=== hd44780_frame_driver ===
hd44780_frame_driver/m2.png
The bar under the picture is 50 µm long.
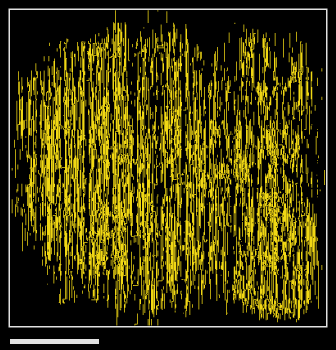

[src/rtl/hd44780_frame_driver.sv]
`default_nettype none
// ============================================================================
// Module  : hd44780_frame_driver
// Brief   : ROWS x COLS frame-buffered HD44780/ST7066 driver with power-on init
//           and RS/E/data timing on an 8-bit or 4-bit bus.
//           Optional build macro DIRTY_ROW_EN: refresh only rows written since
//           they were last sent.
// Revision: 1.0 - initial release
// ============================================================================
module hd44780_frame_driver #(
   parameter int ROWS        = 2,
   parameter int COLS        = 16,
   parameter int BUS_WIDTH   = 8,
   parameter int T_SETUP_CYC = 4,
   parameter int T_E_CYC     = 50,
   parameter int T_CMD_CYC   = 4000,
   parameter int T_LONG_CYC  = 160000,
   parameter int T_POR_CYC   = 4000000
) (
   input  logic       i_clk,
   input  logic       i_reset_n,
   input  logic       i_wr_en,
   input  logic [6:0] i_wr_addr,
   input  logic [7:0] i_wr_data,
   input  logic       i_refresh,
   output logic       o_ready,
   output logic       o_busy,
   output logic       o_rs,
   output logic       o_e,
   output logic [7:0] o_d
);
   localparam int DEPTH    = ROWS * COLS;
   localparam int AW       = (DEPTH > 1) ? $clog2(DEPTH) : 1;
   localparam int INIT_LEN = (BUS_WIDTH == 4) ? 8 : 7;

   typedef enum logic [1:0] {S_POR_WAIT, S_INIT, S_IDLE, S_REFRESH} main_state_t;
   typedef enum logic [2:0] {X_IDLE, X_SETUP, X_E_HI, X_HOLD, X_WAIT} tx_state_t;

   main_state_t   r_state, w_state_next;
   tx_state_t     r_tx_state, w_tx_next;

   logic [7:0]    r_buf [0:(1<<AW)-1];
   logic [AW-1:0] w_rd_addr;
   logic [7:0]    w_rd_data;

   logic [31:0]   r_cnt, w_cnt_next;
   logic [7:0]    r_tx_byte, w_lat_byte;
   logic          r_tx_rs, w_lat_rs;
   logic          r_tx_single, w_lat_single;
   logic          r_tx_low, w_lat_low;
   logic          w_tx_ready;
   logic [7:0]    w_d_next;
   logic          r_e, r_rs;
   logic [7:0]    r_d;

   logic          w_tx_start;
   logic [7:0]    w_req_byte;
   logic          w_req_rs, w_req_single;

   logic [31:0]   r_por_cnt, w_por_next;
   logic [3:0]    r_step, w_step_next;
   logic [2:0]    r_row, w_row_next, w_scan_row;
   logic [5:0]    r_col, w_col_next;
   logic          r_phase, w_phase_next;
   logic          r_pending, r_busy, r_ready;

   function automatic logic [8:0] init_entry(input logic [3:0] step);
      // {nibble_only, byte}
      logic [8:0] v;
      v = 9'h006;
      if (BUS_WIDTH == 4) begin
         case (step)
            4'd0, 4'd1, 4'd2: v = 9'h130;
            4'd3:             v = 9'h120;
            4'd4:             v = 9'h028;
            4'd5:             v = 9'h00C;
            4'd6:             v = 9'h001;
            default:          v = 9'h006;
         endcase
      end else begin
         case (step)
            4'd0, 4'd1, 4'd2: v = 9'h030;
            4'd3:             v = 9'h038;
            4'd4:             v = 9'h00C;
            4'd5:             v = 9'h001;
            default:          v = 9'h006;
         endcase
      end
      return v;
   endfunction

   function automatic logic [7:0] row_cmd(input logic [2:0] row);
      case (row)
         3'd1:    return 8'hC0;
         3'd2:    return 8'h94;
         3'd3:    return 8'hD4;
         default: return 8'h80;
      endcase
   endfunction

   always_ff @(posedge i_clk or negedge i_reset_n) begin
      if (!i_reset_n) begin
         for (int i = 0; i < (1<<AW); i++) r_buf[i] <= 8'h20;
      end else if (i_wr_en && (i_wr_addr < 7'(DEPTH))) begin
         r_buf[i_wr_addr[AW-1:0]] <= i_wr_data;
      end
   end

   assign w_rd_addr = AW'(r_row) * AW'(COLS) + AW'(r_col);
   assign w_rd_data = r_buf[w_rd_addr];

   // The engine accepts a new byte in its last WAIT cycle so bytes run back to back.
   assign w_tx_ready = (r_tx_state == X_IDLE) || ((r_tx_state == X_WAIT) && (r_cnt == 32'd0));

   always_comb begin
      w_tx_next    = r_tx_state;
      w_cnt_next   = r_cnt;
      w_lat_byte   = r_tx_byte;
      w_lat_rs     = r_tx_rs;
      w_lat_single = r_tx_single;
      w_lat_low    = r_tx_low;
      case (r_tx_state)
         X_SETUP: begin
            if (r_cnt == 32'd0) begin
               w_tx_next  = X_E_HI;
               w_cnt_next = 32'(T_E_CYC - 1);
            end else w_cnt_next = r_cnt - 32'd1;
         end
         X_E_HI: begin
            if (r_cnt == 32'd0) begin
               w_tx_next  = X_HOLD;
               w_cnt_next = 32'(T_SETUP_CYC - 1);
            end else w_cnt_next = r_cnt - 32'd1;
         end
         X_HOLD: begin
            if (r_cnt == 32'd0) begin
               if ((BUS_WIDTH == 4) && !r_tx_low && !r_tx_single) begin
                  w_tx_next  = X_SETUP;
                  w_lat_low  = 1'b1;
                  w_cnt_next = 32'(T_SETUP_CYC - 1);
               end else begin
                  w_tx_next  = X_WAIT;
                  w_cnt_next = ((r_tx_byte == 8'h01) && !r_tx_rs) ?
                               32'(T_LONG_CYC - 1) : 32'(T_CMD_CYC - 1);
               end
            end else w_cnt_next = r_cnt - 32'd1;
         end
         X_WAIT: begin
            if (r_cnt == 32'd0) w_tx_next = X_IDLE;
            else                w_cnt_next = r_cnt - 32'd1;
         end
         default: ;
      endcase
      if (w_tx_ready && w_tx_start) begin
         w_tx_next    = X_SETUP;
         w_cnt_next   = 32'(T_SETUP_CYC - 1);
         w_lat_byte   = w_req_byte;
         w_lat_rs     = w_req_rs;
         w_lat_single = w_req_single;
         w_lat_low    = 1'b0;
      end
   end

   generate
      if (BUS_WIDTH == 4) begin : g_bus4
         assign w_d_next = {(w_lat_low ? w_lat_byte[3:0] : w_lat_byte[7:4]), 4'h0};
      end else begin : g_bus8
         assign w_d_next = w_lat_byte;
      end
   endgenerate

   always_ff @(posedge i_clk or negedge i_reset_n) begin
      if (!i_reset_n) begin
         r_tx_state  <= X_IDLE;
         r_cnt       <= 32'd0;
         r_tx_byte   <= 8'h00;
         r_tx_rs     <= 1'b0;
         r_tx_single <= 1'b0;
         r_tx_low    <= 1'b0;
         r_e         <= 1'b0;
         r_rs        <= 1'b0;
         r_d         <= 8'h00;
      end else begin
         r_tx_state  <= w_tx_next;
         r_cnt       <= w_cnt_next;
         r_tx_byte   <= w_lat_byte;
         r_tx_rs     <= w_lat_rs;
         r_tx_single <= w_lat_single;
         r_tx_low    <= w_lat_low;
         r_e         <= (w_tx_next == X_E_HI);
         r_rs        <= w_lat_rs;
         r_d         <= w_d_next;
      end
   end

`ifdef DIRTY_ROW_EN
   logic [ROWS-1:0] r_dirty;
   logic            w_hdr_issue;

   // Lowest dirty row at or after r_row; ROWS when nothing is left to send.
   always_comb begin
      w_scan_row = 3'(ROWS);
      for (int r = ROWS - 1; r >= 0; r--) begin
         if ((3'(r) >= r_row) && r_dirty[r]) w_scan_row = 3'(r);
      end
   end

   assign w_hdr_issue = (r_state == S_REFRESH) && w_tx_ready && !r_phase &&
                        (w_scan_row < 3'(ROWS));

   always_ff @(posedge i_clk or negedge i_reset_n) begin
      if (!i_reset_n) begin
         r_dirty <= '1;
      end else begin
         for (int r = 0; r < ROWS; r++) begin
            if (w_hdr_issue && (w_scan_row == 3'(r))) r_dirty[r] <= 1'b0;
            // a write in the same cycle as the header wins so it is never lost
            if (i_wr_en && (i_wr_addr >= 7'(r * COLS)) && (i_wr_addr < 7'((r + 1) * COLS)))
               r_dirty[r] <= 1'b1;
         end
      end
   end
`else
   assign w_scan_row = r_row;
`endif

   always_comb begin
      w_state_next = r_state;
      w_por_next   = r_por_cnt;
      w_step_next  = r_step;
      w_row_next   = r_row;
      w_col_next   = r_col;
      w_phase_next = r_phase;
      w_tx_start   = 1'b0;
      w_req_byte   = 8'h00;
      w_req_rs     = 1'b0;
      w_req_single = 1'b0;
      case (r_state)
         S_POR_WAIT: begin
            if (r_por_cnt == 32'd0) begin
               w_state_next = S_INIT;
               w_step_next  = 4'd0;
            end else w_por_next = r_por_cnt - 32'd1;
         end
         S_INIT: begin
            if (w_tx_ready) begin
               if (r_step == 4'(INIT_LEN)) begin
                  w_state_next = S_IDLE;
               end else begin
                  w_tx_start   = 1'b1;
                  w_req_byte   = init_entry(r_step)[7:0];
                  w_req_single = init_entry(r_step)[8];
                  w_step_next  = r_step + 4'd1;
               end
            end
         end
         S_IDLE: begin
            if (i_refresh || r_pending) begin
               w_state_next = S_REFRESH;
               w_row_next   = 3'd0;
               w_col_next   = 6'd0;
               w_phase_next = 1'b0;
            end
         end
         S_REFRESH: begin
            if (w_tx_ready) begin
               if (!r_phase) begin
                  if (w_scan_row >= 3'(ROWS)) begin
                     w_state_next = S_IDLE;
                  end else begin
                     w_tx_start   = 1'b1;
                     w_req_byte   = row_cmd(w_scan_row);
                     w_row_next   = w_scan_row;
                     w_col_next   = 6'd0;
                     w_phase_next = 1'b1;
                  end
               end else begin
                  w_tx_start = 1'b1;
                  w_req_rs   = 1'b1;
                  w_req_byte = w_rd_data;
                  if (r_col == 6'(COLS - 1)) begin
                     w_phase_next = 1'b0;
                     w_row_next   = r_row + 3'd1;
                  end else w_col_next = r_col + 6'd1;
               end
            end
         end
         default: w_state_next = S_POR_WAIT;
      endcase
   end

   always_ff @(posedge i_clk or negedge i_reset_n) begin
      if (!i_reset_n) begin
         r_state   <= S_POR_WAIT;
         r_por_cnt <= 32'(T_POR_CYC - 1);
         r_step    <= 4'd0;
         r_row     <= 3'd0;
         r_col     <= 6'd0;
         r_phase   <= 1'b0;
         r_pending <= 1'b0;
         r_busy    <= 1'b1;
         r_ready   <= 1'b0;
      end else begin
         r_state   <= w_state_next;
         r_por_cnt <= w_por_next;
         r_step    <= w_step_next;
         r_row     <= w_row_next;
         r_col     <= w_col_next;
         r_phase   <= w_phase_next;
         r_busy    <= (w_state_next != S_IDLE);
         if ((r_state == S_INIT) && (w_state_next == S_IDLE)) r_ready <= 1'b1;
         // IDLE services any request at once, so the flag only matters while busy
         if (r_state == S_IDLE) r_pending <= 1'b0;
         else if (i_refresh)    r_pending <= 1'b1;
      end
   end

   assign o_ready = r_ready;
   assign o_busy  = r_busy;
   assign o_rs    = r_rs;
   assign o_e     = r_e;
   assign o_d     = r_d;

endmodule
`default_nettype wire

[config.mk]
export PLATFORM = sky130hd
export DESIGN_NAME = hd44780_frame_driver
export DESIGN_NICKNAME = d
export VERILOG_FILES = /design/src/rtl/hd44780_frame_driver.sv
export SDC_FILE = /design/constraint.sdc
export NUM_CORES = 1
export LEC_CHECK = 0
export CORE_MARGIN = 2
export CORE_UTILIZATION = 57
export CTS_CLUSTER_DIAMETER = 30
export CTS_CLUSTER_SIZE = 28
export DETAILED_ROUTE_END_ITERATION = 7
export GPL_ROUTABILITY_DRIVEN = 1
export GPL_TIMING_DRIVEN = 0
export PLACE_DENSITY = 0.77
export SLEW_MARGIN = 10
export SYNTH_ARGS = -nofsm -noshare
export SYNTH_HDL_FRONTEND = slang
export SYNTH_SLANG_ARGS = --single-unit
[constraint.sdc]
create_clock -name i_clk -period 3.1 [get_ports i_clk]
set_clock_uncertainty 0.15 [all_clocks]
set_input_delay 0.465 -clock i_clk [delete_from_list [all_inputs] [get_ports i_clk]]
set_output_delay 0.465 -clock i_clk [all_outputs]
set_load 0.02 [all_outputs]
=== seg7_scan_driver ===
`src/rtl/seg7_pkg.sv`:
```
// Shared character codes, segment patterns and the character type for the
// seven-segment scan driver.
package seg7_pkg;

    typedef logic [3:0] char_t;

    localparam char_t CH_A     = 4'd10;
    localparam char_t CH_T     = 4'd11;
    localparam char_t CH_U     = 4'd12;
    localparam char_t CH_DASH  = 4'd13;
    localparam char_t CH_E     = 4'd14;
    localparam char_t CH_BLANK = 4'd15;

    // Active-low patterns, bit order g..a
    localparam logic [6:0] SEG_0     = 7'h40;
    localparam logic [6:0] SEG_1     = 7'h79;
    localparam logic [6:0] SEG_2     = 7'h24;
    localparam logic [6:0] SEG_3     = 7'h30;
    localparam logic [6:0] SEG_4     = 7'h19;
    localparam logic [6:0] SEG_5     = 7'h12;
    localparam logic [6:0] SEG_6     = 7'h02;
    localparam logic [6:0] SEG_7     = 7'h78;
    localparam logic [6:0] SEG_8     = 7'h00;
    localparam logic [6:0] SEG_9     = 7'h10;
    localparam logic [6:0] SEG_A     = 7'h08;
    localparam logic [6:0] SEG_T     = 7'h07;
    localparam logic [6:0] SEG_U     = 7'h41;
    localparam logic [6:0] SEG_DASH  = 7'h3F;
    localparam logic [6:0] SEG_E     = 7'h06;
    localparam logic [6:0] SEG_BLANK = 7'h7F;

endpackage

```
`src/rtl/seg7_char_decode.sv`:
```
// Combinational character-code to active-low segment decoder.
module seg7_char_decode
    import seg7_pkg::*;
(
    input  char_t       code_i,
    output logic [6:0]  seg_o
);

    // Code lookup; anything unexpected falls back to dark segments
    always_comb begin
        seg_o = SEG_BLANK;
        case (code_i)
            4'd0:     seg_o = SEG_0;
            4'd1:     seg_o = SEG_1;
            4'd2:     seg_o = SEG_2;
            4'd3:     seg_o = SEG_3;
            4'd4:     seg_o = SEG_4;
            4'd5:     seg_o = SEG_5;
            4'd6:     seg_o = SEG_6;
            4'd7:     seg_o = SEG_7;
            4'd8:     seg_o = SEG_8;
            4'd9:     seg_o = SEG_9;
            CH_A:     seg_o = SEG_A;
            CH_T:     seg_o = SEG_T;
            CH_U:     seg_o = SEG_U;
            CH_DASH:  seg_o = SEG_DASH;
            CH_E:     seg_o = SEG_E;
            CH_BLANK: seg_o = SEG_BLANK;
            default:  seg_o = SEG_BLANK;
        endcase
    end

endmodule

```
`src/rtl/seg7_scan_driver.sv`:
```
// Multiplexed N-digit seven-segment scan driver with a double-buffered frame
// that only commits on scan-frame boundaries.
module seg7_scan_driver
    import seg7_pkg::*;
#(
    parameter int NUM_DIGITS   = 4,
    parameter int SCAN_DIV     = 100000,
    parameter int GUARD        = 4,
    parameter int BLINK_FRAMES = 128
) (
    input  logic                      clk,
    input  logic                      rst,
    input  logic [4*NUM_DIGITS-1:0]   chars,
    input  logic [NUM_DIGITS-1:0]     dp,
    input  logic [NUM_DIGITS-1:0]     blank,
    input  logic [NUM_DIGITS-1:0]     blink,
    input  logic                      load,
    output logic [NUM_DIGITS-1:0]     an,
    output logic [7:0]                ca,
    output logic                      frame_tick
);

    localparam int DIV_W = (SCAN_DIV > 1)     ? $clog2(SCAN_DIV)     : 1;
    localparam int IDX_W = (NUM_DIGITS > 1)   ? $clog2(NUM_DIGITS)   : 1;
    localparam int FRM_W = (BLINK_FRAMES > 1) ? $clog2(BLINK_FRAMES) : 1;

    logic [DIV_W-1:0]          div_q, div_d;
    logic [IDX_W-1:0]          idx_q, idx_d;
    logic [FRM_W-1:0]          frm_q, frm_d;
    logic                      phase_q, phase_d;
    logic                      pend_valid_q;
    logic [4*NUM_DIGITS-1:0]   pend_chars_q, act_chars_q;
    logic [NUM_DIGITS-1:0]     pend_dp_q, pend_blank_q, pend_blink_q;
    logic [NUM_DIGITS-1:0]     act_dp_q, act_blank_q, act_blink_q;
    logic [NUM_DIGITS-1:0]     an_q, an_d;
    logic [7:0]                ca_q, ca_d;
    logic                      tick_q;

    logic                      div_wrap_s;
    logic                      frame_end_s;
    char_t                     cur_code_s;
    logic [6:0]                seg_s;
    logic                      dark_s;

    seg7_char_decode u_decode (
        .code_i (cur_code_s),
        .seg_o  (seg_s)
    );

    // Next-state for prescaler, digit index and blink timing
    always_comb begin
        div_wrap_s  = (div_q == DIV_W'(SCAN_DIV - 1));
        frame_end_s = div_wrap_s && (idx_q == IDX_W'(NUM_DIGITS - 1));
        div_d       = div_wrap_s ? '0 : div_q + DIV_W'(1);
        idx_d       = idx_q;
        frm_d       = frm_q;
        phase_d     = phase_q;
        if (frame_end_s) begin
            idx_d = '0;
            if (frm_q == FRM_W'(BLINK_FRAMES - 1)) begin
                frm_d   = '0;
                phase_d = ~phase_q;
            end else begin
                frm_d = frm_q + FRM_W'(1);
            end
        end else if (div_wrap_s) begin
            idx_d = idx_q + IDX_W'(1);
        end else begin
            idx_d = idx_q;
        end
    end

    // Output pattern; a blank character code is treated as a dark digit
    always_comb begin
        cur_code_s = act_chars_q[{idx_q, 2'b00} +: 4];
        dark_s     = (div_q < DIV_W'(GUARD)) || act_blank_q[idx_q] ||
                     (act_blink_q[idx_q] && phase_q) || (cur_code_s == CH_BLANK);
        an_d       = '1;
        ca_d       = 8'hFF;
        if (!dark_s) begin
            an_d[idx_q] = 1'b0;
            ca_d        = {~act_dp_q[idx_q], seg_s};
        end else begin
            an_d = '1;
            ca_d = 8'hFF;
        end
    end

    // Scan counters and registered outputs
    always_ff @(posedge clk or posedge rst) begin
        if (rst) begin
            div_q   <= '0;
            idx_q   <= '0;
            frm_q   <= '0;
            phase_q <= 1'b0;
            an_q    <= '1;
            ca_q    <= 8'hFF;
            tick_q  <= 1'b0;
        end else begin
            div_q   <= div_d;
            idx_q   <= idx_d;
            frm_q   <= frm_d;
            phase_q <= phase_d;
            an_q    <= an_d;
            ca_q    <= ca_d;
            tick_q  <= frame_end_s;
        end
    end

    // Pending/active frame buffers; boundary commit happens before a same-cycle load
    always_ff @(posedge clk or posedge rst) begin
        if (rst) begin
            pend_valid_q <= 1'b0;
            pend_chars_q <= '1;
            pend_dp_q    <= '0;
            pend_blank_q <= '1;
            pend_blink_q <= '0;
            act_chars_q  <= '1;
            act_dp_q     <= '0;
            act_blank_q  <= '1;
            act_blink_q  <= '0;
        end else begin
            if (frame_end_s && pend_valid_q) begin
                act_chars_q  <= pend_chars_q;
                act_dp_q     <= pend_dp_q;
                act_blank_q  <= pend_blank_q;
                act_blink_q  <= pend_blink_q;
                pend_valid_q <= 1'b0;
            end
            if (load) begin
                pend_chars_q <= chars;
                pend_dp_q    <= dp;
                pend_blank_q <= blank;
                pend_blink_q <= blink;
                pend_valid_q <= 1'b1;
            end
        end
    end

    assign an         = an_q;
    assign ca         = ca_q;
    assign frame_tick = tick_q;

endmodule

```
`config.mk`:
```
export PLATFORM = sky130hd
export DESIGN_NAME = seg7_scan_driver
export DESIGN_NICKNAME = d
export VERILOG_FILES = /design/src/rtl/seg7_pkg.sv /design/src/rtl/seg7_char_decode.sv /design/src/rtl/seg7_scan_driver.sv
export SDC_FILE = /design/constraint.sdc
export NUM_CORES = 1
export LEC_CHECK = 0
export CORE_AREA = 2 2 91 93
export CTS_CLUSTER_SIZE = 10
export DETAILED_ROUTE_END_ITERATION = 7
export DIE_AREA = 0 0 93 95
export DONT_BUFFER_PORTS = 1
export HOLD_SLACK_MARGIN = 0.05
export PLACE_DENSITY = 0.74
export SLEW_MARGIN = 20
export SYNTH_ARGS = -nofsm -noshare
export SYNTH_HDL_FRONTEND = slang
export SYNTH_SLANG_ARGS = --single-unit
```
`constraint.sdc`:
```
create_clock -name clk -period 2.54 [get_ports clk]
set_input_delay 0.254 -clock clk [delete_from_list [all_inputs] [get_ports clk]]
set_output_delay 0.254 -clock clk [all_outputs]
set_load 0.01 [all_outputs]
```
=== ucsbece154b_branch_gshare ===
<file path="src/rtl/ucsbece154b_branch_gshare.sv">
// Fetch-stage branch predictor: tagged direct-mapped BTB and a 2-bit-counter PHT indexed in gshare or bimodal mode.
// Includes a PHT init/flush sweep FSM and saturating prediction statistics counters.
module ucsbece154b_branch_gshare #(
    parameter int GHR_W     = 5,
    parameter int BTB_IDX_W = 5,
    parameter int PRED_MODE = 1
) (
    input  logic             clk,
    input  logic             reset_n,
    input  logic [31:0]      pc_i,
    output logic             predtaken_o,
    output logic [31:0]      predtarget_o,
    output logic [GHR_W-1:0] phtidx_o,
    input  logic             upd_valid_i,
    input  logic             upd_branch_i,
    input  logic             upd_jump_i,
    input  logic             upd_taken_i,
    input  logic [31:0]      upd_pc_i,
    input  logic [31:0]      upd_target_i,
    input  logic [GHR_W-1:0] upd_phtidx_i,
    input  logic             upd_mispredict_i,
    input  logic             flush_i,
    output logic             ready_o,
    output logic [31:0]      branch_cnt_o,
    output logic [31:0]      mispred_cnt_o
);

    localparam int PHT_N = 1 << GHR_W;
    localparam int BTB_N = 1 << BTB_IDX_W;
    localparam int TAG_W = 32 - BTB_IDX_W - 2;

    typedef enum logic {ST_INIT, ST_RUN} state_t;

    state_t               r_state;
    logic [GHR_W-1:0]     r_ptr;
    logic [GHR_W-1:0]     r_ghr;
    logic [BTB_N-1:0]     r_btb_valid;
    logic [TAG_W-1:0]     r_btb_tag    [BTB_N];
    logic [31:0]          r_btb_target [BTB_N];
    logic                 r_btb_jump   [BTB_N];
    logic [1:0]           r_pht        [PHT_N];
    logic [31:0]          r_branch_cnt;
    logic [31:0]          r_mispred_cnt;

    logic                 w_run;
    logic [BTB_IDX_W-1:0] w_fetch_idx;
    logic [TAG_W-1:0]     w_fetch_tag;
    logic                 w_hit;
    logic [GHR_W-1:0]     w_pht_idx;
    logic [BTB_IDX_W-1:0] w_upd_idx;
    logic [TAG_W-1:0]     w_upd_tag;
    logic                 w_upd_en;
    logic                 w_upd_br;
    logic                 w_upd_jmp;
    logic                 w_btb_wr;
    logic [1:0]           w_pht_old;
    logic [1:0]           w_pht_new;
    logic                 w_unused;

    assign w_run       = (r_state == ST_RUN);
    assign w_fetch_idx = pc_i[BTB_IDX_W+1:2];
    assign w_fetch_tag = pc_i[31:BTB_IDX_W+2];
    assign w_upd_idx   = upd_pc_i[BTB_IDX_W+1:2];
    assign w_upd_tag   = upd_pc_i[31:BTB_IDX_W+2];
    assign w_unused    = ^{pc_i[1:0], upd_pc_i[1:0]};

    generate
        if (PRED_MODE != 0) begin : g_gshare
            assign w_pht_idx = pc_i[GHR_W+1:2] ^ r_ghr;
        end else begin : g_bimodal
            assign w_pht_idx = pc_i[GHR_W+1:2];
        end
    endgenerate

    // Flush takes priority over training; a branch with jump also set trains as a branch.
    assign w_upd_en  = w_run && upd_valid_i && !flush_i;
    assign w_upd_br  = w_upd_en && upd_branch_i;
    assign w_upd_jmp = w_upd_en && upd_jump_i && !upd_branch_i;
    assign w_btb_wr  = w_upd_jmp || (w_upd_br && upd_taken_i);

    assign w_hit        = r_btb_valid[w_fetch_idx] && (r_btb_tag[w_fetch_idx] == w_fetch_tag);
    assign predtaken_o  = w_run && w_hit && (r_btb_jump[w_fetch_idx] || r_pht[w_pht_idx][1]);
    assign predtarget_o = (w_run && w_hit) ? r_btb_target[w_fetch_idx] : '0;
    assign phtidx_o     = w_pht_idx;

    assign ready_o       = w_run;
    assign branch_cnt_o  = r_branch_cnt;
    assign mispred_cnt_o = r_mispred_cnt;

    assign w_pht_old = r_pht[upd_phtidx_i];

    // NOTE: default assignment first so every path drives w_pht_new and no latch is inferred.
    always_comb begin
        w_pht_new = w_pht_old;
        if (upd_taken_i && (w_pht_old != 2'b11)) begin
            w_pht_new = w_pht_old + 2'b01;
        end else if (!upd_taken_i && (w_pht_old != 2'b00)) begin
            w_pht_new = w_pht_old - 2'b01;
        end
    end

    always_ff @(posedge clk or negedge reset_n) begin
        if (!reset_n) begin
            r_state       <= ST_INIT;
            r_ptr         <= '0;
            r_ghr         <= '0;
            r_btb_valid   <= '0;
            r_branch_cnt  <= '0;
            r_mispred_cnt <= '0;
        end else begin
            if (w_run && upd_valid_i && upd_mispredict_i && (r_mispred_cnt != '1)) begin
                r_mispred_cnt <= r_mispred_cnt + 32'd1;
            end
            if (w_run && upd_valid_i && upd_branch_i && (r_branch_cnt != '1)) begin
                r_branch_cnt <= r_branch_cnt + 32'd1;
            end
            if (r_state == ST_INIT) begin
                if (flush_i) begin
                    r_ptr <= '0;
                end else begin
                    r_ptr <= r_ptr + 1'b1;
                    if (&r_ptr) begin
                        r_state <= ST_RUN;
                    end
                end
            end else begin
                if (flush_i) begin
                    r_state     <= ST_INIT;
                    r_ptr       <= '0;
                    r_ghr       <= '0;
                    r_btb_valid <= '0;
                end else begin
                    if (w_upd_br) begin
                        r_ghr <= {r_ghr[GHR_W-2:0], upd_taken_i};
                    end
                    if (w_btb_wr) begin
                        r_btb_valid[w_upd_idx] <= 1'b1;
                    end
                end
            end
        end
    end

    // NOTE: table storage has no reset; the valid bits and the INIT sweep make its contents safe to use.
    always_ff @(posedge clk) begin
        if (!w_run) begin
            r_pht[r_ptr] <= 2'b01;
        end else if (w_upd_br) begin
            r_pht[upd_phtidx_i] <= w_pht_new;
        end
        if (w_btb_wr) begin
            r_btb_tag[w_upd_idx]    <= w_upd_tag;
            r_btb_target[w_upd_idx] <= upd_target_i;
            r_btb_jump[w_upd_idx]   <= w_upd_jmp;
        end
    end

endmodule

</file>
<file path="config.mk">
export PLATFORM = sky130hd
export DESIGN_NAME = ucsbece154b_branch_gshare
export DESIGN_NICKNAME = d
export VERILOG_FILES = /design/src/rtl/ucsbece154b_branch_gshare.sv
export SDC_FILE = /design/constraint.sdc
export NUM_CORES = 2
export LEC_CHECK = 0
export CORE_ASPECT_RATIO = 1.75
export CORE_UTILIZATION = 65
export CTS_BUF_LIST = sky130_fd_sc_hd__clkbuf_8
export DETAILED_ROUTE_END_ITERATION = 16
export GPL_TIMING_DRIVEN = 0
export MAX_ROUTING_LAYER = met4
export PLACE_DENSITY = 0.83
export SLEW_MARGIN = 5
export SYNTH_ARGS = -nofsm -noshare
export SYNTH_HDL_FRONTEND = slang
export SYNTH_SLANG_ARGS = --single-unit
</file>
<file path="constraint.sdc">
create_clock -name clk -period 18.5 [get_ports clk]
set_input_delay 3.7 -clock clk [delete_from_list [all_inputs] [get_ports clk]]
set_output_delay 3.7 -clock clk [all_outputs]
set_load 0.05 [all_outputs]
</file>
=== tdm_demux ===
--- src/rtl/tdm_demux.sv ---
// tdm_demux: receive side of a NUM_CH-slot TDM word stream; aligns on a channel-0 sync marker
// and presents whole frames in parallel. Define TDM_DEMUX_PARITY_EN to add the even-parity check.
module tdm_demux #(
  parameter int NUM_CH = 4,
  parameter int DATA_W = 8
) (
  input  logic                     clk,
  input  logic                     rst,
  input  logic                     in_valid,
  input  logic                     in_sync,
  input  logic [DATA_W-1:0]        in_data,
  input  logic                     err_clr,
`ifdef TDM_DEMUX_PARITY_EN
  input  logic                     in_par,
  output logic                     par_err,
`endif
  output logic [NUM_CH*DATA_W-1:0] out_data,
  output logic                     out_valid,
  output logic                     locked,
  output logic                     frame_err
);

  localparam int CW = $clog2(NUM_CH);
  localparam logic [CW-1:0] LAST = CW'(NUM_CH - 1);
  localparam logic [CW-1:0] ONE  = CW'(1);

  typedef enum logic {HUNT, LOCKED} state_t;

  state_t                        state;
  logic [CW-1:0]                 cnt;
  logic [(NUM_CH-1)*DATA_W-1:0]  shadow;

`ifdef TDM_DEMUX_PARITY_EN
  logic word_bad;
  assign word_bad = ^{in_data, in_par};
`endif

  assign locked = (state == LOCKED);

  // Slots 0..NUM_CH-2 collect in the shadow; the last word is merged straight into out_data
  // so a partial frame is never visible on the output.
  always_ff @(posedge clk or posedge rst) begin
    if (rst) begin
      state     <= HUNT;
      cnt       <= '0;
      shadow    <= '0;
      out_data  <= '0;
      out_valid <= 1'b0;
      frame_err <= 1'b0;
`ifdef TDM_DEMUX_PARITY_EN
      par_err   <= 1'b0;
`endif
    end else begin
      out_valid <= 1'b0;
      // Clear first so that an error raised later in this cycle wins.
      if (err_clr) begin
        frame_err <= 1'b0;
`ifdef TDM_DEMUX_PARITY_EN
        par_err   <= 1'b0;
`endif
      end
      if (in_valid) begin
`ifdef TDM_DEMUX_PARITY_EN
        if (word_bad) begin
          par_err <= 1'b1;
          state   <= HUNT;
          cnt     <= '0;
        end else
`endif
        begin
          case (state)
            LOCKED: begin
              if (in_sync) begin
                if (cnt != '0)
                  frame_err <= 1'b1;
                shadow[DATA_W-1:0] <= in_data;
                cnt                <= ONE;
              end else if (cnt == '0) begin
                frame_err <= 1'b1;
                state     <= HUNT;
              end else if (cnt == LAST) begin
                out_data  <= {in_data, shadow};
                out_valid <= 1'b1;
                cnt       <= '0;
              end else begin
                shadow[cnt*DATA_W +: DATA_W] <= in_data;
                cnt                          <= cnt + ONE;
              end
            end
            default: begin
              if (in_sync) begin
                shadow[DATA_W-1:0] <= in_data;
                cnt                <= ONE;
                state              <= LOCKED;
              end
            end
          endcase
        end
      end
    end
  end

endmodule

--- config.mk ---
export PLATFORM = sky130hd
export DESIGN_NAME = tdm_demux
export DESIGN_NICKNAME = d
export VERILOG_FILES = /design/src/rtl/tdm_demux.sv
export SDC_FILE = /design/constraint.sdc
export NUM_CORES = 1
export LEC_CHECK = 0
export ABC_AREA = 1
export CORE_MARGIN = 2
export CORE_UTILIZATION = 50
export CTS_CLUSTER_DIAMETER = 40
export CTS_CLUSTER_SIZE = 14
export DETAILED_ROUTE_END_ITERATION = 7
export GPL_ROUTABILITY_DRIVEN = 0
export PLACE_DENSITY = 0.76
export SYNTH_ARGS = -nofsm -noshare
export SYNTH_HDL_FRONTEND = slang
export SYNTH_SLANG_ARGS = --single-unit
--- constraint.sdc ---
create_clock -name clk -period 2.6 [get_ports clk]
set_input_delay 0.52 -clock clk [delete_from_list [all_inputs] [get_ports clk]]
set_output_delay 0.52 -clock clk [all_outputs]
set_load 0.005 [all_outputs]
seg7_scan_driver/m2.png
The bar under the picture is 20 µm long.
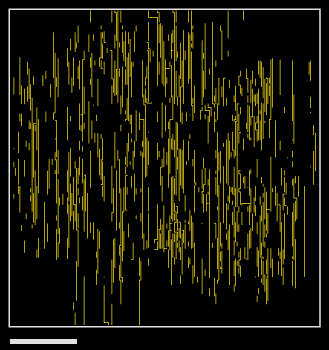
354 nets have wire on it. The layer holds 49% of the routed length. The longest straight run is 34.0 µm. The layer carries 3840 µm of wire. The wires run mostly vertical.
Vias: 2579
GR Util met2: 0.315
WL final: 7860 µm

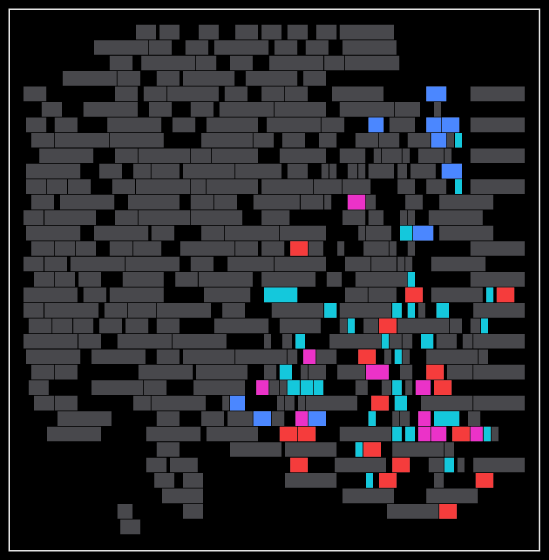
seg7_scan_driver/gates.png
Key: xor and xnor cells = red [cells 17, most used xor2_1]; and/or cells = magenta [cells 10, where lower right]; nor cells = cyan [cells 30, most used nor2_1]; non-inverting ao/oa cells = blue [cells 10, most used a21o_1]
Layout Cells excl Fill: 464
most numerous logic cell after layout: mux2_2
combinational share of cell area: 0.347

==> job_summary.md, seg7_scan_driver <==
### Flow metrics

| Metric | Value |
|---|---|
| Slew @ Worst Pin | `554 ps` |
| Internal power | `2.07 mW` |
| Finished Cell Area | `0.00498 mm²` |
| Inverters | `13` |
| Avg Inst Size Synth | `between 10 and 15 µm²` |
| CP max FO | `7` |
| FFs w/ async S/R, synth | `1.00` |
| # Cells Yosys | `319` |
| Net Sw Frac | `0.240` |
| Grt peak-use layer | `met2` |
| Top cells by count, synth | `58 x mux2_2, 52 x dfstp_2, 45 x dfrtp_1, 19 x nand2_1` |
| Number of global-route vias before repair | `2688` |
| Chip Height | `95 µm` |
| Rel. slew slack | `0.630` |
| Max Fclk | `450 MHz` |
| Hold path depth | `1` |
| Synthesized flop and latch total | `~97` |
| Clk pwr | `0.946 mW` |
| Die W | `between 90 and 100 µm` |
| Data arrival time of the worst path | `2500 ps` |
| Run status | `complete, no violations` |
## seg7_scan_driver: routing by layer
layer / vias to the layer above / wire (µm)
met5: - / 0
met4: 0 / 104
met3: 10 / 207
met2: 49 / 3840
met1: 1321 / 3710
li1: 1199 / -
## seg7_scan_driver: what timing repair did
item / in CTS / in global routing
hold buffers: 31 / 1
setup endpoints to repair: 0 / 0
endpoints found under the hold margin: 35 / 1
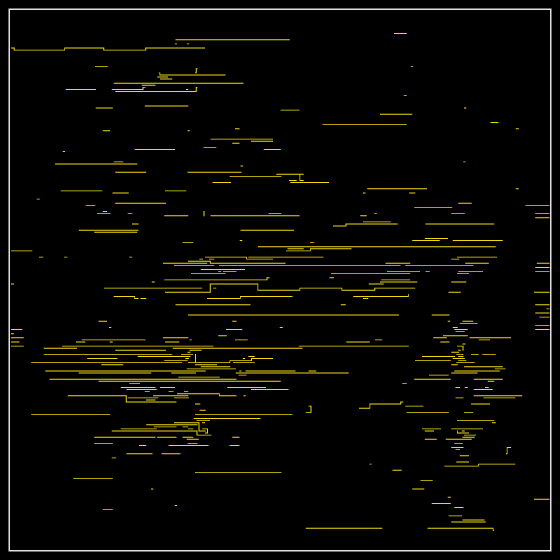
hd44780_frame_driver/m3.png
The wires run mostly horizontal. The layer carries 3170 µm of wire.
WL final: 46100 µm
Vias: 12300

About hd44780_frame_driver/m2.png:
The longest straight run is 58.3 µm. The layer holds 48% of the routed length. The layer carries 22.0 mm of wire. The wires run mostly vertical.
GR Util met2: 0.484

==> job_summary.md, hd44780_frame_driver <==
### Flow metrics

| Metric | Value |
|---|---|
| Top power group | `clock` |
| TritonCTS Sinks | `352` |
| Max Fclk | `333 MHz` |
| FILL cells | `1895` |
| Run status | `complete, no violations` |
| Yosys warns | `0` |
| Maximum VDD drop | `roughly 660 µV` |
| Tot Pwr | `13.5 mW` |
| Overflow after GRT | `0` |
| Core Util at FP | `0.578` |
| Cts hold-fix bufs | `1` |
| Fraction of layout cells with a size suffix above 1 | `0.384` |
| Most common cell in the netlist | `dfrtp_1` |
| GRT Util Overall | `0.302` |
| Drc violations | `0` |
| Combinational share of cell area | `0.385` |
| Max-area cell share | `0.445` |
| Adder Share, Synth | `0.00730` |
| Met2 Wirelength | `22000 µm` |
| Chip area | `0.0315 mm²` |
| Data arrival time of the worst path | `3340 ps` |
| Number of CTS-inserted buffers | `73` |
==> hd44780_frame_driver: worst paths after layout <==
path / start / endpoint / slack [ps] / cells past startpoint
min in group i_clk: r_por_cnt[17] / r_por_cnt[17] / 320 / 1
max in group asynchronous: i_reset_n / r_por_cnt[21] / 1170 / 4
max reg2reg: r_cnt[9] / r_step[3] / 100 / 6
max: r_cnt[9] / r_step[3] / 100 / 6
min reg2reg: r_por_cnt[17] / r_por_cnt[17] / 320 / 1
min: i_reset_n / r_cnt[29] / 280 / 2
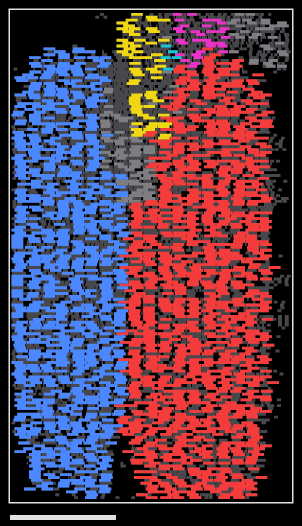
ucsbece154b_branch_gshare/ff_map.png
The bar under the picture is 100 µm long. Other sequential cells in the stronger grey, the rest of the logic in the fainter grey.
Key: r_pht = yellow [flops 64, where top centre]; r_btb_target = red [flops 1024]; mispred_cnt_o = magenta [flops 32]; r_btb_tag = blue [flops 800]; r_ptr = cyan [flops 5, where top centre]
sequential power: 5.02 mW
register share of the cell area: 0.662

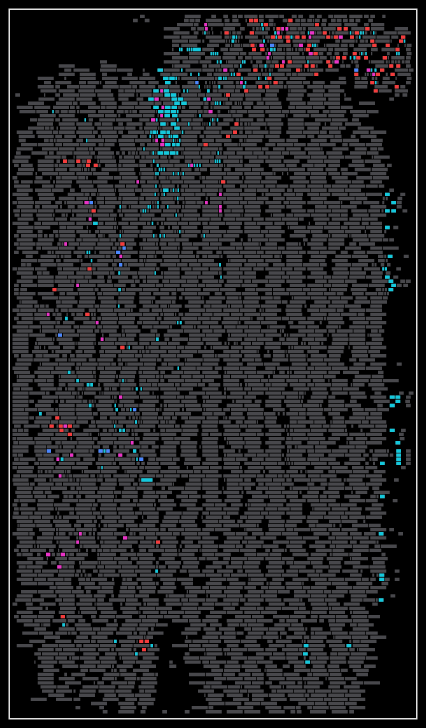
ucsbece154b_branch_gshare/gates.png
Key: and/or cells = magenta [cells 56, most used and3_1, where widely spread]; non-inverting ao/oa cells = blue [cells 13, most used o21a_1]; xor and xnor cells = red [cells 93, most used xnor2_1]; nor cells = cyan [cells 244, most used nor2_1]
most numerous logic cell after layout: edfxtp_1
Layout Cells excl Fill: 6119
combinational share of cell area: 0.202

==> job_summary.md, ucsbece154b_branch_gshare <==
### Flow metrics

| Metric | Value |
|---|---|
| Distinct lib cells used | `73` |
| Post-CTS setup buffers | `0` |
| GRT Util Overall | `0.389` |
| Global-route wire length before repair | `317000 µm` |
| Max_cap viols | `1` |
| CP required | `14800 ps` |
| Worst-path clk slew | `60 ps` |
| Synthesized flop and latch total | `2027` |
| Tot Pwr | `8.71 mW` |
| Synthesis area per yosys | `between 0.07 and 0.08 mm²` |
| FF-to-FF setup slack | `~14000 ps` |
| Top cells, area | `edfxtp_1 72%, mux4_2 14%, dfrtp_1 3.4%` |
| Chip Height | `465 µm` |
| Run status | `complete, but fails checks` |
| Violated checks | `capacitance limit, slew limit` |
| Dpl ws | `5140 ps` |
| Final Setup Violations | `0` |
| Core Box Area | `0.121 mm²` |
| Leakage | `29.7 nW` |
| I/O Pins | `212` |
| Area fraction in compound gates | `0.0179` |
| Core Util at FP | `0.657` |
| DR iter-0 viols | `6593` |
| Cts hold-fix bufs | `0` |
| Hold Crit Start | `branch_cnt_o[27]` |
| Net Sw Frac | `0.222` |
| Most instantiated logic cells after routing | `1920 x edfxtp_1, 499 x mux4_2, 295 x clkbuf_8` |
| Fin. max-slew vios | `11` |
| Setup CP Type | `in -> out` |
ucsbece154b_branch_gshare: cell type report:
class | instances | area [µm²]
fillers | 6225 | 30200
well taps | 1624 | 2030
flip-flops and latches | 2027 | 60300
clock buffers | 295 | 4060
inverters | 17 | 63.8
clock inverters | 177 | 921
repair buffers | 304 | 4160
diodes | 15 | 37.5
multi-input cells | 1472 | 18400
plain buffers | 188 | 1130
ucsbece154b_branch_gshare: routing by layer:
layer  wire [µm]  track usage
met1       67000        0.413
met2      116000        0.631
met3       24800       0.0920
met4       20300        0.294
met5           0            -
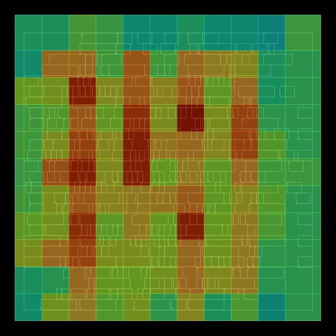
tdm_demux/congestion_map.png
WL/cell: 12.9 µm
fin util: 0.663
GR Util met2: 0.297
met1 Use GR: 0.296
M3 GR Usage: 0.0414

==> job_summary.md, tdm_demux <==
### Flow metrics

| Metric | Value |
|---|---|
| Run status | `complete, no violations` |
| Port Buf Inserts | `around 47` |
| Largest net degree at the start of global routing | `between 60 and 70` |
| Tightest Hold Check Type | `reg -> reg` |
| Met1 WL | `2770 µm` |
| Global-route wire length before repair | `between 9000 and 10000 µm` |
| Fin. max-slew vios | `0` |
| Hold Crit Start | `shadow[8]` |
| CTS tree | `yes` |
| Worst setup EP type | `register` |
| Core Util at FP | `0.527` |
| Worst path max stage delay | `520 ps` |
| Fin crit period | `1870 ps` |
| Hold Worst Slack | `481 ps` |
| WL final | `5660 µm` |
| Tool warnings | `31` |
| Data arrival time of the worst path | `roughly 2100 ps` |
==> tdm_demux: power by group <==
| group | switching, mW | leakage, nW | internal, mW | total (mW) |
|---|---|---|---|---|
| registers | 0.173 | 0.815 | 1.25 | 1.42 |
| clock network | 0.352 | 0.107 | 0.535 | 0.886 |
| logic | 0.716 | 0.853 | 0.581 | 1.30 |
| total | 1.24 | 1.78 | 2.36 | 3.60 |
==> tdm_demux: registers in the layout (all words and copies together) (netlist names) <==
| register | cells |
|---|---|
| out_data | 32 |
| locked | 1 |
| shadow | 24 |
| out_valid | 1 |
| frame_err | 1 |
| cnt | 2 |

=== uba_devif ===
uba_devif/congestion_map.png
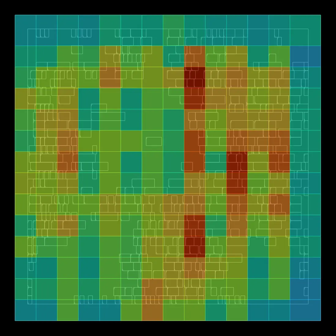

===== src/rtl/uba_pkg.sv =====
// Shared KS10 IO-bus definitions: address-word flag positions, bridge/address
// field slices and the device front-end FSM state type.
package uba_pkg;

    localparam int unsigned FLAG_READ  = 3;
    localparam int unsigned FLAG_WRITE = 5;
    localparam int unsigned FLAG_WRU   = 6;
    localparam int unsigned FLAG_BYTE  = 12;
    localparam int unsigned FLAG_IO    = 13;

    localparam int unsigned BRIDGE_MSB = 15;
    localparam int unsigned BRIDGE_LSB = 17;
    localparam int unsigned ADDR_MSB   = 18;
    localparam int unsigned ADDR_LSB   = 35;

    localparam int unsigned BUS_W    = 36;
    localparam int unsigned HALF_W   = 18;
    localparam int unsigned BRIDGE_W = 3;

    typedef enum logic [2:0] {
        IDLE,
        WRITE,
        READ,
        RDWAIT,
        ACK
    } devif_state_t;

    // Bus words are numbered PDP-10 style, bit 0 is the MSB.
    function automatic logic [BRIDGE_W-1:0] bridgeOf(input logic [0:BUS_W-1] addrWord);
        return addrWord[BRIDGE_MSB:BRIDGE_LSB];
    endfunction

    function automatic logic [HALF_W-1:0] ioAddrOf(input logic [0:BUS_W-1] addrWord);
        return addrWord[ADDR_MSB:ADDR_LSB];
    endfunction

endpackage


===== src/rtl/uba_devif_dec.sv =====
// Combinational request decode: bridge match, register window hit, register
// index and the transfer-type flags of the current address word.
module uba_devif_dec
    import uba_pkg::*;
#(
    parameter logic [2:0]  UBANUM   = 3'd3,
    parameter logic [17:0] BASEADDR = 18'o760010,
    parameter int unsigned NREGS    = 8,
    localparam int unsigned IDXW    = $clog2(NREGS)
) (
    input  logic              devREQI,
    input  logic [0:35]       devADDRI,
    output logic              sel,
    output logic              wru,
    output logic              isRead,
    output logic              isWrite,
    output logic              isByte,
    output logic              isHi,
    output logic [IDXW-1:0]   regIdx
);

    localparam int unsigned SPAN = 2 * NREGS;

    logic [HALF_W-1:0] addr;
    logic [HALF_W-1:0] offset;
    logic              bridgeHit;
    logic              inRange;
    logic              unusedBits;

    assign addr      = ioAddrOf(devADDRI);
    assign offset    = addr - BASEADDR;
    assign bridgeHit = (bridgeOf(devADDRI) == UBANUM);
    // The subtraction wraps below BASEADDR, so the lower bound is checked separately.
    assign inRange   = (addr >= BASEADDR) && (offset < HALF_W'(SPAN));

    assign sel     = devREQI & devADDRI[FLAG_IO] & bridgeHit & inRange;
    assign wru     = devREQI & devADDRI[FLAG_WRU] & bridgeHit;
    assign isRead  = devADDRI[FLAG_READ];
    assign isWrite = devADDRI[FLAG_WRITE];
    assign isByte  = devADDRI[FLAG_BYTE];
    assign isHi    = addr[0];
    assign regIdx  = offset[IDXW:1];

    assign unusedBits = ^{devADDRI[0:2], devADDRI[4], devADDRI[7:11], devADDRI[14],
                          offset[HALF_W-1:IDXW+1], offset[0]};

endmodule


===== src/rtl/uba_devif.sv =====
// Generic UBA device front end: turns IO-bus requests into register strobes
// with a wait-state read return. Define UBA_DEVIF_INTR_EN for interrupt/WRU support.
module uba_devif
    import uba_pkg::*;
#(
    parameter logic [2:0]  UBANUM   = 3'd3,
    parameter logic [17:0] BASEADDR = 18'o760010,
    parameter int unsigned NREGS    = 8,
    parameter logic [17:0] VECT     = 18'o000300,
    parameter logic [3:0]  INTLEV   = 4'b0100,
    localparam int unsigned IDXW    = $clog2(NREGS)
) (
    input  logic              clk,
    input  logic              rst,
    input  logic              devRESET,
    input  logic              devREQI,
    input  logic [0:35]       devADDRI,
    input  logic [0:35]       devDATAI,
    input  logic              devACKI,
    output logic              devACKO,
    output logic [0:35]       devDATAO,
    output logic [7:4]        devINTRO,
    output logic              devREQO,
    output logic [0:35]       devADDRO,
    output logic              devACLO,
    output logic [IDXW-1:0]   regADDR,
    output logic              regWR,
    output logic              regRD,
    output logic              regBYTE,
    output logic              regHI,
    output logic [17:0]       regWDATA,
    input  logic [17:0]       regRDATA,
    input  logic              regRDY,
    input  logic              intREQ,
    output logic              intACK
);

    devif_state_t      state;
    logic              sel;
    logic              wru;
    logic              isRead;
    logic              isWrite;
    logic              isByte;
    logic              isHi;
    logic [IDXW-1:0]   regIdx;
    logic              unusedIn;

    uba_devif_dec #(
        .UBANUM   (UBANUM),
        .BASEADDR (BASEADDR),
        .NREGS    (NREGS)
    ) u_dec (
        .devREQI  (devREQI),
        .devADDRI (devADDRI),
        .sel      (sel),
        .wru      (wru),
        .isRead   (isRead),
        .isWrite  (isWrite),
        .isByte   (isByte),
        .isHi     (isHi),
        .regIdx   (regIdx)
    );

    // DMA mastering is not supported; the master side of the bus stays quiet.
    assign devREQO  = 1'b0;
    assign devADDRO = '0;
    assign devACLO  = 1'b0;

    // Request FSM; write wins when both read and write flags are set.
    always_ff @(posedge clk) begin
        if (rst || devRESET) begin
            state    <= IDLE;
            regWR    <= 1'b0;
            regRD    <= 1'b0;
            devACKO  <= 1'b0;
            devDATAO <= '0;
            regADDR  <= '0;
            regBYTE  <= 1'b0;
            regHI    <= 1'b0;
            regWDATA <= '0;
`ifdef UBA_DEVIF_INTR_EN
            intACK   <= 1'b0;
`endif
        end else begin
            regWR   <= 1'b0;
            regRD   <= 1'b0;
            devACKO <= 1'b0;
`ifdef UBA_DEVIF_INTR_EN
            intACK  <= 1'b0;
`endif
            case (state)
                IDLE: begin
                    if (sel && isWrite) begin
                        regADDR  <= regIdx;
                        regBYTE  <= isByte;
                        regHI    <= isHi;
                        regWDATA <= devDATAI[18:35];
                        regWR    <= 1'b1;
                        devACKO  <= 1'b1;
                        state    <= WRITE;
                    end else if (sel && isRead) begin
                        regADDR  <= regIdx;
                        regBYTE  <= isByte;
                        regHI    <= isHi;
                        regRD    <= 1'b1;
                        state    <= READ;
`ifdef UBA_DEVIF_INTR_EN
                    end else if (wru && (devINTRO != 4'b0000)) begin
                        devDATAO <= {18'b0, VECT};
                        devACKO  <= 1'b1;
                        intACK   <= 1'b1;
                        state    <= ACK;
`endif
                    end
                end
                WRITE: state <= IDLE;
                READ, RDWAIT: begin
                    // No timeout: a device that never raises regRDY stalls here until reset.
                    if (regRDY) begin
                        devDATAO <= {18'b0, regRDATA};
                        devACKO  <= 1'b1;
                        state    <= ACK;
                    end else begin
                        state    <= RDWAIT;
                    end
                end
                ACK:     state <= IDLE;
                default: state <= IDLE;
            endcase
        end
    end

`ifdef UBA_DEVIF_INTR_EN
    // Interrupt level follows intREQ one cycle later.
    always_ff @(posedge clk) begin
        if (rst || devRESET) begin
            devINTRO <= '0;
        end else begin
            devINTRO <= intREQ ? INTLEV : 4'b0000;
        end
    end

    assign unusedIn = ^{devACKI, devDATAI[0:17]};
`else
    assign devINTRO = '0;
    assign intACK   = 1'b0;
    assign unusedIn = ^{devACKI, devDATAI[0:17], intREQ, wru, VECT, INTLEV};
`endif

endmodule


===== config.mk =====
export PLATFORM = sky130hd
export DESIGN_NAME = uba_devif
export DESIGN_NICKNAME = d
export VERILOG_FILES = /design/src/rtl/uba_pkg.sv /design/src/rtl/uba_devif_dec.sv /design/src/rtl/uba_devif.sv
export SDC_FILE = /design/constraint.sdc
export NUM_CORES = 1
export LEC_CHECK = 0
export ABC_CLOCK_PERIOD_IN_PS = 2100
export CAP_MARGIN = 0
export CORE_MARGIN = 4
export CORE_UTILIZATION = 31
export DETAILED_ROUTE_END_ITERATION = 12
export PLACE_DENSITY = 0.74
export SLEW_MARGIN = 15
export SYNTH_ARGS = -nofsm -noshare
export SYNTH_HDL_FRONTEND = slang
export SYNTH_SLANG_ARGS = --single-unit

===== constraint.sdc =====
create_clock -name clk -period 2.1 [get_ports clk]
set_input_delay 0.42 -clock clk [delete_from_list [all_inputs] [get_ports clk]]
set_output_delay 0.42 -clock clk [all_outputs]
set_load 0.02 [all_outputs]

=== hazard_scoreboard_unit ===
--- config.mk ---
export PLATFORM = sky130hd
export DESIGN_NAME = hazard_scoreboard_unit
export DESIGN_NICKNAME = d
export VERILOG_FILES = /design/src/rtl/pipeline_pkg.sv /design/src/rtl/hazard_operand_match.sv /design/src/rtl/hazard_scoreboard_unit.sv
export SDC_FILE = /design/constraint.sdc
export NUM_CORES = 1
export LEC_CHECK = 0
export ABC_AREA = 1
export CAP_MARGIN = 20
export CORE_MARGIN = 2
export CORE_UTILIZATION = 35
export DETAILED_ROUTE_END_ITERATION = 8
export DONT_BUFFER_PORTS = 1
export GPL_TIMING_DRIVEN = 0
export PLACE_DENSITY = 0.5
export SKIP_LAST_GASP = 1
export SYNTH_ARGS = -nofsm -noshare
export SYNTH_HDL_FRONTEND = slang
export SYNTH_SLANG_ARGS = --single-unit
export TNS_END_PERCENT = 100
--- constraint.sdc ---
create_clock -name clk -period 14 [get_ports clk]
set_input_delay 4.2 -clock clk [delete_from_list [all_inputs] [get_ports clk]]
set_output_delay 4.2 -clock clk [all_outputs]
set_load 0.005 [all_outputs]
--- src/rtl/pipeline_pkg.sv ---
// Shared pipeline-control types: scoreboard entry layout, forward-select encoding
// and default result-availability positions.
package pipeline_pkg;

    // Entry fields are sized for the widest configuration; instances zero-extend into them.
    localparam int SB_RD_W    = 8;
    localparam int SB_AVAIL_W = 8;

    typedef logic [SB_AVAIL_W-1:0] fwd_sel_t;

    localparam fwd_sel_t FWD_REGFILE = '0;

    localparam int ALU_AVAIL  = 1;
    localparam int LOAD_AVAIL = 2;

    typedef struct packed {
        logic                  valid;
        logic [SB_RD_W-1:0]    rd;
        logic                  we;
        logic [SB_AVAIL_W-1:0] avail;
    } sb_entry_t;

endpackage

--- src/rtl/hazard_operand_match.sv ---
// Youngest-producer search for one source operand over the in-flight scoreboard,
// resolved into a forward select or a hazard request.
module hazard_operand_match
    import pipeline_pkg::*;
#(
    parameter int DEPTH      = 4,
    parameter int REG_ADDR_W = 5,
    parameter int FORWARD_EN = 1,
    parameter int WB_BYPASS  = 1,
    localparam int SEL_W     = $clog2(DEPTH + 1)
) (
    input  sb_entry_t             entries [DEPTH],
    input  logic [REG_ADDR_W-1:0] rs,
    input  logic                  use_rs,
    output logic [SEL_W-1:0]      fwd_sel,
    output logic                  hazard
);

    logic [DEPTH-1:0]      hit;
    logic                  operand_live;
    logic                  found;
    int                    win_pos;
    logic [SB_AVAIL_W-1:0] win_avail;

    // x0 is hard-wired zero, so it never depends on an in-flight write.
    assign operand_live = use_rs && (rs != '0);

    for (genvar gi = 0; gi < DEPTH; gi++) begin : g_hit
        assign hit[gi] = operand_live
                      && entries[gi].valid
                      && entries[gi].we
                      && (entries[gi].rd == SB_RD_W'(rs));
    end

    // Scan oldest to youngest so the lowest position is the last one written.
    always_comb begin
        found     = 1'b0;
        win_pos   = 0;
        win_avail = '0;
        for (int k = DEPTH - 1; k >= 0; k--) begin
            if (hit[k]) begin
                found     = 1'b1;
                win_pos   = k + 1;
                win_avail = entries[k].avail;
            end
        end
    end

    // A producer that has reached its avail position has its result on the bypass network.
    always_comb begin
        fwd_sel = SEL_W'(FWD_REGFILE);
        hazard  = 1'b0;
        if (found) begin
            if ((FORWARD_EN != 0) && (win_pos >= int'(win_avail))) begin
                fwd_sel = SEL_W'(win_pos);
            end else if ((WB_BYPASS != 0) && (win_pos == DEPTH)) begin
                fwd_sel = SEL_W'(FWD_REGFILE);
            end else begin
                hazard = 1'b1;
            end
        end
    end

endmodule

--- src/rtl/hazard_scoreboard_unit.sv ---
// In-order pipeline hazard unit: DEPTH-deep scoreboard of in-flight writes driving
// stall, per-operand forwarding selects, branch squash and a saturating stall counter.
module hazard_scoreboard_unit
    import pipeline_pkg::*;
#(
    parameter int DEPTH      = 4,
    parameter int REG_ADDR_W = 5,
    parameter int FORWARD_EN = 1,
    parameter int WB_BYPASS  = 1,
    parameter int BR_STAGE   = 2,
    parameter int CNT_W      = 32,
    localparam int AV_W      = $clog2(DEPTH + 1)
) (
    input  logic                  clk,
    input  logic                  rst,
    input  logic                  clk_enable,
    input  logic                  issue_valid,
    input  logic [REG_ADDR_W-1:0] issue_rs1,
    input  logic [REG_ADDR_W-1:0] issue_rs2,
    input  logic                  issue_use_rs1,
    input  logic                  issue_use_rs2,
    input  logic [REG_ADDR_W-1:0] issue_rd,
    input  logic                  issue_reg_we,
    input  logic [AV_W-1:0]       issue_avail,
    input  logic                  branch_taken,
    output logic                  stall,
    output logic [AV_W-1:0]       fwd_sel_a,
    output logic [AV_W-1:0]       fwd_sel_b,
    output logic                  squash,
    output logic [DEPTH-1:0]      stage_valid,
    output logic [CNT_W-1:0]      stall_count
);

    sb_entry_t        sb_reg  [DEPTH];
    sb_entry_t        sb_next [DEPTH];
    sb_entry_t        issue_entry;
    logic [CNT_W-1:0] stall_count_reg;
    logic [CNT_W-1:0] stall_count_next;
    logic             hazard_a;
    logic             hazard_b;
    logic             issue_accept;

    // Array index k holds scoreboard position k+1.
    assign squash = branch_taken && sb_reg[BR_STAGE-1].valid;

    hazard_operand_match #(
        .DEPTH      (DEPTH),
        .REG_ADDR_W (REG_ADDR_W),
        .FORWARD_EN (FORWARD_EN),
        .WB_BYPASS  (WB_BYPASS)
    ) u_match_a (
        .entries (sb_reg),
        .rs      (issue_rs1),
        .use_rs  (issue_use_rs1),
        .fwd_sel (fwd_sel_a),
        .hazard  (hazard_a)
    );

    hazard_operand_match #(
        .DEPTH      (DEPTH),
        .REG_ADDR_W (REG_ADDR_W),
        .FORWARD_EN (FORWARD_EN),
        .WB_BYPASS  (WB_BYPASS)
    ) u_match_b (
        .entries (sb_reg),
        .rs      (issue_rs2),
        .use_rs  (issue_use_rs2),
        .fwd_sel (fwd_sel_b),
        .hazard  (hazard_b)
    );

    assign stall        = issue_valid && !squash && (hazard_a || hazard_b);
    assign issue_accept = issue_valid && !stall && !squash;

    always_comb begin
        issue_entry = '0;
        if (issue_accept) begin
            issue_entry.valid = 1'b1;
            issue_entry.rd    = SB_RD_W'(issue_rd);
            issue_entry.we    = issue_reg_we;
            issue_entry.avail = SB_AVAIL_W'(issue_avail);
        end
    end

    // Younger-than-branch entries are killed as they shift; the branch itself survives.
    always_comb begin
        sb_next[0] = issue_entry;
        for (int k = 1; k < DEPTH; k++) begin
            sb_next[k] = sb_reg[k-1];
            if (squash && (k < BR_STAGE)) begin
                sb_next[k].valid = 1'b0;
            end
        end
    end

    always_comb begin
        stall_count_next = stall_count_reg;
        if (stall && (stall_count_reg != '1)) begin
            stall_count_next = stall_count_reg + CNT_W'(1);
        end
    end

    always_ff @(posedge clk) begin
        if (rst) begin
            for (int k = 0; k < DEPTH; k++) begin
                sb_reg[k] <= '0;
            end
            stall_count_reg <= '0;
        end else if (clk_enable) begin
            sb_reg          <= sb_next;
            stall_count_reg <= stall_count_next;
        end
    end

    for (genvar gi = 0; gi < DEPTH; gi++) begin : g_stage_valid
        assign stage_valid[gi] = sb_reg[gi].valid;
    end

    assign stall_count = stall_count_reg;

endmodule

=== ssd_reader ===
## src/rtl/ssd_reader.sv

```systemverilog
// Seven-segment bus reader: recovers per-position digit codes from a multiplexed display; SSD_READER_HEX_EN adds A-F glyphs.
// Latency: capture registered STABLE_CYCLES+1 edges after the bus settles on a new pattern/position.
// Backpressure: none; the bus is sampled every cycle and results are overwritten in place.
module ssd_reader #(
    parameter int NDIG          = 4,
    parameter int STABLE_CYCLES = 4
) (
    input  logic                clk,
    input  logic                rst,
    input  logic [6:0]          seg,
    input  logic [NDIG-1:0]     dig_sel,
    input  logic                err_clr,
    output logic [4*NDIG-1:0]   digits,
    output logic [NDIG-1:0]     dvalid,
    output logic                upd,
    output logic                err,
    output logic                err_sticky,
    output logic                frame_done
);

    typedef enum logic [1:0] {
        IDLE   = 2'd0,
        SETTLE = 2'd1,
        HOLD   = 2'd2
    } state_t;

    localparam logic [7:0] CNT_LAST = 8'(STABLE_CYCLES - 1);

    state_t             state;
    state_t             state_nxt;
    logic [7:0]         cnt;
    logic [7:0]         cnt_nxt;
    logic [6:0]         seg_q;
    logic [NDIG-1:0]    sel_q;
    logic [NDIG-1:0]    mask;

    logic               sel_ok;
    logic               changed;
    logic               capture;
    logic               legal;
    logic [3:0]         code;
    logic [NDIG-1:0]    mask_set;

    logic [4*NDIG-1:0]  digits_nxt;
    logic [NDIG-1:0]    dvalid_nxt;
    logic [NDIG-1:0]    mask_nxt;
    logic               upd_nxt;
    logic               err_nxt;
    logic               sticky_nxt;
    logic               frame_nxt;

    // Returns {legal, code}; blank and any non-glyph pattern are illegal.
    function automatic logic [4:0] decode(input logic [6:0] p);
        logic [4:0] r;
        r = 5'h00;
        case (p)
            7'h7E: r = {1'b1, 4'h0};
            7'h30: r = {1'b1, 4'h1};
            7'h6D: r = {1'b1, 4'h2};
            7'h79: r = {1'b1, 4'h3};
            7'h33: r = {1'b1, 4'h4};
            7'h5B: r = {1'b1, 4'h5};
            7'h5F: r = {1'b1, 4'h6};
            7'h70: r = {1'b1, 4'h7};
            7'h7F: r = {1'b1, 4'h8};
            7'h7B: r = {1'b1, 4'h9};
`ifdef SSD_READER_HEX_EN
            7'h77: r = {1'b1, 4'hA};
            7'h1F: r = {1'b1, 4'hB};
            7'h4E: r = {1'b1, 4'hC};
            7'h3D: r = {1'b1, 4'hD};
            7'h4F: r = {1'b1, 4'hE};
            7'h47: r = {1'b1, 4'hF};
`else
            7'h77, 7'h1F, 7'h4E, 7'h3D, 7'h4F, 7'h47: r = 5'h00;
`endif
            default: r = 5'h00;
        endcase
        return r;
    endfunction

    always_comb begin
        sel_ok  = (dig_sel != '0) && ((dig_sel & (dig_sel - NDIG'(1))) == '0);
        changed = (seg != seg_q) || (dig_sel != sel_q);
        {legal, code} = decode(seg_q);
    end

    // Stability FSM: any change restarts the count; capture fires once per settled pattern.
    always_comb begin
        state_nxt = state;
        cnt_nxt   = cnt;
        capture   = 1'b0;
        if (!sel_ok) begin
            state_nxt = IDLE;
            cnt_nxt   = 8'd0;
        end else if (changed) begin
            state_nxt = SETTLE;
            cnt_nxt   = 8'd0;
        end else if (state == SETTLE) begin
            if (cnt == CNT_LAST) begin
                capture   = 1'b1;
                state_nxt = HOLD;
            end else begin
                cnt_nxt = cnt + 8'd1;
            end
        end
    end

    always_ff @(posedge clk) begin
        if (rst) begin
            state <= IDLE;
            cnt   <= 8'd0;
            seg_q <= 7'd0;
            sel_q <= '0;
        end else begin
            state <= state_nxt;
            cnt   <= cnt_nxt;
            seg_q <= seg;
            sel_q <= dig_sel;
        end
    end

    always_comb begin
        digits_nxt = digits;
        dvalid_nxt = dvalid;
        mask_nxt   = mask;
        mask_set   = mask | sel_q;
        upd_nxt    = 1'b0;
        err_nxt    = 1'b0;
        frame_nxt  = 1'b0;
        sticky_nxt = err_clr ? 1'b0 : err_sticky;
        if (capture) begin
            for (int i = 0; i < NDIG; i++) begin
                if (sel_q[i]) begin
                    if (legal) begin
                        digits_nxt[4*i +: 4] = code;
                    end
                    dvalid_nxt[i] = legal;
                end
            end
            upd_nxt = legal;
            err_nxt = !legal;
            // A new error overrides a simultaneous clear.
            if (!legal) begin
                sticky_nxt = 1'b1;
            end
            if (&mask_set) begin
                frame_nxt = 1'b1;
                mask_nxt  = '0;
            end else begin
                mask_nxt  = mask_set;
            end
        end
    end

    always_ff @(posedge clk) begin
        if (rst) begin
            digits     <= '0;
            dvalid     <= '0;
            mask       <= '0;
            upd        <= 1'b0;
            err        <= 1'b0;
            err_sticky <= 1'b0;
            frame_done <= 1'b0;
        end else begin
            digits     <= digits_nxt;
            dvalid     <= dvalid_nxt;
            mask       <= mask_nxt;
            upd        <= upd_nxt;
            err        <= err_nxt;
            err_sticky <= sticky_nxt;
            frame_done <= frame_nxt;
        end
    end

endmodule

```

## config.mk

```make
export PLATFORM = sky130hd
export DESIGN_NAME = ssd_reader
export DESIGN_NICKNAME = d
export VERILOG_FILES = /design/src/rtl/ssd_reader.sv
export SDC_FILE = /design/constraint.sdc
export NUM_CORES = 1
export LEC_CHECK = 0
export ABC_AREA = 1
export CELL_PAD_IN_SITES_DETAIL_PLACEMENT = 1
export CELL_PAD_IN_SITES_GLOBAL_PLACEMENT = 1
export CORE_UTILIZATION = 39
export CTS_BUF_LIST = sky130_fd_sc_hd__clkbuf_2 sky130_fd_sc_hd__clkbuf_4 sky130_fd_sc_hd__clkbuf_8
export CTS_CLUSTER_DIAMETER = 50
export DETAILED_ROUTE_END_ITERATION = 10
export GPL_TIMING_DRIVEN = 1
export PLACE_DENSITY_LB_ADDON = 0.1
export REMOVE_ABC_BUFFERS = 1
export SETUP_SLACK_MARGIN = 0.3
export SLEW_MARGIN = 25
export SYNTH_ARGS = -nofsm -noshare
export SYNTH_HDL_FRONTEND = slang
export SYNTH_SLANG_ARGS = --single-unit
```

## constraint.sdc

```tcl
create_clock -name clk -period 2 [get_ports clk]
set_input_delay 0.2 -clock clk [delete_from_list [all_inputs] [get_ports clk]]
set_output_delay 0.2 -clock clk [all_outputs]
set_load 0.02 [all_outputs]
```

=== apb_master_bridge ===
`config.mk`:
```
export PLATFORM = sky130hd
export DESIGN_NAME = apb_master_bridge
export DESIGN_NICKNAME = d
export VERILOG_FILES = /design/src/rtl/apb_master_bridge.sv
export SDC_FILE = /design/constraint.sdc
export NUM_CORES = 1
export LEC_CHECK = 0
export CAP_MARGIN = 20
export CELL_PAD_IN_SITES_DETAIL_PLACEMENT = 0
export CELL_PAD_IN_SITES_GLOBAL_PLACEMENT = 1
export CORE_UTILIZATION = 32
export DETAILED_ROUTE_END_ITERATION = 10
export PLACE_DENSITY = 0.83
export SETUP_SLACK_MARGIN = 0.1
export SYNTH_ARGS = -nofsm -noshare
export SYNTH_HDL_FRONTEND = slang
export SYNTH_SLANG_ARGS = --single-unit
export TNS_END_PERCENT = 100
```
`constraint.sdc`:
```
create_clock -name clk -period 2.65 [get_ports clk]
set_input_delay 0.53 -clock clk [delete_from_list [all_inputs] [get_ports clk]]
set_output_delay 0.53 -clock clk [all_outputs]
set_load 0.01 [all_outputs]
```
`src/rtl/apb_master_bridge.sv`:
```
// Valid/ready command to single-transfer APB master bridge with a PREADY blanking
// window and an ACCESS timeout; one outstanding transfer, all outputs registered.
module apb_master_bridge #(
  parameter int unsigned DATA_WIDTH     = 32,
  parameter int unsigned ADDR_WIDTH     = 16,
  parameter int unsigned MIN_WAIT       = 1,
  parameter int unsigned TIMEOUT_CYCLES = 16
) (
  input  logic                  clk,
  input  logic                  rstn,
  input  logic                  cmd_valid,
  output logic                  cmd_ready,
  input  logic                  cmd_write,
  input  logic [ADDR_WIDTH-1:0] cmd_addr,
  input  logic [DATA_WIDTH-1:0] cmd_wdata,
  output logic                  rsp_valid,
  input  logic                  rsp_ready,
  output logic [DATA_WIDTH-1:0] rsp_rdata,
  output logic                  rsp_err,
  output logic                  PSEL,
  output logic                  PENABLE,
  output logic [ADDR_WIDTH-1:0] PADDR,
  output logic                  PWRITE,
  output logic [DATA_WIDTH-1:0] PWDATA,
  input  logic                  PREADY,
  input  logic [DATA_WIDTH-1:0] PRDATA
);

  localparam int unsigned CntW = $clog2(TIMEOUT_CYCLES + 1);
  localparam logic [CntW-1:0] MinCnt  = CntW'(MIN_WAIT);
  localparam logic [CntW-1:0] LastCnt = CntW'(TIMEOUT_CYCLES - 1);

  typedef enum logic [1:0] {StIdle, StSetup, StAccess, StResp} state_e;

  state_e                r_state,     w_state_nxt;
  logic [CntW-1:0]       r_wait_cnt,  w_wait_cnt_nxt;
  logic                  r_cmd_ready, w_cmd_ready_nxt;
  logic                  r_psel,      w_psel_nxt;
  logic                  r_penable,   w_penable_nxt;
  logic [ADDR_WIDTH-1:0] r_paddr,     w_paddr_nxt;
  logic                  r_pwrite,    w_pwrite_nxt;
  logic [DATA_WIDTH-1:0] r_pwdata,    w_pwdata_nxt;
  logic                  r_rsp_valid, w_rsp_valid_nxt;
  logic [DATA_WIDTH-1:0] r_rsp_rdata, w_rsp_rdata_nxt;
  logic                  r_rsp_err,   w_rsp_err_nxt;

  logic w_wait_ok;
  logic w_done;
  logic w_timeout;

  // PREADY is blanked for the first MIN_WAIT ACCESS cycles to reject a stale ready.
  assign w_wait_ok = (r_wait_cnt >= MinCnt);
  assign w_done    = PREADY & w_wait_ok;
  assign w_timeout = (r_wait_cnt == LastCnt);

  always_ff @(posedge clk or negedge rstn) begin
    if (!rstn) begin
      r_state     <= StIdle;
      r_wait_cnt  <= '0;
      r_cmd_ready <= 1'b0;
      r_psel      <= 1'b0;
      r_penable   <= 1'b0;
      r_paddr     <= '0;
      r_pwrite    <= 1'b0;
      r_pwdata    <= '0;
      r_rsp_valid <= 1'b0;
      r_rsp_rdata <= '0;
      r_rsp_err   <= 1'b0;
    end else begin
      r_state     <= w_state_nxt;
      r_wait_cnt  <= w_wait_cnt_nxt;
      r_cmd_ready <= w_cmd_ready_nxt;
      r_psel      <= w_psel_nxt;
      r_penable   <= w_penable_nxt;
      r_paddr     <= w_paddr_nxt;
      r_pwrite    <= w_pwrite_nxt;
      r_pwdata    <= w_pwdata_nxt;
      r_rsp_valid <= w_rsp_valid_nxt;
      r_rsp_rdata <= w_rsp_rdata_nxt;
      r_rsp_err   <= w_rsp_err_nxt;
    end
  end

  always_comb begin
    w_state_nxt     = r_state;
    w_wait_cnt_nxt  = r_wait_cnt;
    w_cmd_ready_nxt = r_cmd_ready;
    w_psel_nxt      = r_psel;
    w_penable_nxt   = r_penable;
    w_paddr_nxt     = r_paddr;
    w_pwrite_nxt    = r_pwrite;
    w_pwdata_nxt    = r_pwdata;
    w_rsp_valid_nxt = r_rsp_valid;
    w_rsp_rdata_nxt = r_rsp_rdata;
    w_rsp_err_nxt   = r_rsp_err;

    unique case (r_state)
      StIdle: begin
        w_cmd_ready_nxt = 1'b1;
        if (cmd_valid && r_cmd_ready) begin
          w_paddr_nxt     = cmd_addr;
          w_pwrite_nxt    = cmd_write;
          w_pwdata_nxt    = cmd_wdata;
          w_cmd_ready_nxt = 1'b0;
          w_psel_nxt      = 1'b1;
          w_state_nxt     = StSetup;
        end
      end
      StSetup: begin
        w_penable_nxt  = 1'b1;
        w_wait_cnt_nxt = '0;
        w_state_nxt    = StAccess;
      end
      StAccess: begin
        // Completion wins over timeout when both land in the last cycle.
        if (w_done) begin
          w_psel_nxt      = 1'b0;
          w_penable_nxt   = 1'b0;
          w_rsp_valid_nxt = 1'b1;
          w_rsp_rdata_nxt = r_pwrite ? '0 : PRDATA;
          w_rsp_err_nxt   = 1'b0;
          w_state_nxt     = StResp;
        end else if (w_timeout) begin
          w_psel_nxt      = 1'b0;
          w_penable_nxt   = 1'b0;
          w_rsp_valid_nxt = 1'b1;
          w_rsp_rdata_nxt = '0;
          w_rsp_err_nxt   = 1'b1;
          w_state_nxt     = StResp;
        end else begin
          w_wait_cnt_nxt = r_wait_cnt + 1'b1;
        end
      end
      StResp: begin
        if (r_rsp_valid && rsp_ready) begin
          w_rsp_valid_nxt = 1'b0;
          w_cmd_ready_nxt = 1'b1;
          w_state_nxt     = StIdle;
        end
      end
      default: begin
        w_state_nxt = StIdle;
      end
    endcase
  end

  assign cmd_ready = r_cmd_ready;
  assign rsp_valid = r_rsp_valid;
  assign rsp_rdata = r_rsp_rdata;
  assign rsp_err   = r_rsp_err;
  assign PSEL      = r_psel;
  assign PENABLE   = r_penable;
  assign PADDR     = r_paddr;
  assign PWRITE    = r_pwrite;
  assign PWDATA    = r_pwdata;

endmodule

```

==> screenshots <==
Met3 routing.
picture 1
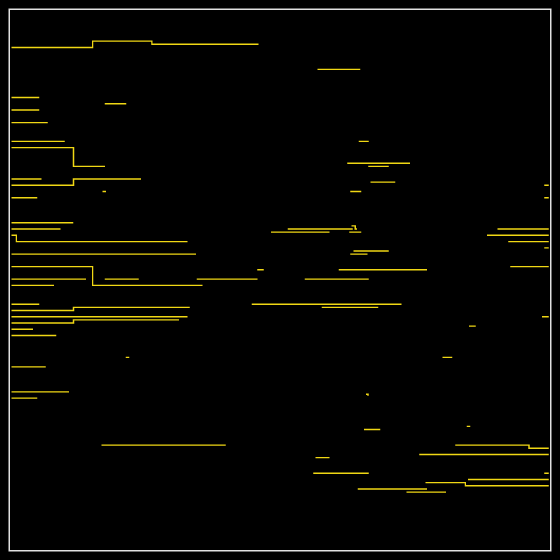
picture 2
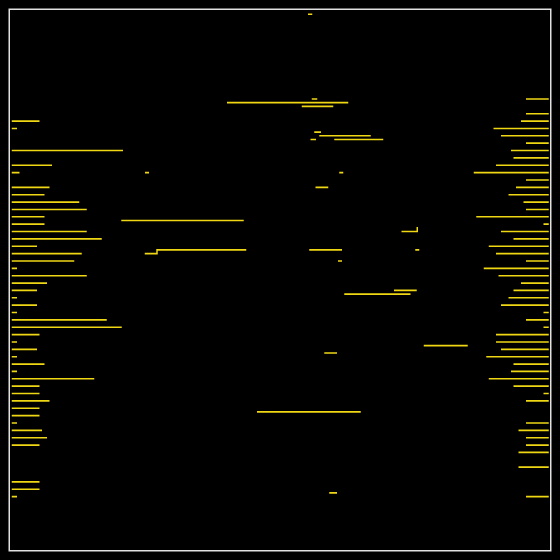
picture 3
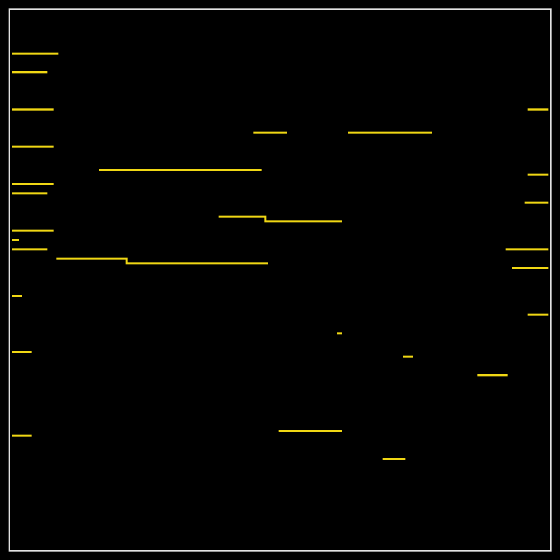
picture 4
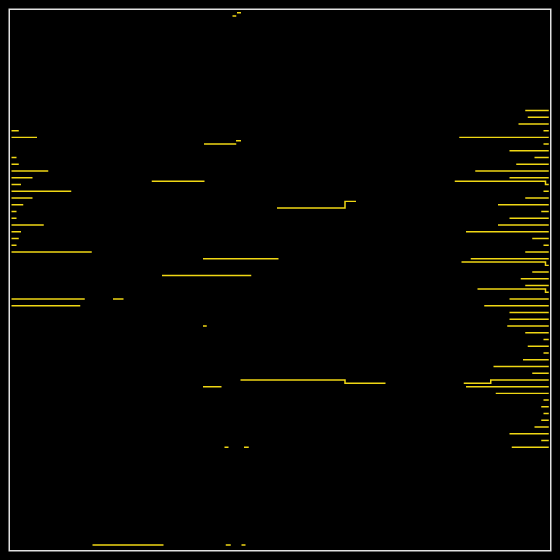
For uba_devif, see picture 2.
For apb_master_bridge, see picture 4.
For ssd_reader, see picture 3.
For hazard_scoreboard_unit, see picture 1.

apb_master_bridge/m2.png
The bar under the picture is 20 µm long.
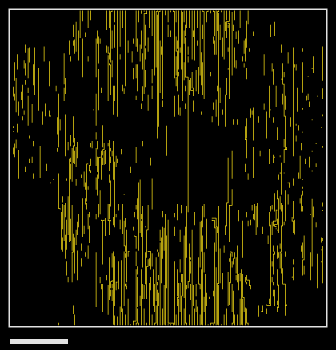
The longest straight run is 46.6 µm. The wires run mostly vertical. The layer holds 51% of the routed length.

==> job_summary.md, apb_master_bridge <==
### Flow metrics

| Metric | Value |
|---|---|
| Run status | `complete, no violations` |
| Dpl cells | `545` |
| Max Used Layer | `met4` |
| Area fraction in compound gates | `0.116` |
| RSZ-0062 raised after global routing | `no` |
| Chip Height | `109 µm` |
| Worst setup EP type | `register` |
| Fin. max-slew vios | `0` |
| # Cells Yosys | `~240` |
| Post-DRT Antenna Nets | `0` |
| WL final | `8780 µm` |
| Core Util at FP | `0.334` |
| Setup TNS | `0 ps` |
| Metal3 WL | `between 500 and 600 µm` |
| Fraction of layout cells with a size suffix above 1 | `0.194` |
-- apb_master_bridge: final cells by class --
| type | count | area [µm²] | share of cell area |
|---|---|---|---|
| timing repair buffer | 177 | 1800 | 0.303 |
| multi-input combinational | 130 | 1260 | 0.212 |
| inverter | 6 | 22.5 | 0.00380 |
| clock inverter | 7 | 121 | 0.0205 |
| sequential | 93 | 2330 | 0.393 |
| tap | 140 | 175 | 0.0296 |
| clock buffer | 9 | 225 | 0.0380 |
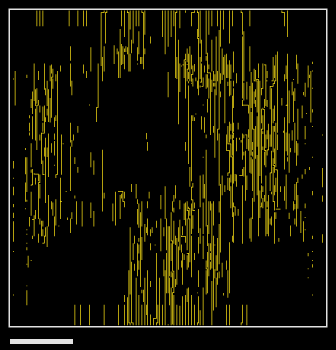
uba_devif/m2.png
The bar under the picture is 20 µm long.
443 nets have wire on it. The longest straight run is 49.5 µm. The wires run mostly vertical.
GR Util met2: 0.256
Vias: 2582
WL final: 7720 µm

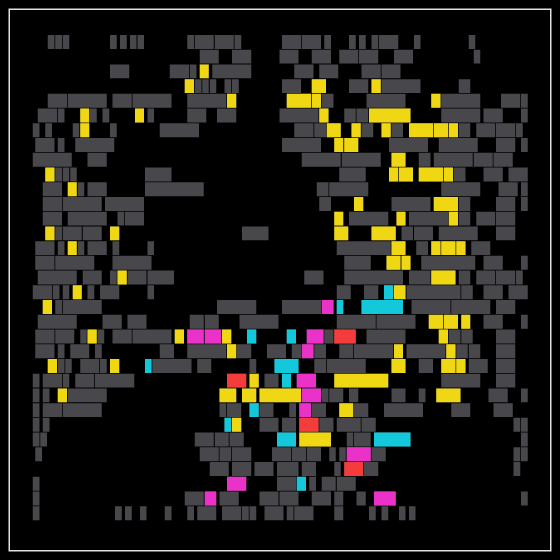
uba_devif/gates.png
Key: aoi and oai cells = yellow [cells 74, most used a21oi_1]; and/or cells = magenta [cells 12]; non-inverting ao/oa cells = red [cells 4, where bottom centre]; nor cells = cyan [cells 13, most used nor3_1]

## Picture notes: uba_devif/congestion_map.png
WL/cell: 14.2 µm
GRT Util Overall: 0.146
grt peak-use layer: met2

==> job_summary.md, uba_devif <==
### Flow metrics

| Metric | Value |
|---|---|
| Top power group | `sequential cells` |
| Flops | `about 47` |
| Dpl cells | `528` |
| Run status | `complete, no violations` |
| Worst-path clk slew | `80 ps` |
| I/O Pins | `a little over 200` |
| Psw | `0.496 mW` |
| Rows | `33` |
| Largest registers | `devDATAO (18), regWDATA (18)` |
| Max_cap viols | `0` |
| Setup crit end | `regWDATA[6]` |
| Drc violations | `0` |
| Max Fclk | `499 MHz` |
| Leakage | `1.44 nW` |
| Overflow after GRT | `0` |
| Area post-placement | `0.00374 mm²` |
| Simple-gate share of the synthesized area | `0.201` |
| Fraction of layout cells with a size suffix above 1 | `0.156` |
| Resized cells post-CTS | `28` |
| Comb gates | `235` |
| Area fraction in compound gates | `0.202` |
| Crit share post-route | `0.955` |
| CP max FO | `12` |
| Synthesized instance count | `308` |
==> uba_devif: per-layer routing <==
metal	vias up	wire [µm]	track usage	share of wire
met5	-	0	0	0
met4	0	116	0.0378	0.015
met3	15	746	0.0421	0.097
met2	127	3870	0.256	0.50
met1	1200	2990	0.175	0.39
li1	1240	-	-	-
==> uba_devif: worst max-delay path, cell delays in order <==
cell     delay, ps
buf_2          110
or4_4          570
o31ai_4        260
buf_4          160
a32o_2         260
buf_12         160
nand4_1         90
a21oi_1        180
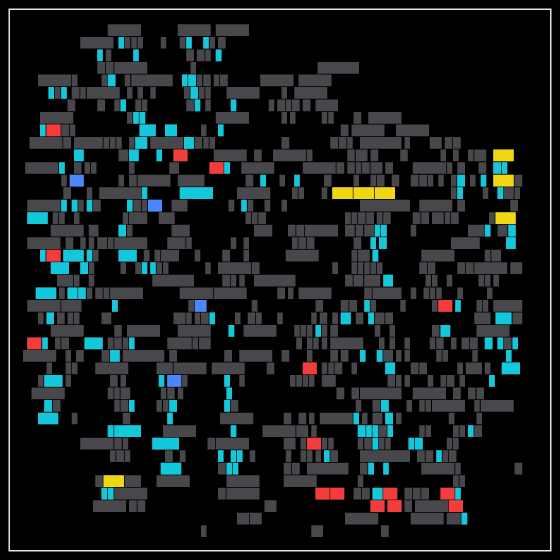
hazard_scoreboard_unit/gates.png
Key: fa/ha/maj cells = yellow [cells 7, most used ha_1]; non-inverting ao/oa cells = blue [cells 4, most used a31o_2]; xor and xnor cells = red [cells 15, most used xor2_1, where widely spread]; nor cells = cyan [cells 129, most used nor2_1, where widely spread]

==> job_summary.md, hazard_scoreboard_unit <==
### Flow metrics

| Metric | Value |
|---|---|
| Net Sw Frac | `0.244` |
| Startpoint types | `input port` |
| CP required | `9800 ps` |
| Met2 Wirelength | `between 6000 and 7000 µm` |
| Maximum VDD drop | `49.5 µV` |
| Max Used Layer | `met4` |
| Run status | `complete, no violations` |
| Rows | `around 41` |
| Adder Share, Synth | `0.0195` |
| Top cells by count, synth | `148 x nand2_1, 83 x nor2_1, 72 x dfxtp_1, 67 x inv_1, 54 x a21oi_1` |
| Seq pwr share | `0.427` |
| Synthesized instance count | `~670` |
| Max FFs per register | `32` |
| Number of global-route vias before repair | `4053` |
| Terminus of the critical flop-to-flop path | `stall_count[27]` |
| Area post-placement | `0.00471 mm²` |
| CTS tree | `yes` |
| Worst path max stage delay | `around 320 ps` |
| Top cells, area | `dfxtp_1 32%, nand2_1 12%, nor2_1 6.9%` |
| Post-Syn Area | `0.00449 mm²` |
| Xor/xnor share | `0.0293` |
| Comb power | `0.0418 mW` |
| Number of CTS-inserted buffers | `9` |
| Max-area cell share | `0.321` |
| Grt peak-use layer | `met2` |
| Area delta synth->final | `11.8%` |
| GRT Util Overall | `0.204` |
| Largest delay share family, worst path | `simple AND/OR/NAND/NOR gates` |
| H-tree level count | `3` |
| Initial antenna violation count | `0` |
[hazard_scoreboard_unit: layout make-up]
class                      count  area [µm²]  share of cell area
buffer                        26         158              0.0314
clock buffer                  13         250              0.0498
clock inverter                 3        65.1              0.0130
inverter                      82         310              0.0618
multi-input combinational    487        2580               0.514
sequential                    72        1440               0.287
tap                          172         215              0.0429
[hazard_scoreboard_unit: per-stage QoR]
stage | setup WS [ps] | instances | hold slack (ps)
after floorplan | 3510 | 667 | 458
final | 2950 | 855 | 487
after CTS | 2970 | 855 | 488
after global routing | 2660 | 855 | 532
after global placement | 3030 | 839 | 482
after detailed placement | 2970 | 839 | 480
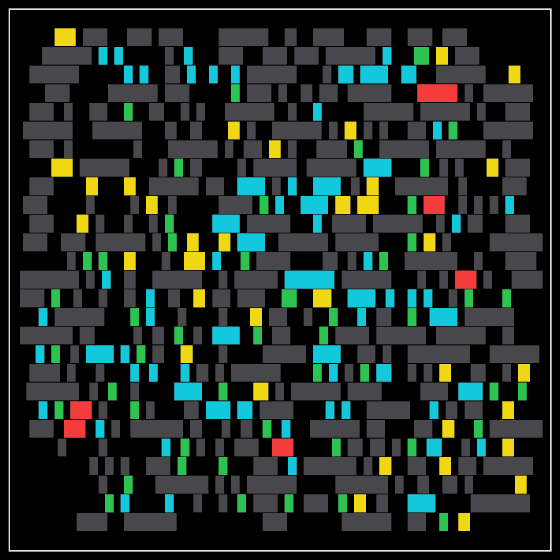
ssd_reader/gates.png
Key: inv cells = green [cells 49, most used inv_1, where widely spread]; nor cells = cyan [cells 65, most used nor2_1]; xor and xnor cells = red [cells 6, most used xnor2_1]; aoi and oai cells = yellow [cells 35, most used a21oi_1, where widely spread]
Layout Cells excl Fill: 462
combinational share of cell area: 0.413
most numerous logic cell after layout: nand2_1

==> job_summary.md, ssd_reader <==
### Flow metrics

| Metric | Value |
|---|---|
| Run status | `complete, no violations` |
| Data arrival time of the worst path | `1890 ps` |
| Rel. slew slack | `0.740` |
| Crit share post-route | `0.839` |
| Leakage | `1.33 nW` |
| DRT Pass-1 Iters | `4` |
| Hold Crit Start | `seg[1]` |
| Max Fclk | `596 MHz` |
| Setup TNS | `0 ps` |
| Dpl cells | `roughly 450` |
| DP HPWL | `4590 µm` |
| Fin crit period | `~1700 ps` |
| Met2 Wirelength | `3290 µm` |
| Main logic family after synthesis | `simple AND/OR/NAND/NOR gates` |
| Xor/xnor share | `0.0229` |
| Yosys warns | `0` |
| Number of global-route vias before repair | `2272` |
| Post-DRT Antenna Nets | `0` |
| Worst reg2reg path depth | `10` |
| Avg Inst Size Synth | `6.86 µm²` |
| Met1 WL | `3090 µm` |
| Vias | `2255` |
| Port Buf Inserts | `37` |
| Global-route wire length before repair | `10200 µm` |
| Final WS setup | `322 ps` |
| Ys flop type | `dfxtp_1` |
| Pwr dens | `between 500 and 600 mW/mm²` |
## ssd_reader: state kept, by name, indices dropped and copies added (netlist names)
signal and cells:
mask 4, sel_q 4, digits 16, err 1
cnt 8, err_sticky 1, upd 1, frame_done 1
seg_q 7, dvalid 4, state 2
## ssd_reader: power by group
group          switching (mW)  internal, mW
registers              0.0207         0.988
logic                  0.0980        0.0699
clock network           0.347         0.275
## ssd_reader: critical path, stage by stage (launching register included)
cell	delay, ps
dfxtp_2	380
ha_4	160
nand2_4	50
nor2_4	140
nand3_4	100
nor2_4	170
nand3_4	170
nor2_4	220
nand3_1	100
nand2_1	80
nor2_1	40


## Gallery

Register map, names as in the netlist.
shot_01.png
The bar under the picture is 50 µm long. Other sequential cells in the stronger grey, the rest of the logic in the fainter grey.
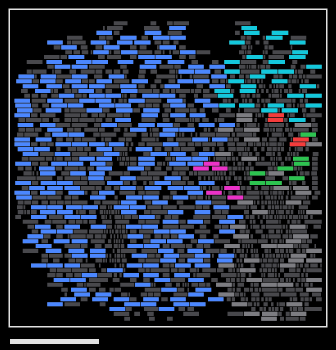
shot_02.png
The bar under the picture is 20 µm long. Other sequential cells in the stronger grey, the rest of the logic in the fainter grey.
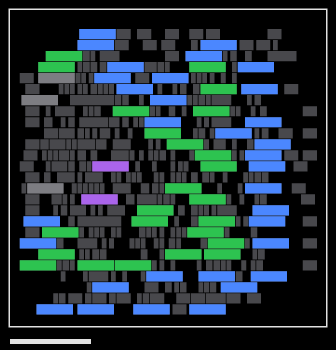
shot_03.png
The bar under the picture is 20 µm long. Other sequential cells in the stronger grey, the rest of the logic in the fainter grey.
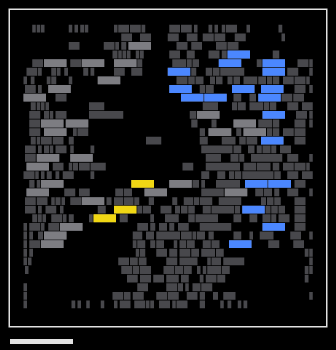
shot_04.png
The bar under the picture is 20 µm long. Other sequential cells in the stronger grey, the rest of the logic in the fainter grey.
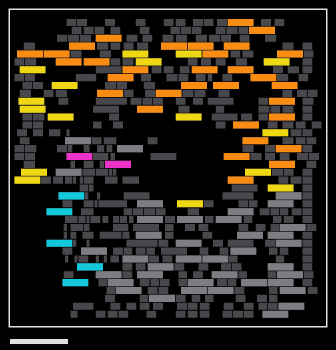
shot_05.png
The bar under the picture is 20 µm long. Other sequential cells in the stronger grey, the rest of the logic in the fainter grey.
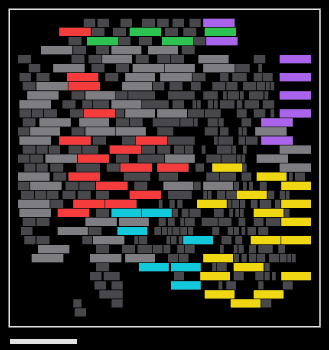
shot_06.png
The bar under the picture is 20 µm long. Other sequential cells in the stronger grey, the rest of the logic in the fainter grey.
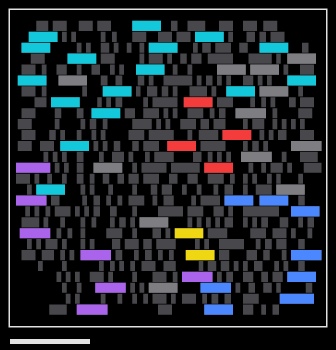
shot_06.png comes from ssd_reader.
shot_05.png comes from seg7_scan_driver.
shot_01.png comes from hd44780_frame_driver.
shot_04.png comes from apb_master_bridge.
shot_03.png comes from uba_devif.
shot_02.png comes from tdm_demux.

Key to shot_02.png:
Key: shadow = green [flops 24]; out_data = blue [flops 32]; cnt = purple [flops 2]
Another 3 sequential cells are not coloured.


==> gallery <==
Selected gate families.
(a)
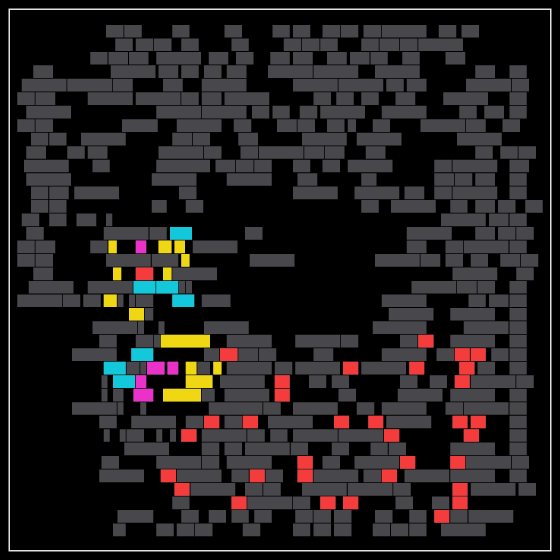
(b)
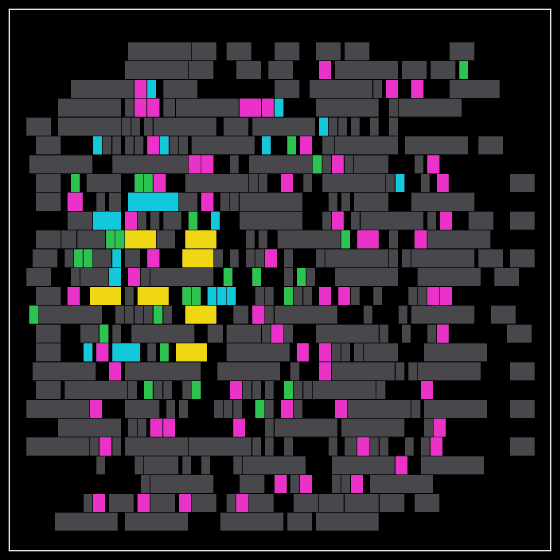
(c)
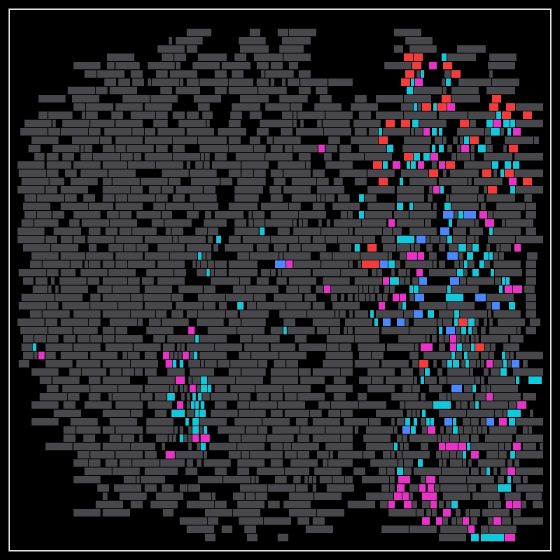
- hd44780_frame_driver = (c)
- apb_master_bridge = (a)
- tdm_demux = (b)
- most cells: (c)
- fewest cells: (b)

Key to (c):
Key: xor and xnor cells = red [cells 35, most used xor2_1, where upper right]; and/or cells = magenta [cells 74, most used or4_1]; non-inverting ao/oa cells = blue [cells 21, most used a21o_1, where middle right]; nor cells = cyan [cells 143, most used nor2_1]

Power and IR drop assume default switching activity.
